=== block 1 ===
Figure 1. Clock wires, drivers and flops (block 1).
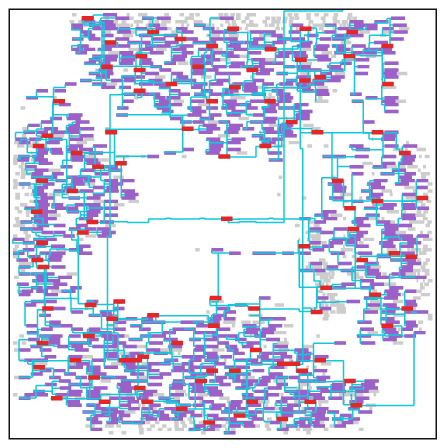

<file path="src/rtl/deformator_9.sv">
// deformator_9: output de-skew collector for the 9x9 systolic array.
// Realigns 9 diagonally skewed lanes into rows and queues them in a FIFO.
//
// Ports:
//   clk, reset        clock, async active-low reset
//   in, in_valid      skewed lanes (lane i lags lane 0 by i cycles)
//   out, out_valid    aligned row at FIFO head, FIFO non-empty
//   out_ready         downstream accept
//   frame_done        1-cycle pulse after ROWS accepted rows
//   overflow          sticky drop flag, ovf_clr clears it
//   fill_level        FIFO occupancy (only with DEFORMATOR_STATUS_EN)
module deformator_9 #(
  parameter int int_bits = 13,
  parameter int DEPTH    = 4,
  parameter int ROWS     = 9
) (
  input  logic                  clk,
  input  logic                  reset,
  input  logic [int_bits*9-1:0] in,
  input  logic                  in_valid,
  output logic [int_bits*9-1:0] out,
  output logic                  out_valid,
  input  logic                  out_ready,
  output logic                  frame_done,
  output logic                  overflow,
  input  logic                  ovf_clr
`ifdef DEFORMATOR_STATUS_EN
  ,
  output logic [$clog2(DEPTH):0] fill_level
`endif
);

  localparam int W  = int_bits;
  localparam int AW = $clog2(DEPTH);
  localparam int CW = $clog2(ROWS + 1);

  logic [W*9-1:0] aligned;
  logic [7:0]     vpipe;
  logic           aligned_valid;

  // Lane i gets 8-i delay stages so all lanes line up with lane 8.
  for (genvar i = 0; i < 9; i++) begin : g_lane
    if (i == 8) begin : g_direct
      assign aligned[i*W +: W] = in[i*W +: W];
    end else begin : g_dly
      logic [W-1:0] pipe [8-i];

      always_ff @(posedge clk or negedge reset) begin
        if (!reset) begin
          for (int k = 0; k < 8 - i; k++)
            pipe[k] <= '0;
        end else begin
          pipe[0] <= in[i*W +: W];
          for (int k = 1; k < 8 - i; k++)
            pipe[k] <= pipe[k-1];
        end
      end

      assign aligned[i*W +: W] = pipe[7-i];
    end
  end

  always_ff @(posedge clk or negedge reset) begin
    if (!reset) vpipe <= '0;
    else        vpipe <= {vpipe[6:0], in_valid};
  end

  assign aligned_valid = vpipe[7];

  logic [W*9-1:0] mem [DEPTH];
  logic [AW-1:0]  wptr;
  logic [AW-1:0]  rptr;
  logic [AW:0]    count;
  logic [AW:0]    count_nxt;
  logic           full;
  logic           pop;
  logic           wr;
  logic           drop;

  assign out_valid = (count != '0);
  assign full      = (count == (AW+1)'(DEPTH));
  assign pop       = out_valid & out_ready;
  // A pop in the same cycle frees the slot, so a full FIFO can still accept.
  assign wr        = aligned_valid & (~full | pop);
  assign drop      = aligned_valid & full & ~pop;
  assign out       = out_valid ? mem[rptr] : '0;

  always_comb begin
    count_nxt = count;
    if (wr)  count_nxt = count_nxt + 1'b1;
    if (pop) count_nxt = count_nxt - 1'b1;
  end

  always_ff @(posedge clk) begin
    if (wr) mem[wptr] <= aligned;
  end

  always_ff @(posedge clk or negedge reset) begin
    if (!reset) begin
      wptr  <= '0;
      rptr  <= '0;
      count <= '0;
    end else begin
      if (wr)  wptr <= wptr + 1'b1;
      if (pop) rptr <= rptr + 1'b1;
      count <= count_nxt;
    end
  end

  logic [CW-1:0] rows_q;
  logic          last_row;

  assign last_row = (rows_q == CW'(ROWS - 1));

  always_ff @(posedge clk or negedge reset) begin
    if (!reset) begin
      rows_q     <= '0;
      frame_done <= 1'b0;
    end else begin
      frame_done <= pop & last_row;
      if (pop) rows_q <= last_row ? '0 : rows_q + 1'b1;
    end
  end

  // A drop in the same cycle as a clear keeps the flag set.
  always_ff @(posedge clk or negedge reset) begin
    if (!reset)       overflow <= 1'b0;
    else if (drop)    overflow <= 1'b1;
    else if (ovf_clr) overflow <= 1'b0;
  end

`ifdef DEFORMATOR_STATUS_EN
  always_ff @(posedge clk or negedge reset) begin
    if (!reset) fill_level <= '0;
    else        fill_level <= count_nxt;
  end
`endif

endmodule

</file>
<file path="config.mk">
export PLATFORM = sky130hd
export DESIGN_NAME = deformator_9
export DESIGN_NICKNAME = d
export VERILOG_FILES = /design/src/rtl/deformator_9.sv
export SDC_FILE = /design/constraint.sdc
export NUM_CORES = 1
export LEC_CHECK = 0
export CORE_AREA = 2 2 333 335
export DETAILED_ROUTE_END_ITERATION = 8
export DIE_AREA = 0 0 335 337
export GPL_ROUTABILITY_DRIVEN = 1
export PLACE_DENSITY = 0.5
export RECOVER_POWER = 25
export SLEW_MARGIN = 25
export SYNTH_ARGS = -nofsm -noshare
export SYNTH_HDL_FRONTEND = slang
export SYNTH_SLANG_ARGS = --single-unit
</file>
<file path="constraint.sdc">
create_clock -name clk -period 7.26 [get_ports clk]
set_input_delay 1.089 -clock clk [delete_from_list [all_inputs] [get_ports clk]]
set_output_delay 1.089 -clock clk [all_outputs]
set_load 0.01 [all_outputs]
</file>
=== block 2 ===
<file path="src/rtl/spi_cmd_frontend.sv">
// SPI mode-0 slave front end: receives host command bytes into a first-word-fall-through
// FIFO for the controller and returns the controller's status byte on MISO.
module spi_cmd_frontend #(
    parameter int FIFO_DEPTH  = 16,
    parameter int SYNC_STAGES = 2
) (
    input  logic                          clk,
    input  logic                          reset,
    input  logic                          sck,
    input  logic                          cs_n,
    input  logic                          mosi,
    output logic                          miso,
    output logic [7:0]                    in_byte,
    output logic                          in_ready,
    input  logic                          next,
    input  logic [7:0]                    spi_output,
    output logic [$clog2(FIFO_DEPTH):0]   fifo_count,
    output logic                          overflow
);

    localparam int AW = $clog2(FIFO_DEPTH);
    localparam logic [AW:0] FULL_COUNT = (AW+1)'(FIFO_DEPTH);

    logic [SYNC_STAGES-1:0] sck_sync_reg;
    logic [SYNC_STAGES-1:0] cs_sync_reg;
    logic [SYNC_STAGES-1:0] mosi_sync_reg;
    logic [SYNC_STAGES:0]   settle_reg;
    logic                   sck_d_reg;
    logic                   cs_d_reg;

    logic                   sck_s;
    logic                   cs_s;
    logic                   mosi_s;
    logic                   settled;
    logic                   sck_rise;
    logic                   sck_fall;
    logic                   cs_rise;
    logic                   cs_fall;

    logic                   armed_reg;
    logic [2:0]             bit_cnt_reg;
    logic [6:0]             rx_shift_reg;
    logic [7:0]             tx_shift_reg;

    logic                   push;
    logic [7:0]             push_data;
    logic                   pop_ok;
    logic                   push_ok;
    logic                   full;

    logic [7:0]             mem [FIFO_DEPTH];
    logic [AW-1:0]          wr_ptr_reg;
    logic [AW-1:0]          rd_ptr_reg;
    logic [AW-1:0]          rd_ptr_next;
    logic [AW:0]            count_reg;
    logic [AW:0]            count_next;
    logic [7:0]             in_byte_reg;
    logic                   in_ready_reg;
    logic                   overflow_reg;

    always_ff @(posedge clk) begin
        if (!reset) begin
            sck_sync_reg  <= '0;
            cs_sync_reg   <= '1;
            mosi_sync_reg <= '0;
            settle_reg    <= '0;
        end else begin
            sck_sync_reg  <= {sck_sync_reg[SYNC_STAGES-2:0], sck};
            cs_sync_reg   <= {cs_sync_reg[SYNC_STAGES-2:0], cs_n};
            mosi_sync_reg <= {mosi_sync_reg[SYNC_STAGES-2:0], mosi};
            settle_reg    <= {settle_reg[SYNC_STAGES-1:0], 1'b1};
        end
    end

    assign sck_s   = sck_sync_reg[SYNC_STAGES-1];
    assign cs_s    = cs_sync_reg[SYNC_STAGES-1];
    assign mosi_s  = mosi_sync_reg[SYNC_STAGES-1];

    // Edges are ignored until the chains have flushed their reset values, so a cs_n
    // held low across reset cannot fake a falling edge and arm mid-byte.
    assign settled  = settle_reg[SYNC_STAGES];
    assign sck_rise = settled &&  sck_s && !sck_d_reg;
    assign sck_fall = settled && !sck_s &&  sck_d_reg;
    assign cs_rise  = settled &&  cs_s  && !cs_d_reg;
    assign cs_fall  = settled && !cs_s  &&  cs_d_reg;

    assign push      = !cs_s && !cs_fall && armed_reg && sck_rise && (bit_cnt_reg == 3'd7);
    assign push_data = {rx_shift_reg, mosi_s};

    always_ff @(posedge clk) begin
        if (!reset) begin
            sck_d_reg    <= 1'b0;
            cs_d_reg     <= 1'b1;
            armed_reg    <= 1'b0;
            bit_cnt_reg  <= 3'd0;
            rx_shift_reg <= 7'd0;
            tx_shift_reg <= 8'd0;
        end else begin
            sck_d_reg <= sck_s;
            cs_d_reg  <= cs_s;
            if (cs_fall) begin
                bit_cnt_reg  <= 3'd0;
                tx_shift_reg <= spi_output;
                armed_reg    <= 1'b1;
            end else if (cs_rise) begin
                bit_cnt_reg <= 3'd0;
            end else if (!cs_s) begin
                if (sck_rise && armed_reg) begin
                    rx_shift_reg <= push_data[6:0];
                    if (bit_cnt_reg == 3'd7) begin
                        bit_cnt_reg  <= 3'd0;
                        tx_shift_reg <= spi_output;
                    end else begin
                        bit_cnt_reg <= bit_cnt_reg + 3'd1;
                    end
                end else if (sck_fall && bit_cnt_reg != 3'd0) begin
                    // Holding at the byte boundary keeps the freshly loaded MSB on miso.
                    tx_shift_reg <= {tx_shift_reg[6:0], 1'b0};
                end
            end
        end
    end

    assign miso = !cs_s && tx_shift_reg[7];

    always_comb begin
        pop_ok      = next && in_ready_reg;
        full        = (count_reg == FULL_COUNT);
        push_ok     = push && (!full || pop_ok);
        rd_ptr_next = pop_ok ? rd_ptr_reg + AW'(1) : rd_ptr_reg;
        count_next  = count_reg + (AW+1)'(push_ok) - (AW+1)'(pop_ok);
    end

    always_ff @(posedge clk) begin
        if (push_ok) begin
            mem[wr_ptr_reg] <= push_data;
        end
    end

    always_ff @(posedge clk) begin
        if (!reset) begin
            wr_ptr_reg   <= '0;
            rd_ptr_reg   <= '0;
            count_reg    <= '0;
            in_byte_reg  <= 8'd0;
            in_ready_reg <= 1'b0;
            overflow_reg <= 1'b0;
        end else begin
            if (push_ok) begin
                wr_ptr_reg <= wr_ptr_reg + AW'(1);
            end
            rd_ptr_reg   <= rd_ptr_next;
            count_reg    <= count_next;
            in_ready_reg <= (count_next != '0);
            if (push && !push_ok) begin
                overflow_reg <= 1'b1;
            end
            // Registered head: bypass the RAM when the new head is the byte being written now.
            if (count_next == '0) begin
                in_byte_reg <= 8'd0;
            end else if (push_ok && rd_ptr_next == wr_ptr_reg) begin
                in_byte_reg <= push_data;
            end else begin
                in_byte_reg <= mem[rd_ptr_next];
            end
        end
    end

    assign in_byte    = in_byte_reg;
    assign in_ready   = in_ready_reg;
    assign fifo_count = count_reg;
    assign overflow   = overflow_reg;

endmodule

</file>
<file path="config.mk">
export PLATFORM = sky130hd
export DESIGN_NAME = spi_cmd_frontend
export DESIGN_NICKNAME = d
export VERILOG_FILES = /design/src/rtl/spi_cmd_frontend.sv
export SDC_FILE = /design/constraint.sdc
export NUM_CORES = 1
export LEC_CHECK = 0
export CAP_MARGIN = 20
export CORE_ASPECT_RATIO = 0.5
export CORE_MARGIN = 3
export CORE_UTILIZATION = 60
export DETAILED_ROUTE_END_ITERATION = 10
export MAX_ROUTING_LAYER = met4
export PLACE_DENSITY = 0.79
export SYNTH_ARGS = -nofsm -noshare
export SYNTH_HDL_FRONTEND = slang
export SYNTH_SLANG_ARGS = --single-unit
</file>
<file path="constraint.sdc">
create_clock -name clk -period 4.7 [get_ports clk]
set_clock_uncertainty 0.15 [all_clocks]
set_input_delay 1.175 -clock clk [delete_from_list [all_inputs] [get_ports clk]]
set_output_delay 1.175 -clock clk [all_outputs]
set_load 0.01 [all_outputs]
</file>
=== block 3 ===
--- config.mk ---
export PLATFORM = sky130hd
export DESIGN_NAME = bias_weight_scheduler
export DESIGN_NICKNAME = d
export VERILOG_FILES = /design/src/rtl/bias_weight_pkg.sv /design/src/rtl/bias_weight_stage.sv /design/src/rtl/bias_weight_scheduler.sv
export SDC_FILE = /design/constraint.sdc
export NUM_CORES = 1
export LEC_CHECK = 0
export ABC_CLOCK_PERIOD_IN_PS = 2200
export CORE_MARGIN = 4
export CORE_UTILIZATION = 38
export CTS_CLUSTER_DIAMETER = 150
export DETAILED_ROUTE_END_ITERATION = 8
export PLACE_DENSITY = 0.86
export SKIP_CTS_REPAIR_TIMING = 1
export SYNTH_ARGS = -nofsm -noshare
export SYNTH_HDL_FRONTEND = slang
export SYNTH_SLANG_ARGS = --single-unit
--- constraint.sdc ---
create_clock -name iCLK -period 2.2 [get_ports iCLK]
set_input_delay 0.44 -clock iCLK [delete_from_list [all_inputs] [get_ports iCLK]]
set_output_delay 0.44 -clock iCLK [all_outputs]
set_load 0.02 [all_outputs]
--- src/rtl/bias_weight_pkg.sv ---
`default_nettype none
// ------------------------------------------------------------------
// bias_weight_pkg : state and mode encodings shared by the scheduler
// Revision 1.0
// ------------------------------------------------------------------
package bias_weight_pkg;

  typedef enum logic [1:0] {
    INFER = 2'd0,
    FWD   = 2'd1,
    BWD   = 2'd2,
    DRAIN = 2'd3
  } state_t;

  localparam logic MODE_FWD = 1'b0;
  localparam logic MODE_BWD = 1'b1;

endpackage
`default_nettype wire

--- src/rtl/bias_weight_stage.sv ---
`default_nettype none
// ------------------------------------------------------------------
// bias_weight_stage : one-entry valid/ready register slice for {mode, data}
// Revision 1.0
// ------------------------------------------------------------------
module bias_weight_stage
  import bias_weight_pkg::*;
#(
  parameter int WDATA = 64
) (
  input  logic             iCLK,
  input  logic             iRST,
  input  logic             iValid,
  input  logic             iMode,
  input  logic [WDATA-1:0] iData,
  input  logic             iReady,
  output logic             oValid,
  output logic             oMode,
  output logic [WDATA-1:0] oData,
  output logic             oSlot
);

  logic             rValid;
  logic             rMode;
  logic [WDATA-1:0] rData;

  // The register may take a new beat when empty or being drained this cycle.
  assign oSlot = !rValid || iReady;

  always_ff @(posedge iCLK) begin
    if (iRST) begin
      rValid <= 1'b0;
      rMode  <= MODE_FWD;
      rData  <= '0;
    end else if (oSlot) begin
      rValid <= iValid;
      if (iValid) begin
        rMode <= iMode;
        rData <= iData;
      end
    end
  end

  assign oValid = rValid;
  assign oMode  = rMode;
  assign oData  = rData;

endmodule
`default_nettype wire

--- src/rtl/bias_weight_scheduler.sv ---
`default_nettype none
// ------------------------------------------------------------------
// bias_weight_scheduler : orders FW/BW batches into BiasWeight, then pulses update
// Revision 1.0
// ------------------------------------------------------------------
module bias_weight_scheduler
  import bias_weight_pkg::*;
#(
  parameter int WDATA = 64,
  parameter int BATCH = 4,
  parameter int WB    = $clog2(BATCH + 1)
) (
  input  logic             iCLK,
  input  logic             iRST,
  input  logic             iTrain,
  input  logic             iValid_FW,
  output logic             oReady_FW,
  input  logic [WDATA-1:0] iData_FW,
  input  logic             iValid_BW,
  output logic             oReady_BW,
  input  logic [WDATA-1:0] iData_BW,
  output logic             oValid_BS,
  input  logic             iReady_BS,
  output logic [WDATA-1:0] oData_BS,
  output logic             oMode,
  output logic [WB-1:0]    oBatchCnt,
  output logic             oUpdate,
  output logic             oBusy
);

  localparam logic [WB-1:0] LAST_BEAT = WB'(BATCH - 1);

  state_t          rState;
  logic [WB-1:0]   rBatchCnt;
  logic            rUpdate;

  logic            wSlot;
  logic            wSwitchFwd;
  logic            wAccFw;
  logic            wAccBw;
  logic            wInValid;
  logic            wInMode;
  logic [WDATA-1:0] wInData;

  // Leaving training is only allowed on a batch boundary.
  assign wSwitchFwd = (rBatchCnt == '0) && !iTrain;

  assign oReady_FW = wSlot && (((rState == INFER) && !iTrain) ||
                               ((rState == FWD) && !wSwitchFwd));
  assign oReady_BW = wSlot && (rState == BWD);

  assign wAccFw   = oReady_FW && iValid_FW;
  assign wAccBw   = oReady_BW && iValid_BW;
  assign wInValid = wAccFw || wAccBw;
  assign wInMode  = wAccBw ? MODE_BWD : MODE_FWD;
  assign wInData  = wAccBw ? iData_BW : iData_FW;

  bias_weight_stage #(
    .WDATA (WDATA)
  ) u_stage (
    .iCLK   (iCLK),
    .iRST   (iRST),
    .iValid (wInValid),
    .iMode  (wInMode),
    .iData  (wInData),
    .iReady (iReady_BS),
    .oValid (oValid_BS),
    .oMode  (oMode),
    .oData  (oData_BS),
    .oSlot  (wSlot)
  );

  always_ff @(posedge iCLK) begin
    if (iRST) begin
      rState    <= INFER;
      rBatchCnt <= '0;
      rUpdate   <= 1'b0;
    end else begin
      rUpdate <= 1'b0;
      case (rState)
        INFER: begin
          if (iTrain) rState <= FWD;
        end
        FWD: begin
          if (wAccFw) begin
            if (rBatchCnt == LAST_BEAT) begin
              rState    <= BWD;
              rBatchCnt <= '0;
            end else begin
              rBatchCnt <= rBatchCnt + WB'(1);
            end
          end else if (wSwitchFwd) begin
            rState <= INFER;
          end
        end
        BWD: begin
          if (wAccBw) begin
            if (rBatchCnt == LAST_BEAT) begin
              rState    <= DRAIN;
              rBatchCnt <= '0;
            end else begin
              rBatchCnt <= rBatchCnt + WB'(1);
            end
          end
        end
        DRAIN: begin
          // Update only once the last backward beat has left the output register.
          if (!oValid_BS) begin
            rUpdate <= 1'b1;
            rState  <= iTrain ? FWD : INFER;
          end
        end
        default: rState <= INFER;
      endcase
    end
  end

  assign oBatchCnt = rBatchCnt;
  assign oUpdate   = rUpdate;
  assign oBusy     = (rState != INFER) || oValid_BS;

endmodule
`default_nettype wire

=== block 4 ===
File: src/rtl/instruction_mem_loader.sv
// Framed byte-stream loader for instruction memory: length, L instruction bytes, XOR checksum.
// Each accepted instruction byte is written one cycle later at BASE_ADDR + index.
module instruction_mem_loader #(
  parameter int                    ADDR_WIDTH = 8,
  parameter int                    DATA_WIDTH = 8,
  parameter logic [ADDR_WIDTH-1:0] BASE_ADDR  = '0
) (
  input  logic                  clk,
  input  logic                  rst_n,
  input  logic                  start,
  input  logic                  in_valid,
  input  logic [DATA_WIDTH-1:0] in_data,
  output logic                  in_ready,
  output logic                  mem_we,
  output logic [ADDR_WIDTH-1:0] mem_addr,
  output logic [DATA_WIDTH-1:0] mem_wdata,
  output logic                  busy,
  output logic                  load_done,
  output logic                  load_error
);

  typedef enum logic [2:0] {
    S_IDLE,
    S_LENGTH,
    S_DATA,
    S_CHECK,
    S_DONE,
    S_ERROR
  } state_t;

  localparam logic [DATA_WIDTH-1:0] ONE_D  = {{(DATA_WIDTH-1){1'b0}}, 1'b1};
  localparam logic [ADDR_WIDTH-1:0] ONE_A  = {{(ADDR_WIDTH-1){1'b0}}, 1'b1};
  localparam logic [DATA_WIDTH-1:0] ZERO_D = '0;

  state_t                  state;
  state_t                  state_next;
  logic [DATA_WIDTH-1:0]   remaining;
  logic [DATA_WIDTH-1:0]   checksum;
  logic [ADDR_WIDTH-1:0]   index;
  logic                    we_q;
  logic                    xfer;

  assign xfer = in_valid && in_ready;

  // A pending write pulse is masked while reset is asserted so an abort never lands in memory.
  assign mem_we = we_q && rst_n;

  always_ff @(posedge clk) begin
    if (!rst_n) begin
      state <= S_IDLE;
    end else begin
      state <= state_next;
    end
  end

  always_comb begin
    state_next = state;
    in_ready   = 1'b0;
    busy       = 1'b0;
    load_done  = 1'b0;
    load_error = 1'b0;
    case (state)
      S_IDLE: begin
        if (start) begin
          state_next = S_LENGTH;
        end
      end
      S_LENGTH: begin
        in_ready = 1'b1;
        busy     = 1'b1;
        if (xfer) begin
          state_next = (in_data == ZERO_D) ? S_ERROR : S_DATA;
        end
      end
      S_DATA: begin
        in_ready = 1'b1;
        busy     = 1'b1;
        if (xfer && (remaining == ONE_D)) begin
          state_next = S_CHECK;
        end
      end
      S_CHECK: begin
        in_ready = 1'b1;
        busy     = 1'b1;
        if (xfer) begin
          state_next = (in_data == checksum) ? S_DONE : S_ERROR;
        end
      end
      S_DONE: begin
        load_done = 1'b1;
        if (start) begin
          state_next = S_LENGTH;
        end
      end
      S_ERROR: begin
        load_error = 1'b1;
        if (start) begin
          state_next = S_LENGTH;
        end
      end
      default: begin
        state_next = S_IDLE;
      end
    endcase
  end

  always_ff @(posedge clk) begin
    if (!rst_n) begin
      remaining <= '0;
      checksum  <= '0;
      index     <= '0;
      we_q      <= 1'b0;
      mem_addr  <= BASE_ADDR;
      mem_wdata <= '0;
    end else begin
      we_q <= 1'b0;
      case (state)
        S_LENGTH: begin
          if (xfer && (in_data != ZERO_D)) begin
            remaining <= in_data;
            checksum  <= '0;
            index     <= '0;
          end
        end
        S_DATA: begin
          if (xfer) begin
            // Address wraps naturally modulo 2^ADDR_WIDTH.
            checksum  <= checksum ^ in_data;
            index     <= index + ONE_A;
            remaining <= remaining - ONE_D;
            we_q      <= 1'b1;
            mem_addr  <= BASE_ADDR + index;
            mem_wdata <= in_data;
          end
        end
        default: begin
        end
      endcase
    end
  end

endmodule
File: config.mk
export PLATFORM = sky130hd
export DESIGN_NAME = instruction_mem_loader
export DESIGN_NICKNAME = d
export VERILOG_FILES = /design/src/rtl/instruction_mem_loader.sv
export SDC_FILE = /design/constraint.sdc
export NUM_CORES = 1
export LEC_CHECK = 0
export ABC_AREA = 1
export CORE_MARGIN = 2
export CORE_UTILIZATION = 58
export DETAILED_ROUTE_END_ITERATION = 10
export PLACE_DENSITY_LB_ADDON = 0.05
export SYNTH_ARGS = -nofsm -noshare
export SYNTH_HDL_FRONTEND = slang
export SYNTH_SLANG_ARGS = --single-unit
export TNS_END_PERCENT = 30
File: constraint.sdc
create_clock -name clk -period 2.2 [get_ports clk]
set_clock_uncertainty 0.2 [all_clocks]
set_input_delay 0.44 -clock clk [delete_from_list [all_inputs] [get_ports clk]]
set_output_delay 0.44 -clock clk [all_outputs]
set_load 0.02 [all_outputs]
=== block 5 ===
--- src/rtl/cic_interpolator.sv ---
// CIC interpolator: N comb stages at the input rate, zero-stuffing by R,
// N integrator stages at the output rate, rescaled and saturated output.
module cic_interpolator #(
  parameter int INPUT_WIDTH   = 32,
  parameter int OUTPUT_WIDTH  = 32,
  parameter int STAGES        = 3,
  parameter int INTERPOLATION = 8
) (
  input  logic                    clk,
  input  logic                    rst_n,
  input  logic [INPUT_WIDTH-1:0]  data_in,
  input  logic                    data_valid,
  output logic                    input_ready,
  output logic [OUTPUT_WIDTH-1:0] data_out,
  output logic                    output_valid,
  output logic                    underrun
);

  localparam int LOG2R = $clog2(INTERPOLATION);
  localparam int W     = INPUT_WIDTH + STAGES * LOG2R;
  localparam int SHIFT = (STAGES - 1) * LOG2R;
  localparam int OW    = OUTPUT_WIDTH;
  localparam logic [LOG2R-1:0] P_LAST =
    LOG2R'(INTERPOLATION - 1);

  typedef enum logic {IDLE, RUN} state_t;

  state_t state, state_nxt;
  logic [LOG2R-1:0] p, p_nxt;
  logic accept, last;

  logic signed [W-1:0] dly    [STAGES];
  logic signed [W-1:0] integ  [STAGES];
  logic signed [W-1:0] integ_nxt [STAGES];
  logic signed [W-1:0] comb_v [STAGES+1];
  logic signed [W-1:0] comb_out_reg;
  logic signed [W-1:0] inject;
  logic signed [W-1:0] shifted;
  logic [W-OW:0]       hi;
  logic [OW-1:0]       sat;

  assign last   = (p == P_LAST);
  assign accept = data_valid & input_ready;

  always_ff @(posedge clk or negedge rst_n) begin
    if (!rst_n) begin
      state <= IDLE;
      p     <= '0;
    end else begin
      state <= state_nxt;
      p     <= p_nxt;
    end
  end

  always_comb begin
    state_nxt = state;
    p_nxt     = p;
    unique case (state)
      IDLE: begin
        if (accept) begin
          state_nxt = RUN;
          p_nxt     = '0;
        end
      end
      RUN: begin
        p_nxt = p + 1'b1;
        if (last && !accept) state_nxt = IDLE;
      end
      default: state_nxt = IDLE;
    endcase
  end

  always_comb begin
    input_ready = 1'b0;
    unique case (state)
      IDLE:    input_ready = 1'b1;
      RUN:     input_ready = last;
      default: input_ready = 1'b0;
    endcase
  end

  always_comb begin
    comb_v[0] = {{(W-INPUT_WIDTH){data_in[INPUT_WIDTH-1]}},
                 data_in};
    for (int k = 0; k < STAGES; k++)
      comb_v[k+1] = comb_v[k] - dly[k];
  end

  // Zero-stuffing: only phase 0 carries the new comb sample.
  always_comb begin
    inject = (p == '0) ? comb_out_reg : '0;
    integ_nxt[0] = integ[0] + inject;
    for (int k = 1; k < STAGES; k++)
      integ_nxt[k] = integ[k] + integ_nxt[k-1];
  end

  always_comb begin
    shifted = integ_nxt[STAGES-1] >>> SHIFT;
    hi      = shifted[W-1:OW-1];
    if ((&hi) || !(|hi))
      sat = shifted[OW-1:0];
    else if (shifted[W-1])
      sat = {1'b1, {(OW-1){1'b0}}};
    else
      sat = {1'b0, {(OW-1){1'b1}}};
  end

  always_ff @(posedge clk or negedge rst_n) begin
    if (!rst_n) begin
      for (int k = 0; k < STAGES; k++) begin
        dly[k]   <= '0;
        integ[k] <= '0;
      end
      comb_out_reg <= '0;
      data_out     <= '0;
      output_valid <= 1'b0;
      underrun     <= 1'b0;
    end else begin
      if (accept) begin
        for (int k = 0; k < STAGES; k++)
          dly[k] <= comb_v[k];
        comb_out_reg <= comb_v[STAGES];
      end
      if (state == RUN) begin
        for (int k = 0; k < STAGES; k++)
          integ[k] <= integ_nxt[k];
        data_out <= sat;
      end
      output_valid <= (state == RUN);
      underrun     <= (state == RUN) && last && !accept;
    end
  end

endmodule

--- config.mk ---
export PLATFORM = sky130hd
export DESIGN_NAME = cic_interpolator
export DESIGN_NICKNAME = d
export VERILOG_FILES = /design/src/rtl/cic_interpolator.sv
export SDC_FILE = /design/constraint.sdc
export NUM_CORES = 1
export LEC_CHECK = 0
export ABC_AREA = 1
export CELL_PAD_IN_SITES_DETAIL_PLACEMENT = 1
export CELL_PAD_IN_SITES_GLOBAL_PLACEMENT = 1
export CORE_UTILIZATION = 52
export CTS_CLUSTER_SIZE = 10
export DETAILED_ROUTE_END_ITERATION = 12
export DONT_BUFFER_PORTS = 1
export GPL_TIMING_DRIVEN = 0
export PLACE_DENSITY_LB_ADDON = 0.1
export SYNTH_ARGS = -nofsm -noshare
export SYNTH_HDL_FRONTEND = slang
export SYNTH_SLANG_ARGS = --single-unit
--- constraint.sdc ---
create_clock -name clk -period 14.1 [get_ports clk]
set_clock_uncertainty 0.1 [all_clocks]
set_input_delay 1.41 -clock clk [delete_from_list [all_inputs] [get_ports clk]]
set_output_delay 1.41 -clock clk [all_outputs]
set_load 0.05 [all_outputs]
Figure 2. Close-up of the layout (block 2).
Scale bar: 10 um. Window x 70 to 95, y 13 to 38 um. Cells in gray, sequential cells in the stronger gray; small squares are vias.
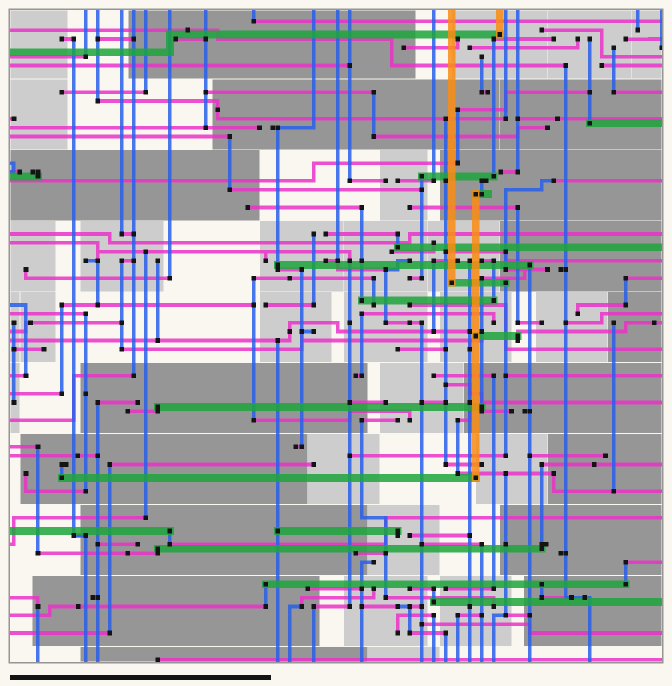
metal 4: marked orange. metal 2: marked blue. metal 3: marked green. metal 1: marked magenta.
Netlist names of flops here include mem (12). Most frequent: edfxtp_1 (12), nor3b_1 (5), a311oi_1 (5). Sequential cells in the window: 12. 32 logic cells have their middle in the window.

==> Flow_metrics.wiki, block 2 <==
=== Physical design figures ===
{| class="wikitable"
! Metric !! Value
|-
| Status || finished, final reports clean
|-
| Total Routed Length || 16000 um
|-
| Met3 routing resource usage after global routing || 6.29%
|-
| Proportion of final cell area spent on non-clock buffers || 4.77%
|-
| Slew Limit Fails || 0
|-
| Top routing layer in use || met4
|-
| Cell area after technology mapping || 0.00750 mm2
|-
| Chip area estimate from yosys synthesis || 0.00750 mm2
|-
| Post-CTS repair timing setup buffer count || 0
|-
| Hold bufs inserted after CTS || 0
|-
| Length of routed met2 wiring || 7510 um
|-
| Chip Area || 0.0140 mm2
|-
| Post-synthesis cell type with the largest instance count || sky130_fd_sc_hd__edfxtp_1
|-
| Met3 wire length || 1260 um
|-
| Global-route wire length before repair || 25200 um
|-
| Detailed-routing wirelength on met1 || 7080 um
|-
| Clock network area share || 6.69%
|-
| Worst path bufs/invs || 1
|-
| Flop count || 181
|-
| Last weighted congestion value of the routability-driven placer || 0.908
|-
| Clock buf count || 17
|-
| Worst hold endpoint || cs_sync_reg[1]
|-
| Most frequent CP cell || sky130_fd_sc_hd__nand2_1
|-
| Placement Rows || 28
|-
| H-tree lvl count || 4
|-
| Flip-flop and latch area || 0.00490 mm2
|-
| Non-CTS inverters || 20
|-
| Top cells by instance count after synthesis || sky130_fd_sc_hd__edfxtp_1 (128), sky130_fd_sc_hd__nand2_1 (71), sky130_fd_sc_hd__dfxtp_1 (53)
|-
| Main synth FF type || sky130_fd_sc_hd__edfxtp_1
|}
block 2: placed cells by master, fill, tap and decap left out, types with 16 or more instances in the layout:
master	n
sky130_fd_sc_hd__mux2i_1	47
sky130_fd_sc_hd__nor2_1	22
sky130_fd_sc_hd__dfxtp_1	53
sky130_fd_sc_hd__edfxtp_1	128
sky130_fd_sc_hd__inv_1	19
sky130_fd_sc_hd__clkdlybuf4s50_1	29
sky130_fd_sc_hd__nand2_1	71
sky130_fd_sc_hd__buf_4	16
sky130_fd_sc_hd__and2_1	18
sky130_fd_sc_hd__clkbuf_16	17
sky130_fd_sc_hd__nand3_1	18
Figure 3. Cell outlines without signal wires (block 3).
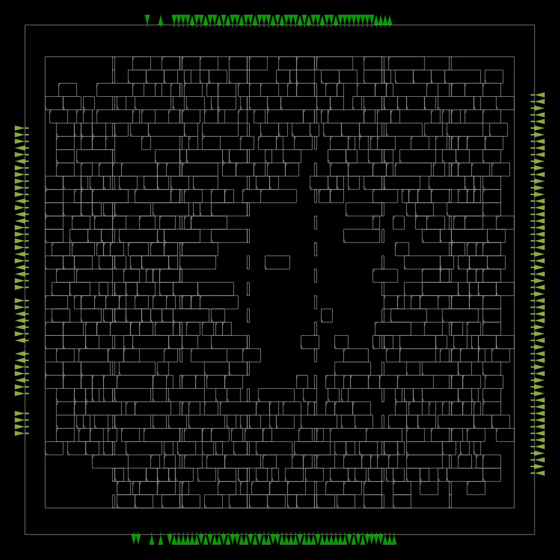
placeable core area: 0.00889 mm2
number of tap cells added at floorplan: 108
flop count: 72

Figure 4. Clock wires, drivers and flops (block 3).
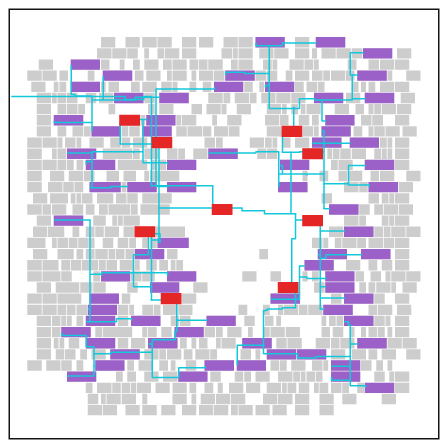
clock drivers: marked red, count 9. flip-flops: marked purple, count 72. clock wires: marked cyan, length 917 um.
There are 10 routed clock nets. Position of the flops: spread over the die.

==> Flow_metrics.wiki, block 3 <==
=== Physical design figures ===
{| class="wikitable"
! Metric !! Value
|-
| Antenna violation net count after detailed routing || 0
|-
| Critical Path Start || iTrain
|-
| Path length in cells of the critical path || 5
|-
| TritonCTS clock tree || yes
|-
| End point of the critical path || oReady_FW
|-
| Cell area after layout || 0.00588 mm2
|-
| Final period demand of the worst path || 2.21 ns
|-
| Source of the worst register-to-register timing path || oBatchCnt[1]
|-
| Status || complete, but fails checks
|-
| Violated checks || negative setup slack
|-
| Type of the worst setup path || input pin to output port
|-
| Number of warnings reported in the yosys synthesis log || 0
|-
| Sequential fraction of the synthesis area || 40.8%
|-
| Aoi share || 36.8%
|-
| Per-instance average area after synthesis || 8.16 um2
|-
| Count of final hold-check violations || 0
|-
| Post-layout net count || 758
|-
| Met2 Usage GRT || 41.0%
|-
| Count of library flops with an enable pin || 0
|-
| Global-route wire length before repair || 21600 um
|-
| Clock buffer count from CTS || 9
|-
| Number of failing setup endpoints in the final timing report || 1
|-
| Fraction of synthesis flops using an asynchronous set or reset pin || 0%
|-
| Number of cell instances after yosys synthesis || 433
|-
| Simple share || 12.1%
|-
| Element type at the critical path start || input pin
|-
| Final WS setup || -0.00509 ns
|}
## block 3: stage by stage
step	cells	setup slack, ns
2_1_floorplan	433	0.0120
3_3_place_gp	719	-0.435
3_5_place_dp	719	-0.450
4_1_cts	734	-0.458
5_1_grt	734	-0.0294
6_report	734	-0.00509
## block 3: layout make-up
type | instances | area share [%]
Clock buffer | 14 | 2.42
Clock inverter | 1 | 0.0851
Inverter | 6 | 0.383
Multi-Input combinational cell | 303 | 30.6
Sequential cell | 72 | 24.5
Tap cell | 108 | 2.30
Timing Repair Buffer | 230 | 39.7
Figure 5. Cell outlines without signal wires (block 1).
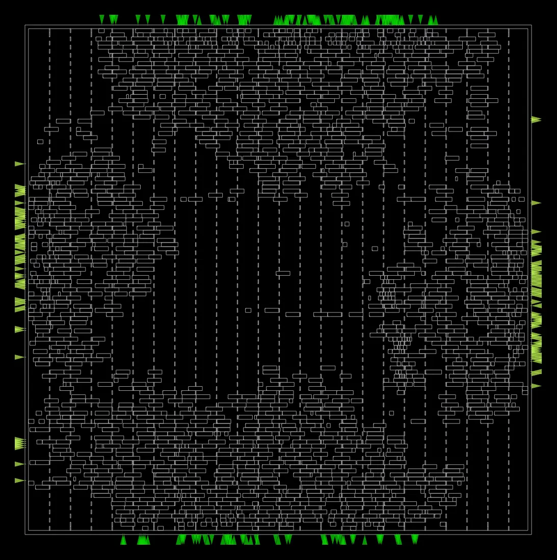
Placement Rows: 122
final core occ: 34.7%
# fillers: 10.2k

Notes on Figure 1 above:
clock drivers: marked red, count 99. clock wires: marked cyan, length 11700 um. flip-flops: marked purple, count 957.
Position of the flops: spread over the die. There are 100 routed clock nets.

==> Flow_metrics.wiki, block 1 <==
=== Physical design figures ===
{| class="wikitable"
! Metric !! Value
|-
| Worst slew margin relative to its limit || 39.8%
|-
| Max Clock Freq || 217 MHz
|-
| Master cell of the clock root buffer || sky130_fd_sc_hd__clkbuf_16
|-
| Post-layout net count || 1742
|-
| Critical path's slowest cell || sky130_fd_sc_hd__dfrtp_4
|-
| Min-Delay Startpoint || g_lane[4].g_dly.pipe[22]
|-
| Detailed-routing wirelength on met1 || 24200 um
|-
| Chip Area || 0.113 mm2
|-
| Worst hold endpoint || aligned[61]
|-
| Endpoint arrival time on the critical path || 3.51 ns
|-
| Met1 Resource Use GR || 13.0%
|-
| Final cell count without fillers || 3126
|-
| Number of cells on the worst hold path || 0
|-
| Die X || 335 um
|-
| Type of the worst setup path || register to output port
|-
| Post-placement cell count || 2935
|-
| Main synth FF type || sky130_fd_sc_hd__dfrtp_1
|-
| Status || finished, final reports clean
|-
| H-tree lvl count || 3
|-
| Cell taking the most area after synthesis || sky130_fd_sc_hd__edfxtp_1
|-
| Tcrit/Tclk final || 63.4%
|}
-- block 1: kinds of logic after synthesis --
| group | Yosys count |
|---|---|
| compound gates | 16 |
| fa+ha+maj | 9 |
| buf+inv | 51 |
| simple gates | 140 |
| xor+xnor | 5 |
| flops | 957 |
| mux | 119 |
-- block 1: layout make-up --
cell class                 count  area [um2]  area share (%)
antenna                        2        5.00          0.0132
clock buffer                 149        2940            7.74
clock inverter                39         440            1.16
inverter                       8        30.0          0.0790
multi-input combinational    289        3890            10.2
sequential                   957       26300            69.2
tap                         1426        1780            4.69
timing repair buffer         256        2640            6.94
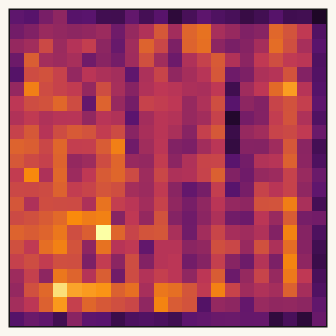
Figure 6: block 5, routed metal per tile.
22 x 22 tiles, from black (low) to pale yellow (high), scaled to the fullest tile. Values are wire area over tile area, all layers added.
The fullest tile reaches 0.67. The mean over all tiles is 0.30. 40% of the tiles are over half the peak.

==> Flow_metrics.wiki, block 5 <==
=== Physical design figures ===
{| class="wikitable"
! Metric !! Value
|-
| Cell taking the most area after synthesis || sky130_fd_sc_hd__dfrtp_1
|-
| Status || finished, final reports clean
|-
| Clock buf count || 52
|-
| Worst hold endpoint || integ[0]
|-
| Cell area after technology mapping || 0.0242 mm2
|-
| Number of iterations in the first detailed-routing pass || 7
|-
| Fraction of area in registers || 28.9%
|-
| Most frequent CP cell || sky130_fd_sc_hd__nand2_1
|-
| Cell area after layout || 0.0261 mm2
|-
| Antenna Diode Count || 0
|-
| Type of the tightest min-delay check || register to register
|-
| Setup repair after global routing missed its margin || false
|-
| Main synth FF type || sky130_fd_sc_hd__dfrtp_1
|-
| Per-instance average area after synthesis || 6.99 um2
|-
| Endpoint arrival time on the critical path || 9.81 ns
|-
| Post-synthesis cell type with the largest instance count || sky130_fd_sc_hd__nand2_1
|-
| Antenna violation net count after detailed routing || 0
|-
| Remaining routing DRC violations || 0
|-
| Final WS setup || 4.64 ns
|-
| Antenna violations before repair || 0
|-
| Logic cell area || 0.0146 mm2
|-
| TritonCTS clock tree || yes
|-
| Met3 wire length || 2740 um
|-
| Pin count of the biggest net entering global routing || 302
|-
| Mi-comb count || 2626
|-
| Flip-flop and latch area || 0.00753 mm2
|-
| Total Routed Length || 87700 um
|-
| Master cell of the clock root buffer || sky130_fd_sc_hd__clkbuf_16
|-
| Number of failing setup endpoints in the final timing report || 0
|-
| Largest logic family || simple AND/OR/NAND/NOR gates
|-
| Count of distinct cell types in the synthesized netlist || 58
|}
[block 5: worst max-delay path, delay by kind of cell, from the launching register on]
family	cells	cell delay (ns)
buffers and inverters	5	1.18
AND-OR/OR-AND	5	1.81
AND/OR/NAND/NOR	18	3.66
XOR/XNOR	3	0.87
flip-flops	1	0.39
adder cells (fa/ha/maj)	4	1.31
[block 5: per-layer routing]
layer / vias to the layer above / GRT usage, %
met5: - / 0
met4: 0 / 28.4
met3: 323 / 4.18
met2: 684 / 70.2
met1: 11800 / 37.7
li1: 11300 / -
Figure 7. Close-up of the layout (block 4).
Scale bar: 10 um. Window x 20 to 45, y 7 to 32 um. Cells in gray, sequential cells in the stronger gray; small squares are vias.
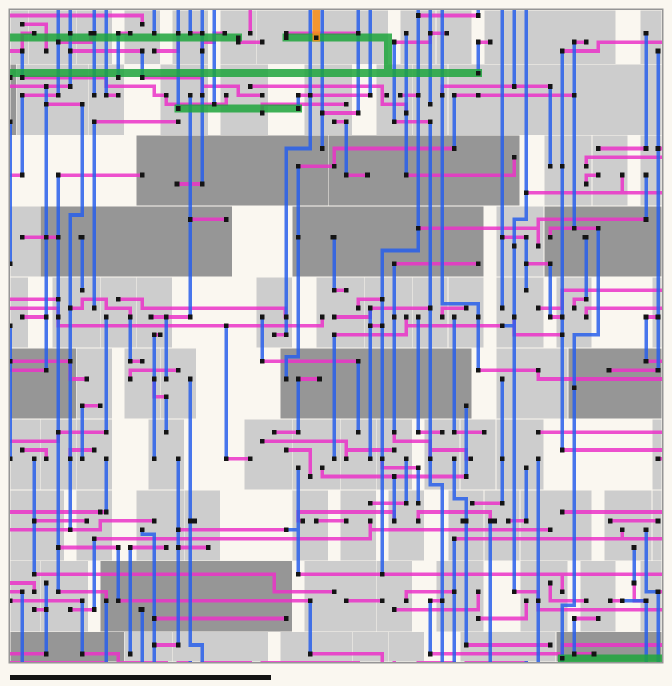
metal 4: marked orange. metal 1: marked magenta. metal 2: marked blue. metal 3: marked green.
Netlist names of flops here include checksum (5). Sequential cells in the window: 7. 72 logic cells have their middle in the window. Most frequent: nand2_1 (21), inv_1 (11), o21ai_0 (8).

==> Flow_metrics.wiki, block 4 <==
=== Physical design figures ===
{| class="wikitable"
! Metric !! Value
|-
| Post-synth top area share || 39.7%
|-
| Vias in the first global route || 1991
|-
| Most common logic cells in the final layout || sky130_fd_sc_hd__nand2_1 (83), sky130_fd_sc_hd__dfxtp_1 (42), sky130_fd_sc_hd__inv_1 (40)
|-
| Number of warnings reported in the yosys synthesis log || 0
|-
| Number of iterations in the first detailed-routing pass || 4
|-
| Placeable core area || 0.00366 mm2
|-
| Placement Rows || 22
|-
| Xor+xnor area frac || 0%
|-
| Post-placement cell count || 419
|-
| Worst slew margin relative to its limit || 77.4%
|-
| Maximum Capacitance Violations || 0
|-
| Final cell count without fillers || 427
|-
| Path length in cells of the critical path || 4
|-
| Kind of end point of the critical path || output port
|-
| Die extent in y || 65.8 um
|-
| Antenna Diode Count || 0
|-
| Post-DP HPWL || 3640 um
|-
| Num Clock Sinks || 44
|-
| Most common cell after layout, fill and taps aside || sky130_fd_sc_hd__nand2_1
|-
| Source of the worst register-to-register timing path || state[1]
|-
| Main synth FF type || sky130_fd_sc_hd__dfxtp_1
|-
| Top cells by instance count after synthesis || sky130_fd_sc_hd__nand2_1 (83), sky130_fd_sc_hd__dfxtp_1 (44), sky130_fd_sc_hd__inv_1 (40)
|-
| Flop2flop setup slack || 0.54 ns
|-
| Status || finished, final reports clean
|-
| Per-cell via count in the routed design || 5.14
|}
## block 4: cell type report
cell class,instances,area (um2)
multi-input cells,233,1100
flip-flops and latches,44,883
fillers,306,882
repair buffers,49,462
inverters,45,169
clock buffers,6,72.6
well taps,48,60.1
clock inverters,2,35.0
## block 4: flip-flops by register name (all words and copies together) (netlist names)
signal	cells
checksum	8
index	8
mem_addr	8
mem_wdata	8
remaining	8
state	3
we_q	1
## block 4: routing by layer
layer | vias to the layer above | share of wire (%)
met5 | - | 0
met4 | 0 | 0.92
met3 | 6 | 4.2
met2 | 46 | 49
met1 | 988 | 46
li1 | 1156 | -

=== block 6 ===
[src/rtl/dram_traffic_pkg.sv]
// Shared encodings for the DRAM traffic checker: pattern modes, FSM states and LFSR taps.
package dram_traffic_pkg;

  typedef enum logic [1:0] {
    MODE_CONST = 2'd0,
    MODE_INCR  = 2'd1,
    MODE_LFSR  = 2'd2,
    MODE_ADDR  = 2'd3
  } mode_e;

  typedef enum logic [1:0] {
    ST_IDLE  = 2'd0,
    ST_WRITE = 2'd1,
    ST_READ  = 2'd2,
    ST_DONE  = 2'd3
  } state_e;

  // 32-bit Galois taps; narrower data widths keep the low taps plus the top bit.
  localparam logic [31:0] LFSR_TAPS = 32'h8020_0003;

endpackage

[src/rtl/dram_pattern_gen.sv]
// Data pattern source: loads seed/mode on start, replays from the latched seed on restart,
// steps one word per advance strobe.
module dram_pattern_gen
  import dram_traffic_pkg::*;
#(
  parameter int ADDR_W = 27,
  parameter int DATA_W = 32
) (
  input  logic              clk,
  input  logic              rst,
  input  logic              load,
  input  logic              restart,
  input  logic              advance,
  input  logic [1:0]        mode,
  input  logic [DATA_W-1:0] seed,
  input  logic [ADDR_W-1:0] addr,
  output logic [DATA_W-1:0] data
);

  function automatic logic [DATA_W-1:0] taps_for_width();
    logic [DATA_W-1:0] t;
    t = '0;
    for (int i = 0; i < DATA_W && i < 32; i++) t[i] = LFSR_TAPS[i];
    t[DATA_W-1] = 1'b1;
    return t;
  endfunction

  localparam logic [DATA_W-1:0] TAPS = taps_for_width();

  function automatic logic [DATA_W-1:0] lfsr_init(input logic [DATA_W-1:0] s);
    return (s == '0) ? DATA_W'(1) : s;
  endfunction

  function automatic logic [DATA_W-1:0] lfsr_step(input logic [DATA_W-1:0] x);
    return x[0] ? ((x >> 1) ^ TAPS) : (x >> 1);
  endfunction

  mode_e             mode_q;
  logic [DATA_W-1:0] seed_q;
  logic [DATA_W-1:0] incr_q;
  logic [DATA_W-1:0] lfsr_q;

  always_ff @(posedge clk) begin
    if (rst) begin
      mode_q <= MODE_CONST;
      seed_q <= '0;
      incr_q <= '0;
      lfsr_q <= '0;
    end else if (load) begin
      mode_q <= mode_e'(mode);
      seed_q <= seed;
      incr_q <= seed;
      lfsr_q <= lfsr_init(seed);
    end else if (restart) begin
      incr_q <= seed_q;
      lfsr_q <= lfsr_init(seed_q);
    end else if (advance) begin
      incr_q <= incr_q + DATA_W'(1);
      lfsr_q <= lfsr_step(lfsr_q);
    end
  end

  always_comb begin
    data = seed_q;
    case (mode_q)
      MODE_CONST: data = seed_q;
      MODE_INCR:  data = incr_q;
      MODE_LFSR:  data = lfsr_q;
      MODE_ADDR:  data = DATA_W'(addr);
      default:    data = seed_q;
    endcase
  end

endmodule

[config.mk]
export PLATFORM = sky130hd
export DESIGN_NAME = dram_pattern_gen
export DESIGN_NICKNAME = d
export VERILOG_FILES = /design/src/rtl/dram_traffic_pkg.sv /design/src/rtl/dram_pattern_gen.sv
export SDC_FILE = /design/constraint.sdc
export NUM_CORES = 1
export LEC_CHECK = 0
export ABC_AREA = 1
export CORE_ASPECT_RATIO = 2
export CORE_MARGIN = 2
export CORE_UTILIZATION = 40
export CTS_BUF_LIST = sky130_fd_sc_hd__clkbuf_8 sky130_fd_sc_hd__clkbuf_16
export DETAILED_ROUTE_END_ITERATION = 12
export HOLD_SLACK_MARGIN = 0.03
export SYNTH_ARGS = -nofsm -noshare
export SYNTH_HDL_FRONTEND = slang
export SYNTH_SLANG_ARGS = --single-unit
[constraint.sdc]
create_clock -name clk -period 3.2 [get_ports clk]
set_input_delay 0.8 -clock clk [delete_from_list [all_inputs] [get_ports clk]]
set_output_delay 0.8 -clock clk [all_outputs]
set_load 0.1 [all_outputs]
=== block 7 ===
--- src/rtl/branch_comp_iter.sv ---
// Multi-cycle RV32I branch comparator: walks operand slices MSB-first
// and registers the branch decision on entry to DONE.
module branch_comp_iter #(
  parameter int XLEN       = 32,
  parameter int SLICE      = 8,
  parameter int EARLY_EXIT = 1
) (
  input  logic            clk,
  input  logic            rst_n,
  input  logic            flush,
  input  logic            in_valid,
  output logic            in_ready,
  input  logic [XLEN-1:0] a,
  input  logic [XLEN-1:0] b,
  input  logic            branch,
  input  logic [2:0]      funct3,
  output logic            out_valid,
  input  logic            out_ready,
  output logic            br_taken
);

  localparam int NSLICE = XLEN / SLICE;
  localparam int KW = (NSLICE > 1) ? $clog2(NSLICE) : 1;
  localparam logic [KW-1:0] KTOP = KW'(NSLICE - 1);

  typedef enum logic [1:0] {
    IDLE,
    RUN,
    DONE
  } state_t;

  state_t          state, state_n;
  logic [XLEN-1:0] a_q, b_q;
  logic [2:0]      f3_q;
  logic [KW-1:0]   k, k_n;
  logic            decided, decided_n;
  logic            lt, lt_n;
  logic            taken, taken_n;

  logic [SLICE-1:0] sa, sb, sa_x, sb_x;
  logic             sgn, hit, dec_x, lt_x, res;
  logic             accept, bypass;

  assign in_ready  = (state == IDLE);
  assign out_valid = (state == DONE);
  assign br_taken  = taken;

  assign accept = in_ready && in_valid && !flush;
  // Non-branches and the unused 010/011 encodings never compare
  assign bypass = !branch || (funct3[2:1] == 2'b01);

  always_comb begin
    sa   = a_q[k*SLICE +: SLICE];
    sb   = b_q[k*SLICE +: SLICE];
    sgn  = (k == KTOP) && (f3_q[2:1] == 2'b10);
    sa_x = sa;
    sb_x = sb;
    // Flip sign bits so an unsigned compare orders two's complement
    sa_x[SLICE-1] = sa[SLICE-1] ^ sgn;
    sb_x[SLICE-1] = sb[SLICE-1] ^ sgn;
    hit   = !decided && (sa != sb);
    dec_x = decided || hit;
    lt_x  = hit ? (sa_x < sb_x) : lt;
  end

  always_comb begin
    res = 1'b0;
    unique case (1'b1)
      (f3_q == 3'b000):     res = !dec_x;
      (f3_q == 3'b001):     res = dec_x;
      (f3_q[2:1] == 2'b10),
      (f3_q[2:1] == 2'b11): res = f3_q[0] ? !lt_x : lt_x;
      default:              res = 1'b0;
    endcase
  end

  always_comb begin
    state_n   = state;
    k_n       = k;
    decided_n = decided;
    lt_n      = lt;
    taken_n   = taken;
    if (flush) begin
      state_n = IDLE;
      taken_n = 1'b0;
    end else begin
      unique case (state)
        IDLE: begin
          if (in_valid) begin
            if (bypass) begin
              state_n = DONE;
              taken_n = 1'b0;
            end else begin
              state_n   = RUN;
              k_n       = KTOP;
              decided_n = 1'b0;
              lt_n      = 1'b0;
            end
          end
        end
        RUN: begin
          decided_n = dec_x;
          lt_n      = lt_x;
          if (k == '0 || (EARLY_EXIT != 0 && hit)) begin
            state_n = DONE;
            taken_n = res;
          end else begin
            k_n = k - 1'b1;
          end
        end
        DONE: begin
          if (out_ready) begin
            state_n = IDLE;
            taken_n = 1'b0;
          end
        end
        default: begin
          state_n = IDLE;
          taken_n = 1'b0;
        end
      endcase
    end
  end

  always_ff @(posedge clk or negedge rst_n) begin
    if (!rst_n) begin
      state   <= IDLE;
      k       <= '0;
      decided <= 1'b0;
      lt      <= 1'b0;
      taken   <= 1'b0;
    end else begin
      state   <= state_n;
      k       <= k_n;
      decided <= decided_n;
      lt      <= lt_n;
      taken   <= taken_n;
    end
  end

  always_ff @(posedge clk or negedge rst_n) begin
    if (!rst_n) begin
      a_q  <= '0;
      b_q  <= '0;
      f3_q <= '0;
    end else if (accept) begin
      a_q  <= a;
      b_q  <= b;
      f3_q <= funct3;
    end
  end

endmodule
--- config.mk ---
export PLATFORM = sky130hd
export DESIGN_NAME = branch_comp_iter
export DESIGN_NICKNAME = d
export VERILOG_FILES = /design/src/rtl/branch_comp_iter.sv
export SDC_FILE = /design/constraint.sdc
export NUM_CORES = 1
export LEC_CHECK = 0
export ABC_AREA = 1
export CAP_MARGIN = 15
export CELL_PAD_IN_SITES_DETAIL_PLACEMENT = 0
export CELL_PAD_IN_SITES_GLOBAL_PLACEMENT = 1
export CORE_ASPECT_RATIO = 0.9
export CORE_MARGIN = 4
export CORE_UTILIZATION = 40
export CTS_BUF_LIST = sky130_fd_sc_hd__clkbuf_16
export CTS_CLUSTER_DIAMETER = 120
export DETAILED_ROUTE_END_ITERATION = 8
export GPL_TIMING_DRIVEN = 1
export PLACE_DENSITY = 0.8
export SKIP_CTS_REPAIR_TIMING = 1
export SLEW_MARGIN = 20
export SYNTH_ARGS = -nofsm -noshare
export SYNTH_HDL_FRONTEND = slang
export SYNTH_SLANG_ARGS = --single-unit
--- constraint.sdc ---
create_clock -name clk -period 3.4 [get_ports clk]
set_clock_uncertainty 0.15 [all_clocks]
set_input_delay 0.51 -clock clk [delete_from_list [all_inputs] [get_ports clk]]
set_output_delay 0.51 -clock clk [all_outputs]
set_load 0.05 [all_outputs]
=== block 8 ===
**src/rtl/mul_arb_pkg.sv**
```systemverilog
// Shared types and constants for the multiplier arbiter: state encoding,
// operand width, default watchdog limit and the requester-ID width helper.
package mul_arb_pkg;

  localparam int MUL_W       = 64;
  localparam int DEF_TIMEOUT = 256;

  typedef enum logic [1:0] {
    ST_IDLE  = 2'd0,
    ST_BUSY  = 2'd1,
    ST_CLEAR = 2'd2
  } arb_state_e;

  function automatic int id_w(input int n);
    return (n > 1) ? $clog2(n) : 1;
  endfunction

endpackage

```
**src/rtl/rr_pick.sv**
```systemverilog
// Combinational round-robin picker: first asserted request at or above ptr,
// wrapping modulo N.
module rr_pick
  import mul_arb_pkg::*;
#(
  parameter  int N  = 4,
  localparam int IW = id_w(N)
) (
  input  logic [N-1:0]  req,
  input  logic [IW-1:0] ptr,
  output logic [IW-1:0] gnt_idx,
  output logic          any
);

  logic [IW-1:0] idx;

  // Walk from farthest to nearest so the candidate closest to ptr wins last.
  always_comb begin
    gnt_idx = '0;
    any     = 1'b0;
    idx     = '0;
    for (int k = N - 1; k >= 0; k--) begin
      idx = IW'((int'(ptr) + k) % N);
      if (req[idx]) begin
        gnt_idx = idx;
        any     = 1'b1;
      end
    end
  end

endmodule

```
**src/rtl/mul_arbiter.sv**
```systemverilog
// Round-robin sequencer sharing one Booth multiplier among N_REQ requesters,
// with mandatory op_clear after each operation and a BUSY watchdog.
module mul_arbiter
  import mul_arb_pkg::*;
#(
  parameter  int N_REQ   = 4,
  parameter  int W       = MUL_W,
  parameter  int TIMEOUT = DEF_TIMEOUT,
  localparam int IW      = id_w(N_REQ)
) (
  input  logic               clk,
  input  logic               reset_n,
  input  logic [N_REQ-1:0]   req_valid,
  input  logic [N_REQ*W-1:0] req_a,
  input  logic [N_REQ*W-1:0] req_b,
  output logic [N_REQ-1:0]   req_ack,
  output logic               rsp_valid,
  output logic [IW-1:0]      rsp_id,
  output logic [2*W-1:0]     rsp_result,
  output logic               rsp_err,
  output logic               busy,
  output logic               mul_op_start,
  output logic               mul_op_clear,
  output logic [W-1:0]       mul_multiplier,
  output logic [W-1:0]       mul_multiplicand,
  input  logic               mul_op_done,
  input  logic [2*W-1:0]     mul_result
);

  localparam int CW = $clog2(TIMEOUT);
  localparam logic [CW-1:0] WD_LAST = CW'(TIMEOUT - 1);

  arb_state_e state_q, state_d;
  logic [IW-1:0]    rr_ptr_q, rr_ptr_d, grant_q, grant_d;
  logic [CW-1:0]    wd_q, wd_d;
  logic [N_REQ-1:0] ack_d;
  logic             start_d, clear_d, rsp_valid_d, rsp_err_d, busy_d;
  logic [IW-1:0]    rsp_id_d;
  logic [2*W-1:0]   rsp_result_d;
  logic [W-1:0]     a_d, b_d, a_sel, b_sel;
  logic [IW-1:0]    pick_idx;
  logic             pick_any;

  rr_pick #(.N(N_REQ)) u_pick (
    .req     (req_valid),
    .ptr     (rr_ptr_q),
    .gnt_idx (pick_idx),
    .any     (pick_any)
  );

  always_comb begin
    a_sel = '0;
    b_sel = '0;
    for (int i = 0; i < N_REQ; i++) begin
      if (pick_idx == IW'(i)) begin
        a_sel = req_a[i*W +: W];
        b_sel = req_b[i*W +: W];
      end
    end
  end

  always_comb begin
    state_d      = state_q;
    rr_ptr_d     = rr_ptr_q;
    grant_d      = grant_q;
    wd_d         = wd_q;
    ack_d        = '0;
    start_d      = 1'b0;
    clear_d      = 1'b0;
    rsp_valid_d  = 1'b0;
    rsp_err_d    = rsp_err;
    rsp_id_d     = rsp_id;
    rsp_result_d = rsp_result;
    a_d          = mul_multiplier;
    b_d          = mul_multiplicand;
    case (state_q)
      ST_IDLE: begin
        if (pick_any) begin
          state_d         = ST_BUSY;
          grant_d         = pick_idx;
          a_d             = a_sel;
          b_d             = b_sel;
          ack_d[pick_idx] = 1'b1;
          start_d         = 1'b1;
          wd_d            = '0;
        end
      end
      ST_BUSY: begin
        wd_d = wd_q + 1'b1;
        // Done is checked first so a result on the last watchdog cycle is kept.
        if (mul_op_done) begin
          rsp_result_d = mul_result;
          rsp_id_d     = grant_q;
          rsp_err_d    = 1'b0;
          rsp_valid_d  = 1'b1;
          clear_d      = 1'b1;
          state_d      = ST_CLEAR;
        end else if (wd_q == WD_LAST) begin
          rsp_result_d = '0;
          rsp_id_d     = grant_q;
          rsp_err_d    = 1'b1;
          rsp_valid_d  = 1'b1;
          clear_d      = 1'b1;
          state_d      = ST_CLEAR;
        end
      end
      ST_CLEAR: begin
        rr_ptr_d = (grant_q == IW'(N_REQ - 1)) ? '0 : grant_q + 1'b1;
        state_d  = ST_IDLE;
      end
      default: state_d = ST_IDLE;
    endcase
    busy_d = (state_d != ST_IDLE);
  end

  always_ff @(posedge clk or negedge reset_n) begin
    if (!reset_n) begin
      state_q          <= ST_IDLE;
      rr_ptr_q         <= '0;
      grant_q          <= '0;
      wd_q             <= '0;
      req_ack          <= '0;
      mul_op_start     <= 1'b0;
      mul_op_clear     <= 1'b0;
      rsp_valid        <= 1'b0;
      rsp_err          <= 1'b0;
      rsp_id           <= '0;
      rsp_result       <= '0;
      busy             <= 1'b0;
      mul_multiplier   <= '0;
      mul_multiplicand <= '0;
    end else begin
      state_q          <= state_d;
      rr_ptr_q         <= rr_ptr_d;
      grant_q          <= grant_d;
      wd_q             <= wd_d;
      req_ack          <= ack_d;
      mul_op_start     <= start_d;
      mul_op_clear     <= clear_d;
      rsp_valid        <= rsp_valid_d;
      rsp_err          <= rsp_err_d;
      rsp_id           <= rsp_id_d;
      rsp_result       <= rsp_result_d;
      busy             <= busy_d;
      mul_multiplier   <= a_d;
      mul_multiplicand <= b_d;
    end
  end

endmodule
```
**config.mk**
```make
export PLATFORM = sky130hd
export DESIGN_NAME = mul_arbiter
export DESIGN_NICKNAME = d
export VERILOG_FILES = /design/src/rtl/mul_arb_pkg.sv /design/src/rtl/rr_pick.sv /design/src/rtl/mul_arbiter.sv
export SDC_FILE = /design/constraint.sdc
export NUM_CORES = 1
export LEC_CHECK = 0
export CORE_AREA = 2 2 354 356
export DETAILED_ROUTE_END_ITERATION = 7
export DIE_AREA = 0 0 356 358
export PLACE_DENSITY_LB_ADDON = 0.15
export SLEW_MARGIN = 20
export SYNTH_ARGS = -nofsm -noshare
export SYNTH_HDL_FRONTEND = slang
export SYNTH_SLANG_ARGS = --single-unit
```
**constraint.sdc**
```tcl
create_clock -name clk -period 2.5 [get_ports clk]
set_input_delay 0.75 -clock clk [delete_from_list [all_inputs] [get_ports clk]]
set_output_delay 0.75 -clock clk [all_outputs]
set_load 0.02 [all_outputs]
```
=== block 9 ===
<file path="config.mk">
export PLATFORM = sky130hd
export DESIGN_NAME = neuron_sched_flat
export DESIGN_NICKNAME = d
export VERILOG_FILES = /design/src/rtl/neuron_sched_if.sv /design/src/rtl/neuron_sched.sv /design/src/flat_wrapper.sv
export SDC_FILE = /design/constraint.sdc
export NUM_CORES = 2
export LEC_CHECK = 0
export ABC_AREA = 0
export CORE_UTILIZATION = 30
export CTS_CLUSTER_SIZE = 30
export DETAILED_ROUTE_END_ITERATION = 10
export HOLD_SLACK_MARGIN = 0.12
export SKIP_CTS_REPAIR_TIMING = 1
export SLEW_MARGIN = 20
export SYNTH_ARGS = -nofsm -noshare
export SYNTH_HDL_FRONTEND = slang
export SYNTH_SLANG_ARGS = --single-unit
</file>
<file path="constraint.sdc">
create_clock -name CLK -period 52.4 [get_ports CLK]
set_input_delay 7.86 -clock CLK [delete_from_list [all_inputs] [get_ports CLK]]
set_output_delay 7.86 -clock CLK [all_outputs]
set_load 0.005 [all_outputs]
</file>
<file path="src/rtl/neuron_sched_if.sv">
// neuron_sched_if: controller/core-side bundle of the neuron scheduler.
// master = layer controller + core; slave = neuron_sched.
interface neuron_sched_if #(
  parameter int IDX_W = 6,
  parameter int RES_W = 32
);
  logic             START;
  logic             ABORT;
  logic             BUSY;
  logic             DONE;
  logic [IDX_W-1:0] W_SEL;
  logic             ISSUE_VLD;
  logic             IMG_HOLD;
  logic [RES_W-1:0] CORE_RESULT;
  logic [IDX_W-1:0] RD_IDX;
  logic [RES_W-1:0] RD_DATA;
  logic [IDX_W-1:0] MAX_IDX;
  logic [RES_W-1:0] MAX_VAL;

  modport master (
    output START, ABORT, CORE_RESULT, RD_IDX,
    input  BUSY, DONE, W_SEL, ISSUE_VLD,
    input  IMG_HOLD, RD_DATA, MAX_IDX, MAX_VAL
  );

  modport slave (
    input  START, ABORT, CORE_RESULT, RD_IDX,
    output BUSY, DONE, W_SEL, ISSUE_VLD,
    output IMG_HOLD, RD_DATA, MAX_IDX, MAX_VAL
  );
endinterface

</file>
<file path="src/rtl/neuron_sched.sv">
// neuron_sched: time-multiplexes one pipelined mul_add_core over
// N_NEURON neurons and captures results into a result file.
// Ports: CLK, RESET (async, active-high), bus (neuron_sched_if.slave):
//   START/ABORT in, BUSY/DONE/ISSUE_VLD/IMG_HOLD out, W_SEL out,
//   CORE_RESULT in, RD_IDX in / RD_DATA out, MAX_IDX/MAX_VAL out.
// Optional: NEURON_SCHED_ARGMAX_EN enables the running argmax.
module neuron_sched #(
  parameter int N_NEURON = 46,
  parameter int IDX_W    = 6,
  parameter int CORE_LAT = 4,
  parameter int RES_W    = 32
) (
  input  logic          CLK,
  input  logic          RESET,
  neuron_sched_if.slave bus
);

  typedef enum logic [1:0] {
    S_IDLE,
    S_ISSUE,
    S_DRAIN,
    S_FIN
  } state_e;

  localparam logic [IDX_W-1:0] LAST = IDX_W'(N_NEURON - 1);
  localparam int PW = IDX_W + 1;

  state_e           state_q, state_d;
  logic [IDX_W-1:0] w_sel_q, w_sel_d;

  // {valid, index} delay line matching the core latency
  logic [PW-1:0]    pipe_q [CORE_LAT];
  logic [RES_W-1:0] res_q  [N_NEURON];

  logic             active;
  logic             kill;
  logic             dly_vld;
  logic [IDX_W-1:0] dly_idx;
  logic             cap_en;
  logic             issue_vld;

  assign active  = (state_q == S_ISSUE) || (state_q == S_DRAIN);
  assign kill    = active && bus.ABORT;
  assign dly_vld = pipe_q[CORE_LAT-1][IDX_W];
  assign dly_idx = pipe_q[CORE_LAT-1][IDX_W-1:0];
  // an abort also suppresses the capture in its own cycle
  assign cap_en  = dly_vld && !kill;

  always_ff @(posedge CLK or posedge RESET) begin
    if (RESET) begin
      state_q <= S_IDLE;
      w_sel_q <= '0;
    end else begin
      state_q <= state_d;
      w_sel_q <= w_sel_d;
    end
  end

  always_comb begin
    state_d = state_q;
    w_sel_d = w_sel_q;
    unique case (state_q)
      S_IDLE: begin
        if (bus.START) begin
          state_d = S_ISSUE;
          w_sel_d = '0;
        end
      end
      S_ISSUE: begin
        if (bus.ABORT) begin
          state_d = S_IDLE;
        end else if (w_sel_q == LAST) begin
          state_d = S_DRAIN;
        end else begin
          w_sel_d = w_sel_q + 1'b1;
        end
      end
      S_DRAIN: begin
        if (bus.ABORT) begin
          state_d = S_IDLE;
        end else if (dly_vld && dly_idx == LAST) begin
          state_d = S_FIN;
        end
      end
      S_FIN: begin
        state_d = S_IDLE;
      end
      default: begin
        state_d = S_IDLE;
      end
    endcase
  end

  always_comb begin
    issue_vld     = (state_q == S_ISSUE);
    bus.ISSUE_VLD = issue_vld;
    bus.W_SEL     = w_sel_q;
    bus.BUSY      = active;
    bus.IMG_HOLD  = active;
    bus.DONE      = (state_q == S_FIN);
  end

  always_ff @(posedge CLK or posedge RESET) begin
    if (RESET) begin
      for (int i = 0; i < CORE_LAT; i++) begin
        pipe_q[i] <= '0;
      end
    end else if (kill) begin
      for (int i = 0; i < CORE_LAT; i++) begin
        pipe_q[i] <= '0;
      end
    end else begin
      pipe_q[0] <= {issue_vld, w_sel_q};
      for (int i = 1; i < CORE_LAT; i++) begin
        pipe_q[i] <= pipe_q[i-1];
      end
    end
  end

  always_ff @(posedge CLK or posedge RESET) begin
    if (RESET) begin
      for (int i = 0; i < N_NEURON; i++) begin
        res_q[i] <= '0;
      end
    end else if (cap_en) begin
      res_q[dly_idx] <= bus.CORE_RESULT;
    end
  end

  always_comb begin
    bus.RD_DATA = '0;
    if (bus.RD_IDX <= LAST) begin
      bus.RD_DATA = res_q[bus.RD_IDX];
    end
  end

`ifdef NEURON_SCHED_ARGMAX_EN
  logic signed [RES_W-1:0] run_val_q, cand_val;
  logic [IDX_W-1:0]        run_idx_q, cand_idx;
  logic [RES_W-1:0]        max_val_q;
  logic [IDX_W-1:0]        max_idx_q;
  logic                    fin_edge;

  // neuron 0 seeds the run; strict > keeps the lowest index on ties
  always_comb begin
    cand_val = run_val_q;
    cand_idx = run_idx_q;
    if (cap_en) begin
      if (dly_idx == '0 ||
          $signed(bus.CORE_RESULT) > run_val_q) begin
        cand_val = $signed(bus.CORE_RESULT);
        cand_idx = dly_idx;
      end
    end
  end

  // published when the last capture moves the FSM into FIN
  assign fin_edge = (state_q == S_DRAIN) && (state_d == S_FIN);

  always_ff @(posedge CLK or posedge RESET) begin
    if (RESET) begin
      run_val_q <= '0;
      run_idx_q <= '0;
      max_val_q <= '0;
      max_idx_q <= '0;
    end else begin
      run_val_q <= cand_val;
      run_idx_q <= cand_idx;
      if (fin_edge) begin
        max_val_q <= cand_val;
        max_idx_q <= cand_idx;
      end
    end
  end

  assign bus.MAX_IDX = max_idx_q;
  assign bus.MAX_VAL = max_val_q;
`else
  assign bus.MAX_IDX = '0;
  assign bus.MAX_VAL = '0;
`endif

endmodule

</file>
<file path="src/flat_wrapper.sv">
// flat-port wrapper written by rule: the top's interface ports become plain ports
module neuron_sched_flat 
#(
  parameter int N_NEURON = 46,
  parameter int IDX_W    = 6,
  parameter int CORE_LAT = 4,
  parameter int RES_W    = 32
)
  (CLK, RESET, bus_START, bus_ABORT, bus_CORE_RESULT, bus_RD_IDX, bus_BUSY, bus_DONE, bus_W_SEL, bus_ISSUE_VLD, bus_IMG_HOLD, bus_RD_DATA, bus_MAX_IDX, bus_MAX_VAL);
  neuron_sched_if #(.IDX_W(IDX_W), .RES_W(RES_W)) bus_i ();
  input  logic CLK;
  input  logic RESET;
  input wire logic [$bits(bus_i.START)-1:0] bus_START;
  input wire logic [$bits(bus_i.ABORT)-1:0] bus_ABORT;
  input wire logic [$bits(bus_i.CORE_RESULT)-1:0] bus_CORE_RESULT;
  input wire logic [$bits(bus_i.RD_IDX)-1:0] bus_RD_IDX;
  output wire logic [$bits(bus_i.BUSY)-1:0] bus_BUSY;
  output wire logic [$bits(bus_i.DONE)-1:0] bus_DONE;
  output wire logic [$bits(bus_i.W_SEL)-1:0] bus_W_SEL;
  output wire logic [$bits(bus_i.ISSUE_VLD)-1:0] bus_ISSUE_VLD;
  output wire logic [$bits(bus_i.IMG_HOLD)-1:0] bus_IMG_HOLD;
  output wire logic [$bits(bus_i.RD_DATA)-1:0] bus_RD_DATA;
  output wire logic [$bits(bus_i.MAX_IDX)-1:0] bus_MAX_IDX;
  output wire logic [$bits(bus_i.MAX_VAL)-1:0] bus_MAX_VAL;
  assign bus_i.START = bus_START;
  assign bus_i.ABORT = bus_ABORT;
  assign bus_i.CORE_RESULT = bus_CORE_RESULT;
  assign bus_i.RD_IDX = bus_RD_IDX;
  assign bus_BUSY = bus_i.BUSY;
  assign bus_DONE = bus_i.DONE;
  assign bus_W_SEL = bus_i.W_SEL;
  assign bus_ISSUE_VLD = bus_i.ISSUE_VLD;
  assign bus_IMG_HOLD = bus_i.IMG_HOLD;
  assign bus_RD_DATA = bus_i.RD_DATA;
  assign bus_MAX_IDX = bus_i.MAX_IDX;
  assign bus_MAX_VAL = bus_i.MAX_VAL;
  neuron_sched #(.N_NEURON(N_NEURON), .IDX_W(IDX_W), .CORE_LAT(CORE_LAT), .RES_W(RES_W)) u_core (.CLK(CLK), .RESET(RESET), .bus(bus_i));
endmodule
</file>
Figure 8. Routed metal per tile (block 8).
36 x 36 tiles, from black (low) to pale yellow (high), scaled to the fullest tile. Values are wire area over tile area, all layers added.
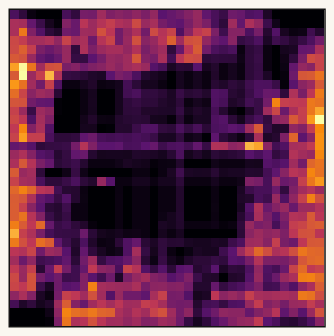
9.5% of the tiles are nearly empty. The mean over all tiles is 0.12. The fullest tile reaches 0.47. 14% of the tiles are over half the peak. The emptiest ninth of the die: center. The densest ninth of the die: lower right.

==> Flow_metrics.wiki, block 8 <==
=== Physical design figures ===
{| class="wikitable"
! Metric !! Value
|-
| Length of routed met2 wiring || 49400 um
|-
| Chip Area || 0.127 mm2
|-
| Cell area after layout || 0.0273 mm2
|-
| Total Routed Length || 94000 um
|-
| Worst setup skew after layout || 0.0214 ns
|-
| Global-route wire length before repair || 128000 um
|-
| Hold slack || 0.131 ns
|-
| CTS-repair resized insts || 38
|-
| Element type at the critical path start || register
|-
| Number of failing setup endpoints in the final timing report || 0
|-
| Clock-pin slew on the worst setup and hold paths || 0.06 ns
|-
| Master cell of the clock root buffer || sky130_fd_sc_hd__clkbuf_16
|-
| Critical Path Start || rsp_result[22]
|-
| Fraction of area in registers || 25.7%
|-
| Per-instance average area after synthesis || 10.8 um2
|-
| Source of the worst register-to-register timing path || rr_ptr_q[1]
|-
| Fraction of power spent switching nets || 43.0%
|-
| Total tool warning count || 26
|-
| Endpoint arrival time on the critical path || 1.68 ns
|-
| Number of tap cells added at floorplan || 1637
|-
| Clock share of power || 18.1%
|-
| Cell taking the most area after synthesis || sky130_fd_sc_hd__dfrtp_1
|-
| Peak-usage layer in the global routing report || met2
|-
| Combinational share of power || 56.9%
|-
| Maximum net fanout on the critical path || 2
|-
| Last weighted congestion value of the routability-driven placer || 0.844
|-
| Static Leak || 10.8 nW
|-
| Post-synthesis cell type with the largest instance count || sky130_fd_sc_hd__dfrtp_1
|-
| Final cell count without fillers || 3895
|-
| Status || finished, final reports clean
|-
| Kind of end point of the critical path || output port
|-
| Aoi share || 33.1%
|-
| Vias in the first global route || 16.8k
|-
| Initial DRC count || 697
|-
| Per-cell via count in the routed design || 3.89
|-
| Placement Rows || 129
|-
| Post-synth top area share || 50.4%
|-
| Combinational share of cell area || 22.8%
|-
| CP top delay family || buffers and inverters
|-
| Flop2flop setup slack || 0.33 ns
|}
block 8: power by group through the flow:
stage	Sequential, mW	Clock (mW)	Combinational, mW
2_1_floorplan	10.5	0	6.58
3_3_place_gp	8.35	0	19.5
3_5_place_dp	8.36	0	19.4
4_1_cts	8.33	6.29	19.3
5_1_grt	8.52	6.43	20.2
6_report	8.24	5.96	18.7
block 8: final timing paths:
check / to / cells past startpoint
max reg2reg: mul_multiplier[1] / 6
max in group asynchronous: rsp_result[122] / 2
max: rsp_result[22] / 1
min in group clk: mul_multiplier[42] / 2
min: rsp_result[73] / 1
min reg2reg: mul_multiplier[42] / 2
Figure 9. Selected gate families (block 6).
Scale bar: 20 um.
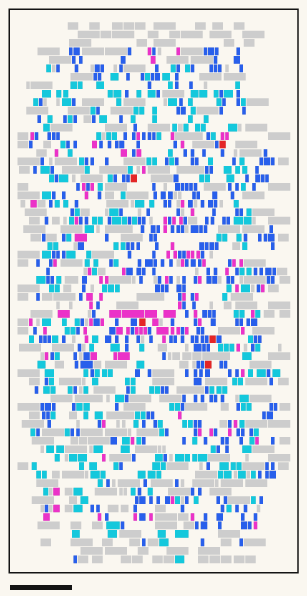
aoi and oai cells: marked cyan, cells 247, most used a21oi_1, where spread over the die. nor cells: marked magenta, cells 102, most used nor2_1. nand cells: marked blue, cells 419, most used nand2_1, where spread over the die. and/or cells: marked red, cells 5, most used or2_2.

==> Flow_metrics.wiki, block 6 <==
=== Physical design figures ===
{| class="wikitable"
! Metric !! Value
|-
| Clock net power || 1.04 mW
|-
| Power group with the highest consumption || registers
|-
| Antenna violations before repair || 0
|-
| Source of the worst register-to-register timing path || incr_q[0]
|-
| Combinational share of power || 31.2%
|-
| Number of failing setup endpoints in the final timing report || 0
|-
| Non-CTS inverters || 87
|-
| Min-Delay Startpoint || seed_q[7]
|-
| Net count after synthesis || 1089
|-
| Critical path's slowest cell || sky130_fd_sc_hd__o2111ai_1
|-
| Cell area after technology mapping || 0.00624 mm2
|-
| Clock buf count || 9
|-
| Post-DP HPWL || 16700 um
|-
| Cell taking the most area after synthesis || sky130_fd_sc_hd__dfxtp_1
|-
| CP top delay family || buffers and inverters
|-
| Sw power || 1.32 mW
|-
| Type of the worst setup path || register to output port
|-
| Count of distinct cell types in the synthesized netlist || 37
|-
| Most common cell after layout, fill and taps aside || sky130_fd_sc_hd__nand2_1
|-
| Area added between synthesis and finish || 28.7%
|-
| Transition at the pin with the smallest max-transition slack || 0.745 ns
|-
| Starting density of the core || 40.8%
|-
| Sequential group share of total power || 39.5%
|-
| Mi-comb count || 780
|-
| Final cell count without fillers || 1297
|-
| Clock-pin slew on the worst setup and hold paths || 0.07 ns
|-
| Initial DRC count || 428
|-
| Status || finished, final reports clean
|-
| Global-route wire length before repair || 36400 um
|-
| Hold slack || 0.465 ns
|-
| Post-placement cell count || 1281
|-
| Number of ordinary and repair buffers in the finished layout || 118
|-
| Number of iterations in the first detailed-routing pass || 5
|-
| Per-instance average area after synthesis || 6.10 um2
|-
| Largest logic family || simple AND/OR/NAND/NOR gates
|-
| Worst path bufs/invs || 4
|-
| Count of input and output buffers || 97
|-
| Antenna violation net count after detailed routing || 0
|-
| Bufs on Longest Clock Path || 2
|-
| Remaining routing DRC violations || 0
|-
| Placeable core area || 0.0153 mm2
|-
| Kind of end point of the critical path || output port
|-
| Flop2flop setup slack || 1.39 ns
|-
| Crit path cell chain || inv_1 > nor2_2 > buf_12 > inv_1 > o2111ai_1 > buf_12
|}
[block 6: path summary, 6_finish.rpt]
path	to	cells after the start
worst max-delay path	data[10]	6
worst min-delay path	seed_q[7]	2
worst max register to register	incr_q[26]	11
worst min register to register	seed_q[7]	2
[block 6: routing by layer]
layer	wire length [um]	part of all wire [%]	vias up	global-route usage, %
met4	872	3.8	0	12.1
met5	0	0	-	0
li1	-	-	3537	-
met1	8780	38	3324	30.7
met2	12700	55	220	52.9
met3	866	3.7	52	2.80
[block 6: registers in the layout (all words and copies together), names as in the netlist]
register / count
incr_q: 32
lfsr_q: 32
mode_q: 2
seed_q: 32
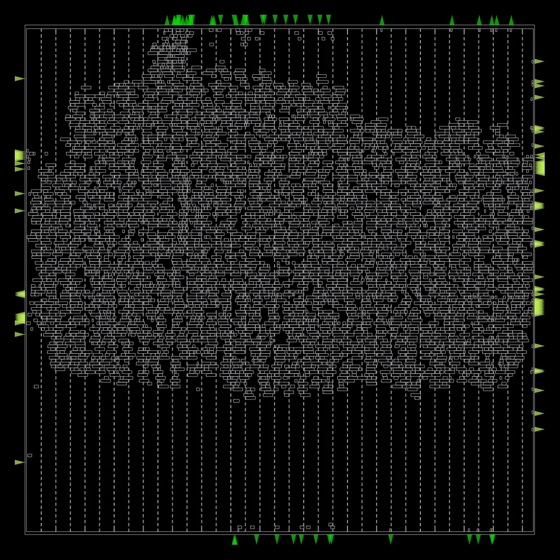
Figure 10: block 9, cell outlines without signal wires.
fraction of area in registers: 48.6%
final cell count without fillers: 7735
number of tap cells added at floorplan: 3009
# fillers: 22.1k

==> Flow_metrics.wiki, block 9 <==
=== Physical design figures ===
{| class="wikitable"
! Metric !! Value
|-
| PD cells || 33.7 mW/mm2
|-
| Number of warnings reported in the yosys synthesis log || 0
|-
| Transition at the pin with the smallest max-transition slack || 1.26 ns
|-
| Count of final hold-check violations || 0
|-
| Worst hold endpoint || u_core.dly_idx[4]
|-
| Top register by number of flip-flops || u_core.res_q
|-
| Critical path's slowest cell || sky130_fd_sc_hd__buf_4
|-
| Sequential group share of total power || 48.1%
|-
| Cell taking the most area after synthesis || sky130_fd_sc_hd__dfrtp_1
|-
| Power group with the highest consumption || registers
|-
| Register bit total from synthesis || 1508
|-
| Placed cell areas || 0.0725 mm2
|-
| Status || finished, final reports clean
|-
| Placement Rows || 175
|-
| Aoi share || 2.85%
|-
| Crit path cell chain || buf_8 > buf_4 > buf_4 > buf_4 > mux4_2 > mux2i_1 > nor2_1 > a311oi_1 > o22ai_1 > clkdlybuf4s50_1
|}
==> block 9: area by class of cell <==
cell class,instances,area share [%]
multi-input combinational,2722,37.9
timing repair buffer,176,1.91
clock inverter,35,0.480
sequential,1508,48.6
antenna,4,0.0129
clock buffer,241,6.03
inverter,40,0.203
tap,3009,4.85
==> block 9: per-layer routing <==
layer	vias up	wire [um]	GRT usage [%]
li1	17000	-	-
met2	897	90800	26.9
met5	-	0	0
met3	269	7770	2.32
met4	0	4740	4.67
met1	22100	88200	22.8
Figure 11. Close-up of the layout (block 7).
Scale bar: 10 um. Window x 42 to 67, y 17 to 42 um. Cells in gray, sequential cells in the stronger gray; small squares are vias.
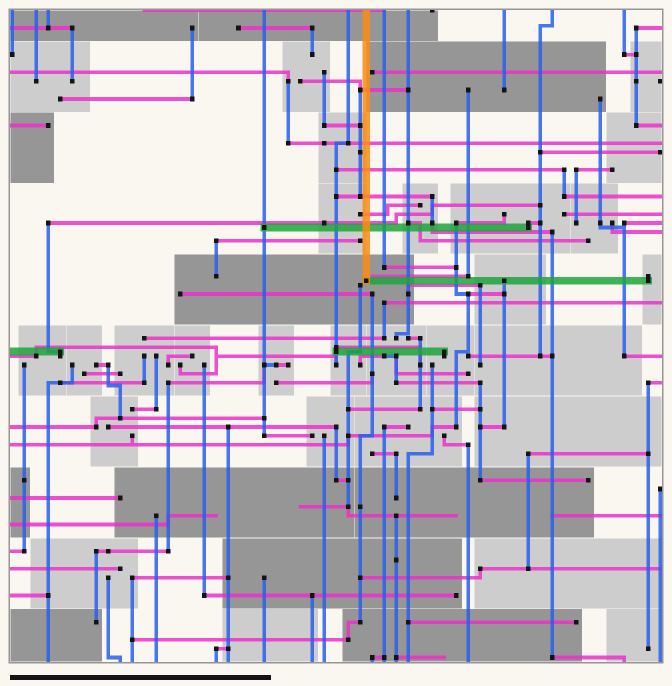
metal 1: marked magenta. metal 2: marked blue. metal 3: marked green. metal 4: marked orange.
32 logic cells have their middle in the window. Sequential cells in the window: 6. Most frequent: dfrtp_1 (6), nor2_1 (5), o21ai_0 (4). Netlist names of flops here include a_q (4).

Figure 12. Cell outlines without signal wires (block 7).
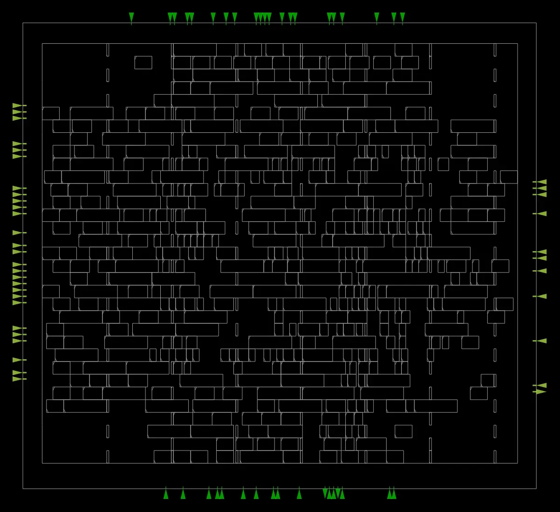
flop count: 74
fraction of area in registers: 37.7%
placeable core area: 0.00913 mm2
number of tap cells added at floorplan: 122
Placement Rows: 33

==> Flow_metrics.wiki, block 7 <==
=== Physical design figures ===
{| class="wikitable"
! Metric !! Value
|-
| P_comb || 1.85 mW
|-
| I/O Pins || 76
|-
| Bufs on Longest Clock Path || 2
|-
| Most common logic cells in the final layout || sky130_fd_sc_hd__dfrtp_1 (74), sky130_fd_sc_hd__clkdlybuf4s50_1 (74), sky130_fd_sc_hd__mux2_2 (63)
|-
| Final period demand of the worst path || 2.64 ns
|-
| Largest logic family || multiplexers
|-
| Flip-flop and latch area || 0.00185 mm2
|-
| Clock-pin slew on the worst setup and hold paths || 0.06 ns
|-
| Count of vias placed by the detailed router || 2792
|-
| Type of the tightest min-delay check || input pin to async pin
|-
| Pin count of the biggest net entering global routing || 75
|-
| Sw power || 1.57 mW
|-
| Worst r2r dst || br_taken
|-
| Combinational share of power || 42.9%
|-
| TritonCTS clock tree || yes
|-
| Setup repair after global routing missed its margin || false
|-
| Maximum Capacitance Violations || 0
|-
| Registers with the highest flip-flop counts || a_q (32), b_q (32), f3_q (3)
|-
| Status || finished, final reports clean
|-
| H-tree lvl count || 3
|-
| Peak supply drop || 0.319 mV
|-
| Final WS setup || 0.763 ns
|-
| Chip Area || 0.0109 mm2
|-
| Worst path bufs/invs || 1
|-
| Global-route wire length before repair || 13100 um
|-
| Number of ordinary and repair buffers in the finished layout || 79
|-
| Clock net power || 988 uW
|-
| Count of library flops with an enable pin || 0
|-
| Number of failing setup endpoints in the final timing report || 0
|-
| Element type at the critical path start || register
|-
| Post-synthesis cell type with the largest instance count || sky130_fd_sc_hd__dfrtp_1
|-
| Clock buf count || 9
|}
-- block 7: routing by layer --
metal / GRT usage (%) / vias up
li1: - / 1380
met1: 20.8 / 1343
met2: 24.2 / 58
met3: 3.57 / 11
met4: 4.89 / 0
met5: 0 / -
-- block 7: cell families (layout without fill, tap and decap cells) --
kind of cell               Yosys count  count (layout)
buffers and inverters               37             114
muxes                               63              63
DFF                                 74              74
adders and majority gates            9               9
AOI/OAI and AO/OA                   55              55
and+or+nand+nor                    122             122

=== block 10 ===
Figure 13. Clock wires, drivers and flops (block 10).
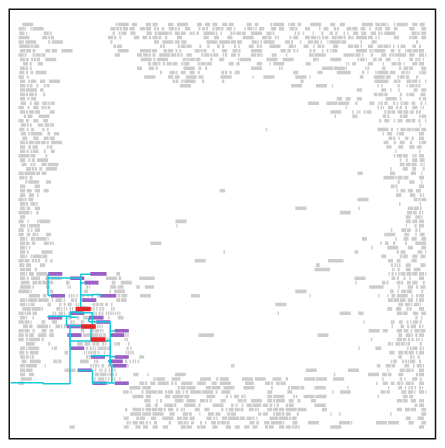

### src/rtl/uprj_slot_ctrl_pkg.sv
// Shared definitions for the user-project slot controller.
//   slot_state_e : controller state encoding
//   GPIO_MODE_*  : 13-bit default pad configurations used by the slot user IO
//   sat_inc8     : saturating 8-bit increment for the switch counter
package uprj_slot_ctrl_pkg;

  typedef enum logic [2:0] {
    ST_IDLE   = 3'd0,
    ST_RUN    = 3'd1,
    ST_DRAIN  = 3'd2,
    ST_SWITCH = 3'd3,
    ST_SETTLE = 3'd4
  } slot_state_e;

  localparam logic [12:0] GPIO_MODE_MGMT_STD_INPUT_NOPULL  = 13'h0403;
  localparam logic [12:0] GPIO_MODE_USER_STD_INPUT_NOPULL  = 13'h0402;
  localparam logic [12:0] GPIO_MODE_USER_STD_OUTPUT        = 13'h1808;
  localparam logic [12:0] GPIO_MODE_USER_STD_BIDIRECTIONAL = 13'h1800;
  localparam logic [12:0] GPIO_MODE_USER_STD_ANALOG        = 13'h000a;

  function automatic logic [7:0] sat_inc8(input logic [7:0] v);
    return (v == 8'hFF) ? v : v + 8'd1;
  endfunction

endpackage

### src/rtl/uprj_slot_ctrl_sel_filter.sv
// Two-stage stability filter for the fabric's project-select request.
// The filtered select only follows req_sel_i when it held the same value on
// two consecutive clocks; a one-cycle sel_err_o pulse marks each new illegal
// filtered value.
//   clk, resetb : clock, async active-low reset
//   req_sel_i   : raw select request from the fabric
//   f_sel_o     : filtered select (registered)
//   f_legal_o   : f_sel_o < NUM_PRJ
//   sel_err_o   : registered pulse when f_sel first takes a new illegal value
module uprj_sel_filter
  import uprj_slot_ctrl_pkg::*;
#(
  parameter int NUM_PRJ = 4,
  parameter int SEL_W   = 2
) (
  input  logic             clk,
  input  logic             resetb,
  input  logic [SEL_W-1:0] req_sel_i,
  output logic [SEL_W-1:0] f_sel_o,
  output logic             f_legal_o,
  output logic             sel_err_o
);

  localparam logic [SEL_W:0] NUM_PRJ_L = (SEL_W+1)'(NUM_PRJ);

  logic [SEL_W-1:0] req_q;
  logic [SEL_W-1:0] f_sel_q, f_sel_d;
  logic             err_q, err_d;

  always_comb begin
    f_sel_d = (req_sel_i == req_q) ? req_sel_i : f_sel_q;
    // Pulse only on the edge where f_sel changes to an illegal value.
    err_d   = ({1'b0, f_sel_d} >= NUM_PRJ_L) && (f_sel_d != f_sel_q);
  end

  always_ff @(posedge clk or negedge resetb) begin
    if (!resetb) begin
      req_q   <= '0;
      f_sel_q <= '0;
      err_q   <= 1'b0;
    end else begin
      req_q   <= req_sel_i;
      f_sel_q <= f_sel_d;
      err_q   <= err_d;
    end
  end

  assign f_sel_o   = f_sel_q;
  assign f_legal_o = ({1'b0, f_sel_q} < NUM_PRJ_L);
  assign sel_err_o = err_q;

endmodule

### src/rtl/uprj_slot_ctrl.sv
// Safe-switch controller for the user-project slot mux behind the top UIO edge.
// Every change of the filtered select is sequenced drain -> switch -> settle,
// and all projects are held in reset until the fabric is configured.
//   clk, resetb    : clock, async active-low reset
//   fabric_done    : fabric configured (level)
//   req_sel        : requested slot from the fabric
//   req_reset      : fabric reset for the running project (active high)
//   hpc_in         : concatenated project outputs, slot k at [k*HPC_W +: HPC_W]
//   hpc_out        : selected project's output, zero unless running
//   prj_sel_o      : committed slot
//   prj_reset_o    : per-project reset (active high)
//   prj_clk_en_o   : per-project clock enable
//   busy_o         : switch sequence in progress
//   sel_err_o      : pulse per new illegal request
//   switch_cnt_o   : committed switches, saturating
//
// state  | meaning
// IDLE   | fabric not done: every project in reset, all clocks off
// RUN    | committed slot clocked, reset follows req_reset, return bus live
// DRAIN  | old slot held in reset with its clock still running
// SWITCH | one cycle with every clock off; new slot committed on entry
// SETTLE | new slot clocked while held in reset
module uprj_slot_ctrl
  import uprj_slot_ctrl_pkg::*;
#(
  parameter int NUM_PRJ      = 4,
  parameter int SEL_W        = 2,
  parameter int HPC_W        = 128,
  parameter int PRE_RST_CYC  = 4,
  parameter int POST_RST_CYC = 8
) (
  input  logic                     clk,
  input  logic                     resetb,
  input  logic                     fabric_done,
  input  logic [SEL_W-1:0]         req_sel,
  input  logic                     req_reset,
  input  logic [NUM_PRJ*HPC_W-1:0] hpc_in,
  output logic [HPC_W-1:0]         hpc_out,
  output logic [SEL_W-1:0]         prj_sel_o,
  output logic [NUM_PRJ-1:0]       prj_reset_o,
  output logic [NUM_PRJ-1:0]       prj_clk_en_o,
  output logic                     busy_o,
  output logic                     sel_err_o,
  output logic [7:0]               switch_cnt_o
);

  localparam int MAX_CYC = (PRE_RST_CYC > POST_RST_CYC) ? PRE_RST_CYC : POST_RST_CYC;
  localparam int PH_W    = $clog2(MAX_CYC + 1);
  localparam logic [PH_W-1:0] PRE_LOAD  = PH_W'((PRE_RST_CYC > 0) ? PRE_RST_CYC - 1 : 0);
  localparam logic [PH_W-1:0] POST_LOAD = PH_W'((POST_RST_CYC > 0) ? POST_RST_CYC - 1 : 0);

  slot_state_e      state_q, state_d;
  logic [PH_W-1:0]  ph_q, ph_d;
  logic [SEL_W-1:0] target_q, target_d;
  logic [SEL_W-1:0] sel_q, sel_d;
  logic [7:0]       cnt_q, cnt_d;
  logic [SEL_W-1:0] f_sel;
  logic             f_legal;

  uprj_sel_filter #(
    .NUM_PRJ (NUM_PRJ),
    .SEL_W   (SEL_W)
  ) u_filter (
    .clk       (clk),
    .resetb    (resetb),
    .req_sel_i (req_sel),
    .f_sel_o   (f_sel),
    .f_legal_o (f_legal),
    .sel_err_o (sel_err_o)
  );

  always_ff @(posedge clk or negedge resetb) begin
    if (!resetb) begin
      state_q  <= ST_IDLE;
      ph_q     <= '0;
      target_q <= '0;
      sel_q    <= '0;
      cnt_q    <= '0;
    end else begin
      state_q  <= state_d;
      ph_q     <= ph_d;
      target_q <= target_d;
      sel_q    <= sel_d;
      cnt_q    <= cnt_d;
    end
  end

  // The slot commit and the counter bump happen on the transition into
  // SWITCH (or into SETTLE from IDLE), so prj_sel_o already shows the new
  // slot while every clock is off.
  always_comb begin
    state_d  = state_q;
    ph_d     = ph_q;
    target_d = target_q;
    sel_d    = sel_q;
    cnt_d    = cnt_q;
    if (!fabric_done) begin
      state_d = ST_IDLE;
    end else begin
      case (state_q)
        ST_IDLE: begin
          target_d = f_legal ? f_sel : '0;
          sel_d    = target_d;
          cnt_d    = sat_inc8(cnt_q);
          ph_d     = POST_LOAD;
          state_d  = ST_SETTLE;
        end
        ST_RUN: begin
          if (f_legal && (f_sel != sel_q)) begin
            target_d = f_sel;
            if (PRE_RST_CYC > 0) begin
              ph_d    = PRE_LOAD;
              state_d = ST_DRAIN;
            end else begin
              sel_d   = f_sel;
              cnt_d   = sat_inc8(cnt_q);
              state_d = ST_SWITCH;
            end
          end
        end
        ST_DRAIN: begin
          if (ph_q == '0) begin
            sel_d   = target_q;
            cnt_d   = sat_inc8(cnt_q);
            state_d = ST_SWITCH;
          end else begin
            ph_d = ph_q - PH_W'(1);
          end
        end
        ST_SWITCH: begin
          ph_d    = POST_LOAD;
          state_d = ST_SETTLE;
        end
        ST_SETTLE: begin
          if (ph_q == '0) begin
            state_d = ST_RUN;
          end else begin
            ph_d = ph_q - PH_W'(1);
          end
        end
        default: state_d = ST_IDLE;
      endcase
    end
  end

  always_comb begin
    prj_reset_o  = '1;
    prj_clk_en_o = '0;
    hpc_out      = '0;
    for (int k = 0; k < NUM_PRJ; k++) begin
      if (sel_q == SEL_W'(k)) begin
        case (state_q)
          ST_RUN: begin
            prj_clk_en_o[k] = 1'b1;
            prj_reset_o[k]  = req_reset;
            hpc_out         = hpc_in[k*HPC_W +: HPC_W];
          end
          ST_DRAIN, ST_SETTLE: prj_clk_en_o[k] = 1'b1;
          default: ;
        endcase
      end
    end
  end

  assign busy_o       = (state_q == ST_DRAIN) || (state_q == ST_SWITCH) || (state_q == ST_SETTLE);
  assign prj_sel_o    = sel_q;
  assign switch_cnt_o = cnt_q;

endmodule

### config.mk
export PLATFORM = sky130hd
export DESIGN_NAME = uprj_slot_ctrl
export DESIGN_NICKNAME = d
export VERILOG_FILES = /design/src/rtl/uprj_slot_ctrl_pkg.sv /design/src/rtl/uprj_slot_ctrl_sel_filter.sv /design/src/rtl/uprj_slot_ctrl.sv
export SDC_FILE = /design/constraint.sdc
export NUM_CORES = 1
export LEC_CHECK = 0
export ABC_AREA = 1
export CORE_AREA = 5 5 259 261
export CTS_CLUSTER_DIAMETER = 100
export DETAILED_ROUTE_END_ITERATION = 10
export DIE_AREA = 0 0 264 266
export SKIP_CTS_REPAIR_TIMING = 1
export SYNTH_ARGS = -nofsm -noshare
export SYNTH_HDL_FRONTEND = slang
export SYNTH_HIERARCHICAL = 1
export SYNTH_SLANG_ARGS = --single-unit
### constraint.sdc
create_clock -name clk -period 2.7 [get_ports clk]
set_input_delay 0.54 -clock clk [delete_from_list [all_inputs] [get_ports clk]]
set_output_delay 0.54 -clock clk [all_outputs]
set_load 0.1 [all_outputs]
=== block 11 ===
<file path="src/rtl/hwlp_ctrl.sv">
// hwlp_ctrl: start/load/run/drain/done sequencer for the nested hardware loop unit.
// Optional feature macro HWLP_CTRL_PERF_EN adds perf_cycles_o (LOAD+RUN+DRAIN cycle count).
module hwlp_ctrl #(
   parameter int N_LP         = 4,
   parameter int NBIT_LP_IV   = 16,
   parameter int NBIT_II      = 4,
   parameter int DRAIN_CYCLES = 3,
   parameter int NBIT_ITER    = 32
) (
   input  logic                       clk_i,
   input  logic                       rst_i,
   input  logic                       start_i,
   output logic                       start_ready_o,
   input  logic                       abort_i,
   input  logic [NBIT_II-1:0]         cfg_ii_i,
   input  logic [N_LP*NBIT_LP_IV-1:0] cfg_iv_i,
   input  logic [N_LP*NBIT_LP_IV-1:0] cfg_fv_i,
   input  logic [N_LP*NBIT_LP_IV-1:0] cfg_inc_i,
   output logic                       hwlp_count_en_o,
   output logic [NBIT_II-1:0]         hwlp_ii_o,
   output logic [N_LP*NBIT_LP_IV-1:0] hwlp_iv_o,
   output logic [N_LP*NBIT_LP_IV-1:0] hwlp_fv_o,
   output logic [N_LP*NBIT_LP_IV-1:0] hwlp_inc_o,
   input  logic                       hwlp_valid_i,
   input  logic                       hwlp_end_i,
   output logic                       busy_o,
   output logic                       done_o,
   output logic                       aborted_o,
`ifdef HWLP_CTRL_PERF_EN
   output logic [NBIT_ITER-1:0]       perf_cycles_o,
`endif
   output logic [NBIT_ITER-1:0]       iter_cnt_o
);

   localparam int W        = N_LP * NBIT_LP_IV;
   localparam int NBIT_DRN = (DRAIN_CYCLES > 2) ? $clog2(DRAIN_CYCLES) : 1;
   localparam int DRN_LOAD = (DRAIN_CYCLES > 0) ? DRAIN_CYCLES - 1 : 0;

   typedef enum logic [2:0] {S_IDLE, S_LOAD, S_RUN, S_DRAIN, S_DONE} state_e;

   state_e                state_q;
   logic                  count_en_q, done_q, aborted_q;
   logic [NBIT_II-1:0]    ii_q;
   logic [W-1:0]          iv_q, fv_q, inc_q;
   logic [NBIT_DRN-1:0]   drn_q;
   logic [NBIT_ITER-1:0]  iter_q, iter_d;
   logic                  start_acc;

   assign start_acc = (state_q == S_IDLE) && start_i;

   // NOTE: a combinational block assigns its default first, so no path leaves the output unassigned (no latch).
   always_comb begin
      iter_d = iter_q;
      if (start_acc)
         iter_d = '0;
      else if ((state_q == S_RUN) && hwlp_valid_i && !(&iter_q))
         iter_d = iter_q + NBIT_ITER'(1);
   end

   // NOTE: sequential state uses non-blocking assignments only, so every register samples pre-edge values.
   always_ff @(posedge clk_i) begin
      if (rst_i) begin
         state_q    <= S_IDLE;
         count_en_q <= 1'b0;
         done_q     <= 1'b0;
         aborted_q  <= 1'b0;
         // NOTE: shadow config registers are reset too; the loop unit must never see stale values.
         ii_q       <= '0;
         iv_q       <= '0;
         fv_q       <= '0;
         inc_q      <= '0;
         drn_q      <= '0;
         iter_q     <= '0;
      end else begin
         done_q    <= 1'b0;
         aborted_q <= 1'b0;
         iter_q    <= iter_d;
         unique case (state_q)
            S_IDLE: begin
               if (start_i) begin
                  state_q <= S_LOAD;
                  ii_q    <= cfg_ii_i;
                  iv_q    <= cfg_iv_i;
                  fv_q    <= cfg_fv_i;
                  inc_q   <= cfg_inc_i;
               end
            end
            S_LOAD: begin
               if (abort_i) begin
                  state_q   <= S_IDLE;
                  aborted_q <= 1'b1;
               end else begin
                  state_q    <= S_RUN;
                  count_en_q <= 1'b1;
               end
            end
            S_RUN: begin
               // Abort wins over a simultaneous loop end.
               if (abort_i) begin
                  state_q    <= S_IDLE;
                  count_en_q <= 1'b0;
                  aborted_q  <= 1'b1;
               end else if (hwlp_end_i) begin
                  count_en_q <= 1'b0;
                  if (DRAIN_CYCLES == 0) begin
                     state_q <= S_DONE;
                     done_q  <= 1'b1;
                  end else begin
                     state_q <= S_DRAIN;
                     drn_q   <= NBIT_DRN'(DRN_LOAD);
                  end
               end
            end
            S_DRAIN: begin
               if (abort_i) begin
                  state_q   <= S_IDLE;
                  aborted_q <= 1'b1;
               end else if (drn_q == '0) begin
                  state_q <= S_DONE;
                  done_q  <= 1'b1;
               end else begin
                  drn_q <= drn_q - NBIT_DRN'(1);
               end
            end
            S_DONE:  state_q <= S_IDLE;
            default: state_q <= S_IDLE;
         endcase
      end
   end

`ifdef HWLP_CTRL_PERF_EN
   logic [NBIT_ITER-1:0] perf_q, perf_d;
   logic                 active;

   assign active = (state_q == S_LOAD) || (state_q == S_RUN) || (state_q == S_DRAIN);

   always_comb begin
      perf_d = perf_q;
      if (start_acc)
         perf_d = '0;
      else if (active && !(&perf_q))
         perf_d = perf_q + NBIT_ITER'(1);
   end

   always_ff @(posedge clk_i) begin
      if (rst_i) perf_q <= '0;
      else       perf_q <= perf_d;
   end

   assign perf_cycles_o = perf_q;
`else
   // Performance counter not built.
`endif

   assign start_ready_o   = (state_q == S_IDLE);
   assign busy_o          = (state_q != S_IDLE);
   assign hwlp_count_en_o = count_en_q;
   assign done_o          = done_q;
   assign aborted_o       = aborted_q;
   assign hwlp_ii_o       = ii_q;
   assign hwlp_iv_o       = iv_q;
   assign hwlp_fv_o       = fv_q;
   assign hwlp_inc_o      = inc_q;
   assign iter_cnt_o      = iter_q;

endmodule

</file>
<file path="config.mk">
export PLATFORM = sky130hd
export DESIGN_NAME = hwlp_ctrl
export DESIGN_NICKNAME = d
export VERILOG_FILES = /design/src/rtl/hwlp_ctrl.sv
export SDC_FILE = /design/constraint.sdc
export NUM_CORES = 1
export LEC_CHECK = 0
export CORE_AREA = 8 8 162 164
export DETAILED_ROUTE_END_ITERATION = 10
export DIE_AREA = 0 0 170 172
export HOLD_SLACK_MARGIN = 0.03
export MAX_ROUTING_LAYER = met4
export PLACE_DENSITY = 0.75
export SYNTH_ARGS = -nofsm -noshare
export SYNTH_HDL_FRONTEND = slang
export SYNTH_SLANG_ARGS = --single-unit
</file>
<file path="constraint.sdc">
create_clock -name clk_i -period 2.3 [get_ports clk_i]
set_input_delay 0.46 -clock clk_i [delete_from_list [all_inputs] [get_ports clk_i]]
set_output_delay 0.46 -clock clk_i [all_outputs]
set_load 0.1 [all_outputs]
</file>
=== block 12 ===
===== src/rtl/ifetch_unit.sv =====
// ---------------------------------------------------------------------------
// ifetch_unit
//   Instruction fetch stage of the 5-bit CPU, directly upstream of the CU.
//   Holds the PC, fetches INSTR_W-bit instruction words over a req/ack
//   handshake, latches them in the IR, and presents opcode/immediate to the
//   CU and datapath. The CU's jump decision selects the next PC.
//
//   Build option: IFETCH_HALT_EN
//     defined   - opcode all-ones in EXEC (stall=0) enters HALT after the
//                 normal PC update; only rst_n leaves HALT.
//     undefined - all-ones opcode is an ordinary instruction, halted=0.
//
// Ports
//   clk, rst_n        clock (rising edge), async active-low reset
//   imem_req/addr     fetch request (held until ack) and address (= pc)
//   imem_ack/rdata    memory response; rdata sampled on req & ack
//   stall             downstream not ready, freezes EXEC
//   jmp_sel           CU jump-taken decision for the current IR
//   opcode, imm       IR fields; imm doubles as the jump target
//   instr_valid       opcode/imm carry a live instruction
//   pc                address of the next fetch
//   halted            core halted
// ---------------------------------------------------------------------------
module ifetch_unit #(
    parameter int PC_W    = 5,
    parameter int OPC_W   = 4,
    parameter int IMM_W   = 5,
    parameter int INSTR_W = 9   // must equal OPC_W + IMM_W
) (
    input  logic               clk,
    input  logic               rst_n,
    output logic               imem_req,
    output logic [PC_W-1:0]    imem_addr,
    input  logic               imem_ack,
    input  logic [INSTR_W-1:0] imem_rdata,
    input  logic               stall,
    input  logic               jmp_sel,
    output logic [OPC_W-1:0]   opcode,
    output logic [IMM_W-1:0]   imm,
    output logic               instr_valid,
    output logic [PC_W-1:0]    pc,
    output logic               halted
);

    typedef enum logic [1:0] {
        S_IDLE,
        S_FETCH,
        S_EXEC,
        S_HALT
    } state_t;

    state_t               state_q, state_d;
    logic [PC_W-1:0]      pc_q, pc_d;
    logic [INSTR_W-1:0]   ir_q, ir_d;
    logic                 req_q, valid_q;
    logic                 halt_op;

    assign opcode      = ir_q[INSTR_W-1 -: OPC_W];
    assign imm         = ir_q[IMM_W-1:0];
    assign pc          = pc_q;
    assign imem_addr   = pc_q;
    assign imem_req    = req_q;
    assign instr_valid = valid_q;

`ifdef IFETCH_HALT_EN
    assign halt_op = (opcode == {OPC_W{1'b1}});
`else
    assign halt_op = 1'b0;
`endif

    // Next-state / next-datapath logic. Outputs are registered from the
    // next state so that req/valid/halted line up with the state they
    // describe without any combinational decode on the ports.
    always_comb begin
        state_d = state_q;
        pc_d    = pc_q;
        ir_d    = ir_q;
        unique case (state_q)
            S_IDLE: state_d = S_FETCH;
            S_FETCH: begin
                if (imem_ack) begin
                    ir_d    = imem_rdata;
                    pc_d    = pc_q + PC_W'(1);   // wraps naturally
                    state_d = S_EXEC;
                end
            end
            S_EXEC: begin
                // Under stall the jump decision is ignored entirely; it only
                // counts in the cycle the instruction actually retires.
                if (!stall) begin
                    if (jmp_sel)
                        pc_d = PC_W'(imm);
                    state_d = halt_op ? S_HALT : S_FETCH;
                end
            end
            S_HALT: state_d = S_HALT;
            default: state_d = S_IDLE;
        endcase
    end

    always_ff @(posedge clk or negedge rst_n) begin
        if (!rst_n) begin
            state_q <= S_IDLE;
            pc_q    <= '0;
            ir_q    <= '0;
            req_q   <= 1'b0;
            valid_q <= 1'b0;
        end else begin
            state_q <= state_d;
            pc_q    <= pc_d;
            ir_q    <= ir_d;
            req_q   <= (state_d == S_FETCH);
            valid_q <= (state_d == S_EXEC);
        end
    end

`ifdef IFETCH_HALT_EN
    logic halted_q;
    always_ff @(posedge clk or negedge rst_n) begin
        if (!rst_n) halted_q <= 1'b0;
        else        halted_q <= (state_d == S_HALT);
    end
    assign halted = halted_q;
`else
    assign halted = 1'b0;
`endif

endmodule

===== config.mk =====
export PLATFORM = sky130hd
export DESIGN_NAME = ifetch_unit
export DESIGN_NICKNAME = d
export VERILOG_FILES = /design/src/rtl/ifetch_unit.sv
export SDC_FILE = /design/constraint.sdc
export NUM_CORES = 1
export LEC_CHECK = 0
export CAP_MARGIN = 20
export CORE_UTILIZATION = 44
export DETAILED_ROUTE_END_ITERATION = 6
export PLACE_DENSITY = 0.82
export SETUP_SLACK_MARGIN = 0.15
export SLEW_MARGIN = 20
export SYNTH_ARGS = -nofsm -noshare
export SYNTH_HDL_FRONTEND = slang
export SYNTH_SLANG_ARGS = --single-unit
export TNS_END_PERCENT = 1

===== constraint.sdc =====
create_clock -name clk -period 2.1 [get_ports clk]
set_input_delay 0.42 -clock clk [delete_from_list [all_inputs] [get_ports clk]]
set_output_delay 0.42 -clock clk [all_outputs]
set_load 0.01 [all_outputs]

Figure 14. Clock wires, drivers and flops (block 12).
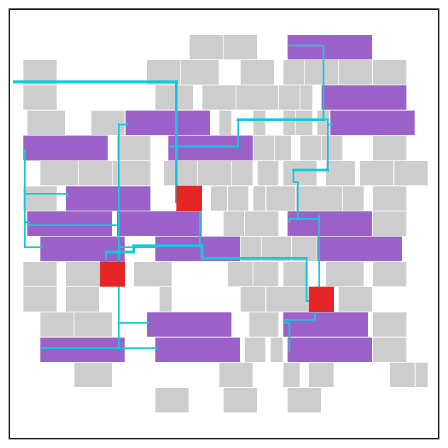
clock drivers: marked red, count 3. clock wires: marked cyan, length 209 um. flip-flops: marked purple, count 18.
There are 4 routed clock nets.

==> Flow_metrics.wiki, block 12 <==
=== Physical design figures ===
{| class="wikitable"
! Metric !! Value
|-
| Status || finished, final reports clean
|-
| Post-synthesis adder-cell area fraction || 1.46%
|-
| Total tool warning count || 26
|-
| Placement Rows || 15
|-
| Post-DP HPWL || 1330 um
|-
| Internal Pwr Total || 1.16 mW
|-
| Post-synth top area share || 52.5%
|-
| Power after layout || 1.77 mW
|-
| Sequential fraction of the synthesis area || 52.5%
|-
| Chip area estimate from yosys synthesis || 858 um2
|-
| Endpoint arrival time on the critical path || 1.35 ns
|-
| Biggest area cells || sky130_fd_sc_hd__dfrtp_1 (52%), sky130_fd_sc_hd__mux2_1 (6.6%), sky130_fd_sc_hd__buf_4 (6.1%), sky130_fd_sc_hd__mux2_2 (5.2%), sky130_fd_sc_hd__a31oi_1 (2.2%)
|-
| Flop count || 18
|-
| Worst EP required || 1.68 ns
|-
| Combinational share of power || 51.2%
|-
| Vias in the first global route || 671
|-
| Cell area after technology mapping || 858 um2
|-
| Last weighted congestion value of the routability-driven placer || 0.771
|-
| Worst Setup Slack post-DPL || 0.227 ns
|-
| Antenna violations before repair || 0
|-
| Fraction of power spent switching nets || 34.3%
|-
| Post-synthesis cell type with the largest instance count || sky130_fd_sc_hd__dfrtp_1
|-
| Final cell count without fillers || 130
|-
| Mi-comb count || 42
|-
| Fraction of area in registers || 36.9%
|-
| Logic cell area || 325 um2
|-
| Pin count of the biggest net entering global routing || 19
|-
| Total congestion overflow after global routing || 0
|-
| Cell count after synthesis || 73
|-
| Final core occ || 68.5%
|-
| Placeable core area || 0.00178 mm2
|-
| Peak-usage layer in the global routing report || met2
|-
| Peak supply drop || 0.781 mV
|-
| Worst path bufs/invs || 1
|-
| Starting density of the core || 48.1%
|-
| Met3 routing resource usage after global routing || 7.45%
|-
| TritonCTS clock tree || yes
|-
| Sw power || 608 uW
|-
| Top cells by instance count after synthesis || sky130_fd_sc_hd__dfrtp_1 (18), sky130_fd_sc_hd__buf_4 (7), sky130_fd_sc_hd__mux2_1 (5)
|}
==> block 12: path summary, 6_finish.rpt <==
kind	start	to	slack (ns)	cells after the start
min in group clk	ir_q[5]	ir_q[5]	0.53	1
worst min register to register	ir_q[5]	ir_q[5]	0.53	1
worst max register to register	state_q[1]	imem_addr[2]	0.59	4
worst min-delay path	rst_n	imem_addr[4]	0.45	2
worst max-delay path	imem_addr[1]	imem_addr[1]	0.33	1
max in group asynchronous	rst_n	ir_q[5]	1.46	2
==> block 12: sequential cells by signal (all words and copies together), names as in the netlist <==
register,cells
state_q,2
ir_q,9
instr_valid,1
imem_addr,5
imem_req,1
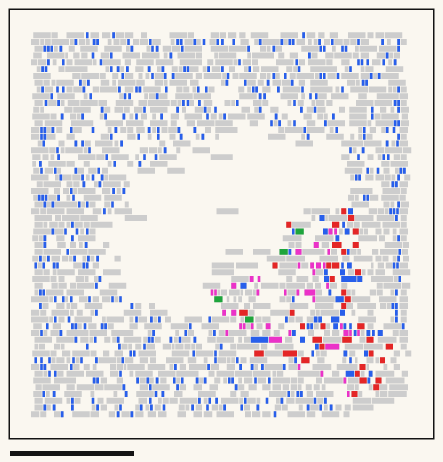
Figure 15: block 11, selected gate families.
Scale bar: 50 um.
nor cells: marked magenta, cells 39, most used nor2_1. and/or cells: marked red, cells 37, most used and3_1. mux cells: marked green, cells 4, most used mux2i_1. nand cells: marked blue, cells 438, most used nand2_1, where spread over the die.

==> Flow_metrics.wiki, block 11 <==
=== Physical design figures ===
{| class="wikitable"
! Metric !! Value
|-
| PD cells || 829 mW/mm2
|-
| Antenna violations before repair || 0
|-
| Sw power || 4.04 mW
|-
| Status || finished, final reports clean
|-
| Count of library flops with an enable pin || 0
|-
| Fraction of layout cells with a size suffix above 1 || 23.8%
|-
| Placed cell areas || 0.0130 mm2
|-
| Fraction of synthesis flops using an asynchronous set or reset pin || 0%
|-
| Clock buffer count from CTS || 26
|-
| Insertion delay of the later-clocked pin in the worst-skew pair || 0.53 ns
|-
| Die X || 170 um
|-
| Post-synth top area share || 53.6%
|-
| Hold slack || 0.353 ns
|-
| Number of iterations in the first detailed-routing pass || 4
|-
| Starting density of the core || 37.0%
|}
[block 11: flip-flops by register name, summed over array words and instances, names as in the netlist, 2 cells and up]
register and count:
iter_cnt_o 32, drn_q 2, hwlp_ii_o 4, hwlp_iv_o 64
state_q 3, hwlp_fv_o 64, hwlp_inc_o 64
[block 11: per-layer routing]
layer / up-vias / GRT usage (%)
li1: 4495 / -
met1: 4076 / 23.8
met2: 337 / 33.8
met3: 71 / 6.42
met4: 0 / 7.67
met5: - / -
Figure 16. Selected gate families (block 10).
Scale bar: 100 um.
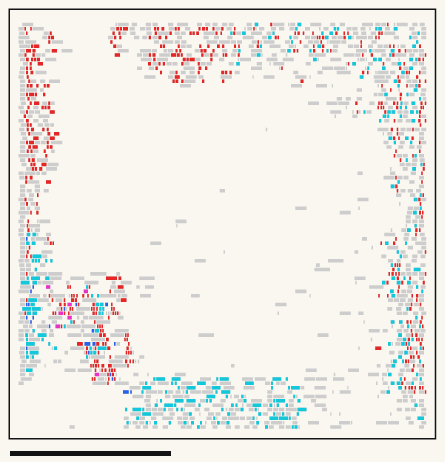
nand cells: marked red, cells 458, most used nand2_1, where spread over the die. nor cells: marked blue, cells 22, most used nor2_1, where lower left. xor and xnor cells: marked magenta, cells 7, most used xnor2_1. aoi and oai cells: marked cyan, cells 265, most used o21ai_0, where spread over the die.

## Picture notes: Figure 13
clock wires: marked cyan, length 376 um. flip-flops: marked purple, count 23. clock drivers: marked red, count 3.
Position of the flops: lower left.

==> Flow_metrics.wiki, block 10 <==
=== Physical design figures ===
{| class="wikitable"
! Metric !! Value
|-
| Status || finished, final reports clean
|-
| Worst hold endpoint || target_q[1]
|-
| Post-layout net count || 2147
|-
| Sequential fraction of the synthesis area || 10.8%
|-
| Cell taking the most area after synthesis || sky130_fd_sc_hd__nand3_1
|-
| Flop2flop setup slack || 0.93 ns
|-
| Chip area estimate from yosys synthesis || 0.00535 mm2
|-
| Endpoint arrival time on the critical path || 2.10 ns
|-
| Number of cell instances after yosys synthesis || 987
|-
| Static Leak || 6.14 nW
|-
| Largest logic family || simple AND/OR/NAND/NOR gates
|-
| Aoi share || 29.2%
|-
| Seq group || 618 uW
|-
| Wire per inst || 20.4 um
|-
| Register bit total from synthesis || 23
|-
| Antenna Diode Count || 0
|-
| TritonCTS clock tree || yes
|-
| Worst setup skew after layout || 0.00302 ns
|-
| Main synth FF type || sky130_fd_sc_hd__dfrtp_1
|-
| Area added between synthesis and finish || 188%
|-
| Placement Rows || 93
|-
| Starting density of the core || 8.33%
|-
| Number of warnings reported in the yosys synthesis log || 6
|-
| Power group with the highest consumption || combinational logic
|-
| Post-synthesis cell type with the largest instance count || sky130_fd_sc_hd__nand2_1
|-
| Antenna violations before repair || 9
|-
| Count of input and output buffers || 664
|-
| Combinational share of power || 89.0%
|}
[block 10: layout make-up]
class | instances | area [um2] | share of cell area, %
repair buffers | 725 | 8850 | 57.3
inverters | 116 | 487 | 3.15
well taps | 855 | 1070 | 6.93
flip-flops and latches | 23 | 584 | 3.79
clock inverters | 1 | 5.00 | 0.0324
clock buffers | 3 | 75.1 | 0.486
multi-input cells | 757 | 4360 | 28.3
[block 10: flip-flops by register name, summed over array words and instances (netlist names)]
register,flops
prj_sel_o,2
switch_cnt_o,8
ph_q,4
u_filter/req_q,2
u_filter/f_sel_o,2
target_q,2
state_q,3

=== block 13 ===
[src/rtl/cmu_phase_seq.sv]
// cmu_phase_seq: NPHASE one-hot phase enables per machine cycle, slot = div_i+2 clocks; single-step logic under `CMU_STEP_EN.
// Latency: cycle_start_o one clock after go in IDLE; stalls and steps are honoured only at machine-cycle boundaries.
module cmu_phase_seq #(
  parameter int NPHASE = 2,
  parameter int DIV_W  = 4,
  parameter int NSTALL = 2
) (
  input  logic              clk_i,
  input  logic              clear_i,
  input  logic [NSTALL-1:0] stall_i,
  input  logic [NSTALL-1:0] stall_mask_i,
  input  logic [DIV_W-1:0]  div_i,
  input  logic              step_mode_i,
  input  logic              step_req_i,
  output logic [NPHASE-1:0] phi_o,
  output logic              cycle_start_o,
  output logic              stalled_o,
  output logic              step_ack_o,
  output logic              clk_o,
  output logic              clear_o
);

  localparam int PW = (NPHASE > 1) ? $clog2(NPHASE) : 1;
  localparam logic [DIV_W:0]    SLOT_ONE = {{DIV_W{1'b0}}, 1'b1};
  localparam logic [PW-1:0]     PH_ONE   = PW'(1);
  localparam logic [PW-1:0]     PH_LAST  = PW'(NPHASE - 1);
  localparam logic [NPHASE-1:0] PHI_LSB  = NPHASE'(1);

  typedef enum logic {ST_IDLE, ST_RUN} state_t;

  state_t            state_q, state_d;
  logic [DIV_W:0]    slot_q, slot_d;
  logic [PW-1:0]     phase_q, phase_d;
  logic [DIV_W-1:0]  div_q, div_d;
  logic              stall_act;
  logic              go;
  logic              slot_end;
  logic              start_c;

  assign stall_act = |(stall_i & ~stall_mask_i);
  assign slot_end  = (state_q == ST_RUN) && (slot_q == ({1'b0, div_q} + SLOT_ONE));

`ifdef CMU_STEP_EN
  logic step_pend_q, step_pend_d;
  logic step_cyc_q, step_cyc_d;

  assign go = !stall_act && (!step_mode_i || step_pend_q);
`else
  logic unused_step_in;

  assign unused_step_in = step_mode_i | step_req_i;
  assign go = !stall_act;
`endif

  always_comb begin
    state_d = state_q;
    slot_d  = slot_q;
    phase_d = phase_q;
    div_d   = div_q;
    start_c = 1'b0;
`ifdef CMU_STEP_EN
    step_pend_d = step_pend_q;
    step_cyc_d  = step_cyc_q;
`endif
    case (state_q)
      ST_IDLE: begin
        if (go) start_c = 1'b1;
      end
      ST_RUN: begin
        slot_d = slot_q + SLOT_ONE;
        if (slot_end) begin
          slot_d  = '0;
          phase_d = phase_q + PH_ONE;
          // Final slot of the last phase: restart back-to-back or park in IDLE.
          if (phase_q == PH_LAST) begin
            phase_d = '0;
            if (go) start_c = 1'b1;
            else    state_d = ST_IDLE;
          end
        end
      end
      default: state_d = ST_IDLE;
    endcase

    if (start_c) begin
      state_d = ST_RUN;
      slot_d  = '0;
      phase_d = '0;
      div_d   = div_i;
`ifdef CMU_STEP_EN
      step_cyc_d = step_mode_i;
      if (step_mode_i) step_pend_d = 1'b0;
`endif
    end
`ifdef CMU_STEP_EN
    // A new request wins over consumption; a request while pending is simply absorbed.
    if (step_req_i) step_pend_d = 1'b1;
`endif
  end

  always_ff @(posedge clk_i) begin
    if (clear_i) begin
      state_q <= ST_IDLE;
      slot_q  <= '0;
      phase_q <= '0;
      div_q   <= '0;
`ifdef CMU_STEP_EN
      step_pend_q <= 1'b0;
      step_cyc_q  <= 1'b0;
`endif
    end else begin
      state_q <= state_d;
      slot_q  <= slot_d;
      phase_q <= phase_d;
      div_q   <= div_d;
`ifdef CMU_STEP_EN
      step_pend_q <= step_pend_d;
      step_cyc_q  <= step_cyc_d;
`endif
    end
  end

  assign phi_o         = (slot_end && !clear_i) ? (PHI_LSB << phase_q) : '0;
  assign cycle_start_o = (state_q == ST_RUN) && (slot_q == '0) && (phase_q == '0) && !clear_i;
  assign stalled_o     = (state_q == ST_IDLE) && stall_act;

`ifdef CMU_STEP_EN
  assign step_ack_o = step_cyc_q && phi_o[NPHASE-1];
`else
  assign step_ack_o = 1'b0;
`endif

  assign clk_o   = clk_i;
  assign clear_o = clear_i;

endmodule

[config.mk]
export PLATFORM = sky130hd
export DESIGN_NAME = cmu_phase_seq
export DESIGN_NICKNAME = d
export VERILOG_FILES = /design/src/rtl/cmu_phase_seq.sv
export SDC_FILE = /design/constraint.sdc
export NUM_CORES = 1
export LEC_CHECK = 0
export CAP_MARGIN = 20
export CORE_AREA = 2 2 42 44
export CTS_CLUSTER_SIZE = 28
export DETAILED_ROUTE_END_ITERATION = 10
export DIE_AREA = 0 0 44 46
export HOLD_SLACK_MARGIN = 0.05
export PLACE_DENSITY = 0.79
export RECOVER_POWER = 50
export REMOVE_ABC_BUFFERS = 1
export SYNTH_ARGS = -nofsm -noshare
export SYNTH_HDL_FRONTEND = slang
export SYNTH_SLANG_ARGS = --single-unit
[constraint.sdc]
create_clock -name clk_i -period 5.52 [get_ports clk_i]
set_clock_uncertainty 0.05 [all_clocks]
set_input_delay 1.38 -clock clk_i [delete_from_list [all_inputs] [get_ports clk_i]]
set_output_delay 1.38 -clock clk_i [all_outputs]
set_load 0.03 [all_outputs]
Figure 17. Routed metal per tile (block 13).
9 x 9 tiles, from black (low) to pale yellow (high), scaled to the fullest tile. Values are wire area over tile area, all layers added.
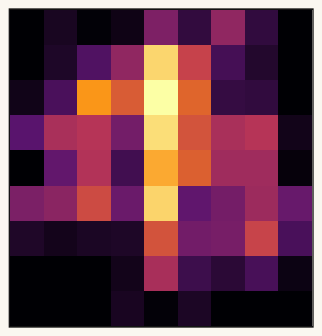
The emptiest ninth of the die: lower left. The mean over all tiles is 0.11. 17% of the tiles are over half the peak. The fullest tile reaches 0.43. 22% of the tiles are nearly empty.

==> Flow_metrics.wiki <==
=== Physical design figures ===
{| class="wikitable"
! Metric !! Value
|-
| Final WS setup || 0.529 ns
|-
| Min-Delay Startpoint || div_q[1]
|-
| Type of the tightest min-delay check || register to register
|-
| Registers with the highest flip-flop counts || slot_q (5), div_q (4)
|-
| Met3 routing resource usage after global routing || 6.35%
|-
| Peak-usage layer in the global routing report || met2
|-
| Register bit total from synthesis || 11
|-
| Worst Setup Slack post-DPL || 0.766 ns
|-
| Count of library flops with an enable pin || 0
|-
| Static Leak || 0.351 nW
|-
| Worst hold endpoint || div_q[1]
|-
| Chip area estimate from yosys synthesis || 756 um2
|-
| Internal Pwr Total || 171 uW
|-
| Per-instance average area after synthesis || 9.33 um2
|-
| Post-synthesis adder-cell area fraction || 4.97%
|-
| Cell count after synthesis || 81
|-
| Fraction of synthesis flops using an asynchronous set or reset pin || 0%
|-
| Die extent in y || 46 um
|-
| Fraction of power spent switching nets || 31.9%
|-
| Placement Rows || 15
|-
| Count of distinct cell types in the synthesized netlist || 31
|-
| Post-synth top area share || 29.1%
|-
| Simple share || 22.8%
|-
| Maximum net fanout on the critical path || 2
|-
| Top routing layer in use || met4
|-
| Clock share of power || 45.2%
|-
| CTS-repair resized insts || 0
|-
| Post-placement cell count || 106
|-
| Count of vias placed by the detailed router || 621
|-
| Worst slew margin relative to its limit || 58.2%
|-
| Seq group || 90.8 uW
|-
| Cell taking the most area after synthesis || sky130_fd_sc_hd__dfxtp_1
|-
| Power after layout || 251 uW
|-
| Sequential fraction of the synthesis area || 29.1%
|-
| Hold bufs inserted after CTS || 0
|-
| Total tool warning count || 29
|-
| Number of cells on the worst hold path || 2
|-
| Power group with the highest consumption || the clock network
|-
| Peak supply drop || 0.118 mV
|-
| Sum of negative setup slack || 0 ns
|-
| Vias in the first global route || 594
|-
| Kind of end point of the critical path || output port
|-
| Flip-flop and latch area || 220 um2
|-
| Source of the worst register-to-register timing path || div_q[0]
|-
| Insertion delay of the later-clocked pin in the worst-skew pair || 0.37 ns
|-
| Status || finished, final reports clean
|-
| Max FFs per register || 5
|-
| Sequential group share of total power || 36.1%
|-
| Largest logic family || simple AND/OR/NAND/NOR gates
|-
| Flop2flop setup slack || 3.30 ns
|-
| Logic cell area || 460 um2
|-
| Placed cell areas || 882 um2
|-
| Post-CTS repair timing setup buffer count || 0
|-
| Detailed-routing wirelength on met1 || 629 um
|-
| Sw power || 80.2 uW
|-
| Post-DP HPWL || 1030 um
|-
| Hold slack || 0.449 ns
|-
| Most common logic cells in the final layout || sky130_fd_sc_hd__clkdlybuf4s50_1 (13), sky130_fd_sc_hd__dfxtp_1 (11), sky130_fd_sc_hd__nand2b_1 (9)
|-
| Fraction of layout cells with a size suffix above 1 || 11.5%
|-
| Chip Area || 0.00202 mm2
|-
| Post-synthesis cell type with the largest instance count || sky130_fd_sc_hd__dfxtp_1
|-
| Cell area after layout || 920 um2
|-
| Initial DRC count || 8
|-
| Final cell count without fillers || 113
|-
| Remaining routing DRC violations || 0
|-
| Transition at the pin with the smallest max-transition slack || 0.625 ns
|-
| Met3 wire length || 58 um
|-
| Main synth FF type || sky130_fd_sc_hd__dfxtp_1
|-
| Critical Path Start || clk_i
|-
| Global-route usage over all layers || 17.7%
|}
Figure 18. Cell outlines without signal wires (block 13).
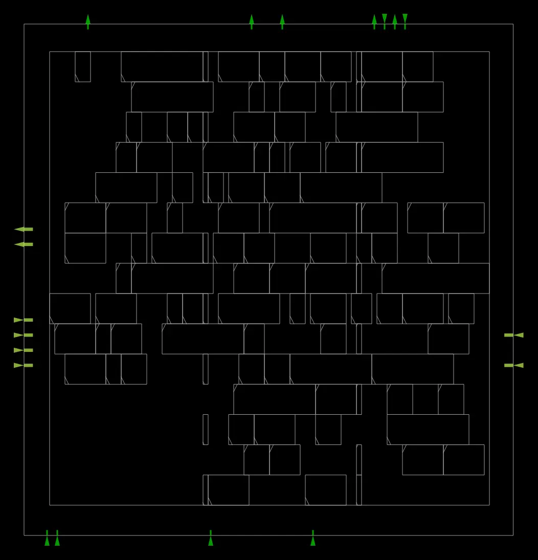
final core occ: 57.0%
placeable core area: 0.00161 mm2
fraction of area in registers: 23.9%
number of tap cells added at floorplan: 17
# fillers: 157

-- worst max-delay path, stage by stage --
cell and delay (ns):
sky130_fd_sc_hd__clkbuf_4 0.11, sky130_fd_sc_hd__clkbuf_4 0.12, sky130_fd_sc_hd__clkdlybuf4s50_1 0.58
-- cell type report --
type	count	area share, %
Tap cell	17	2.31
Multi-Input combinational cell	58	50.1
Inverter	5	2.04
Sequential cell	11	23.9
Clock buffer	8	6.39
Timing Repair Buffer	14	15.2


==> notes/layouts.md <==
Pictures saved along the way, in no particular order.

Cell outlines without signal wires.
shot_01.png
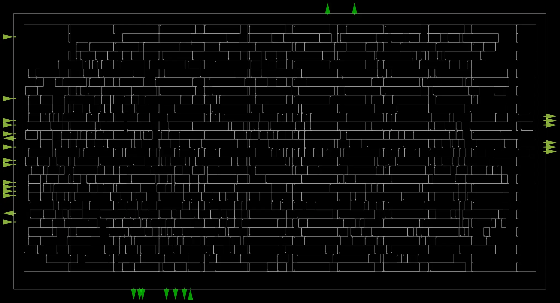
shot_02.png
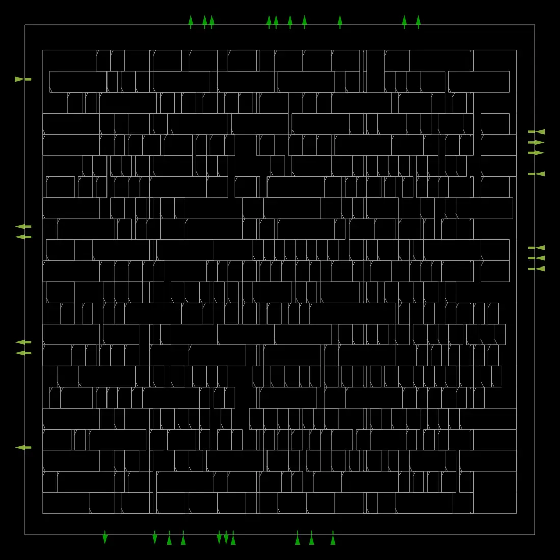
shot_03.png
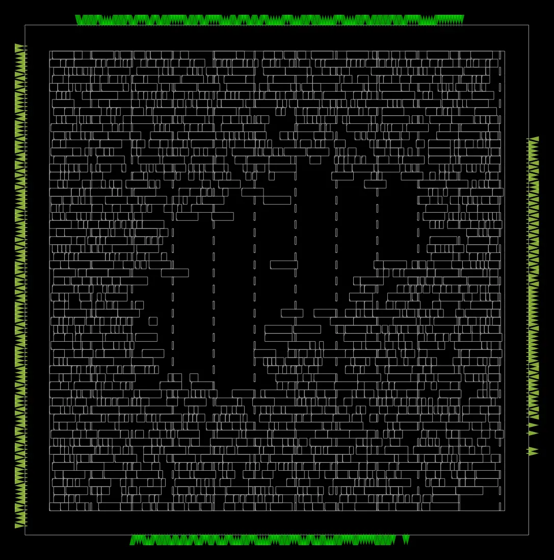
shot_04.png
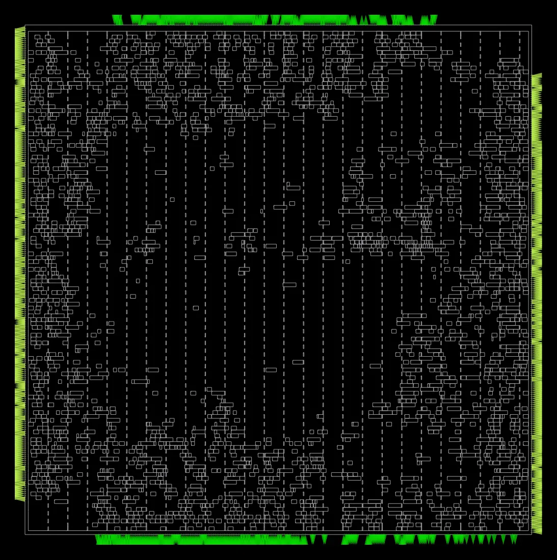
shot_05.png
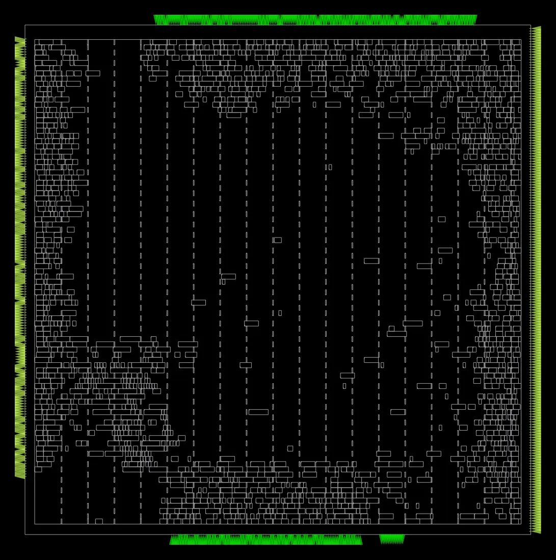
shot_06.png
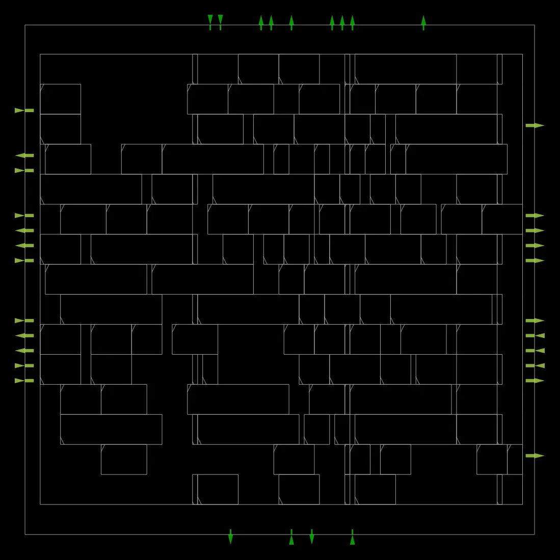
- shot_05.png = block 10
- shot_03.png = block 11
- shot_01.png = block 2
- shot_02.png = block 4
- shot_04.png = block 8
- shot_06.png = block 12


==> layout pictures side by side <==
Routed metal per tile.
(a)
9 x 9 tiles, from black (low) to pale yellow (high), scaled to the fullest tile. Values are wire area over tile area, all layers added.
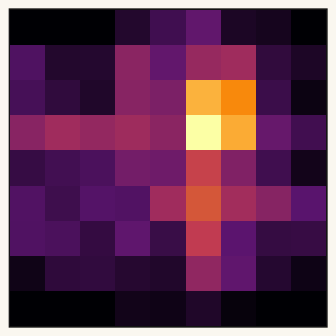
(b)
13 x 13 tiles, from black (low) to pale yellow (high), scaled to the fullest tile. Values are wire area over tile area, all layers added.
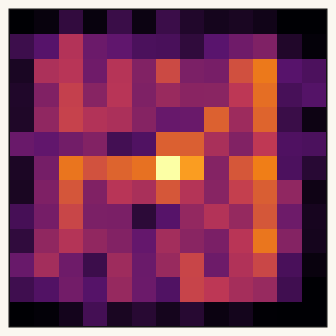
(c)
34 x 34 tiles, from black (low) to pale yellow (high), scaled to the fullest tile. Values are wire area over tile area, all layers added.
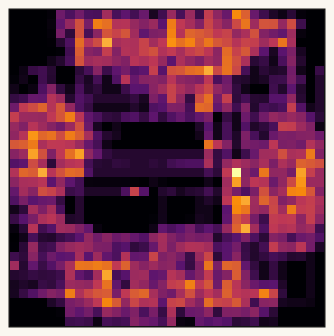
(d)
24 x 24 tiles, from black (low) to pale yellow (high), scaled to the fullest tile. Values are wire area over tile area, all layers added.
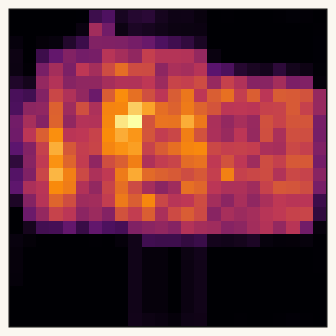
(e)
26 x 27 tiles, from black (low) to pale yellow (high), scaled to the fullest tile. Values are wire area over tile area, all layers added.
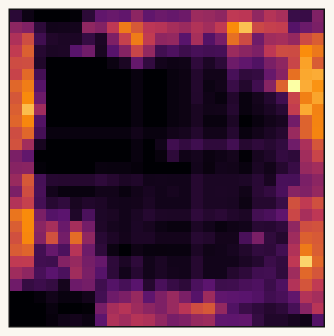
(f)
22 x 20 tiles, from black (low) to pale yellow (high), scaled to the fullest tile. Values are wire area over tile area, all layers added.
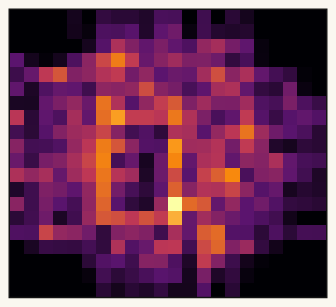
(f): block 7
(d): block 9
(b): block 4
(e): block 10
(a): block 12
(c): block 1

Key to (f):
11% of the tiles are over half the peak. 18% of the tiles are nearly empty. The fullest tile reaches 0.46. The mean over all tiles is 0.12.

No activity file was given, so power comes from the tool's default toggle rates.
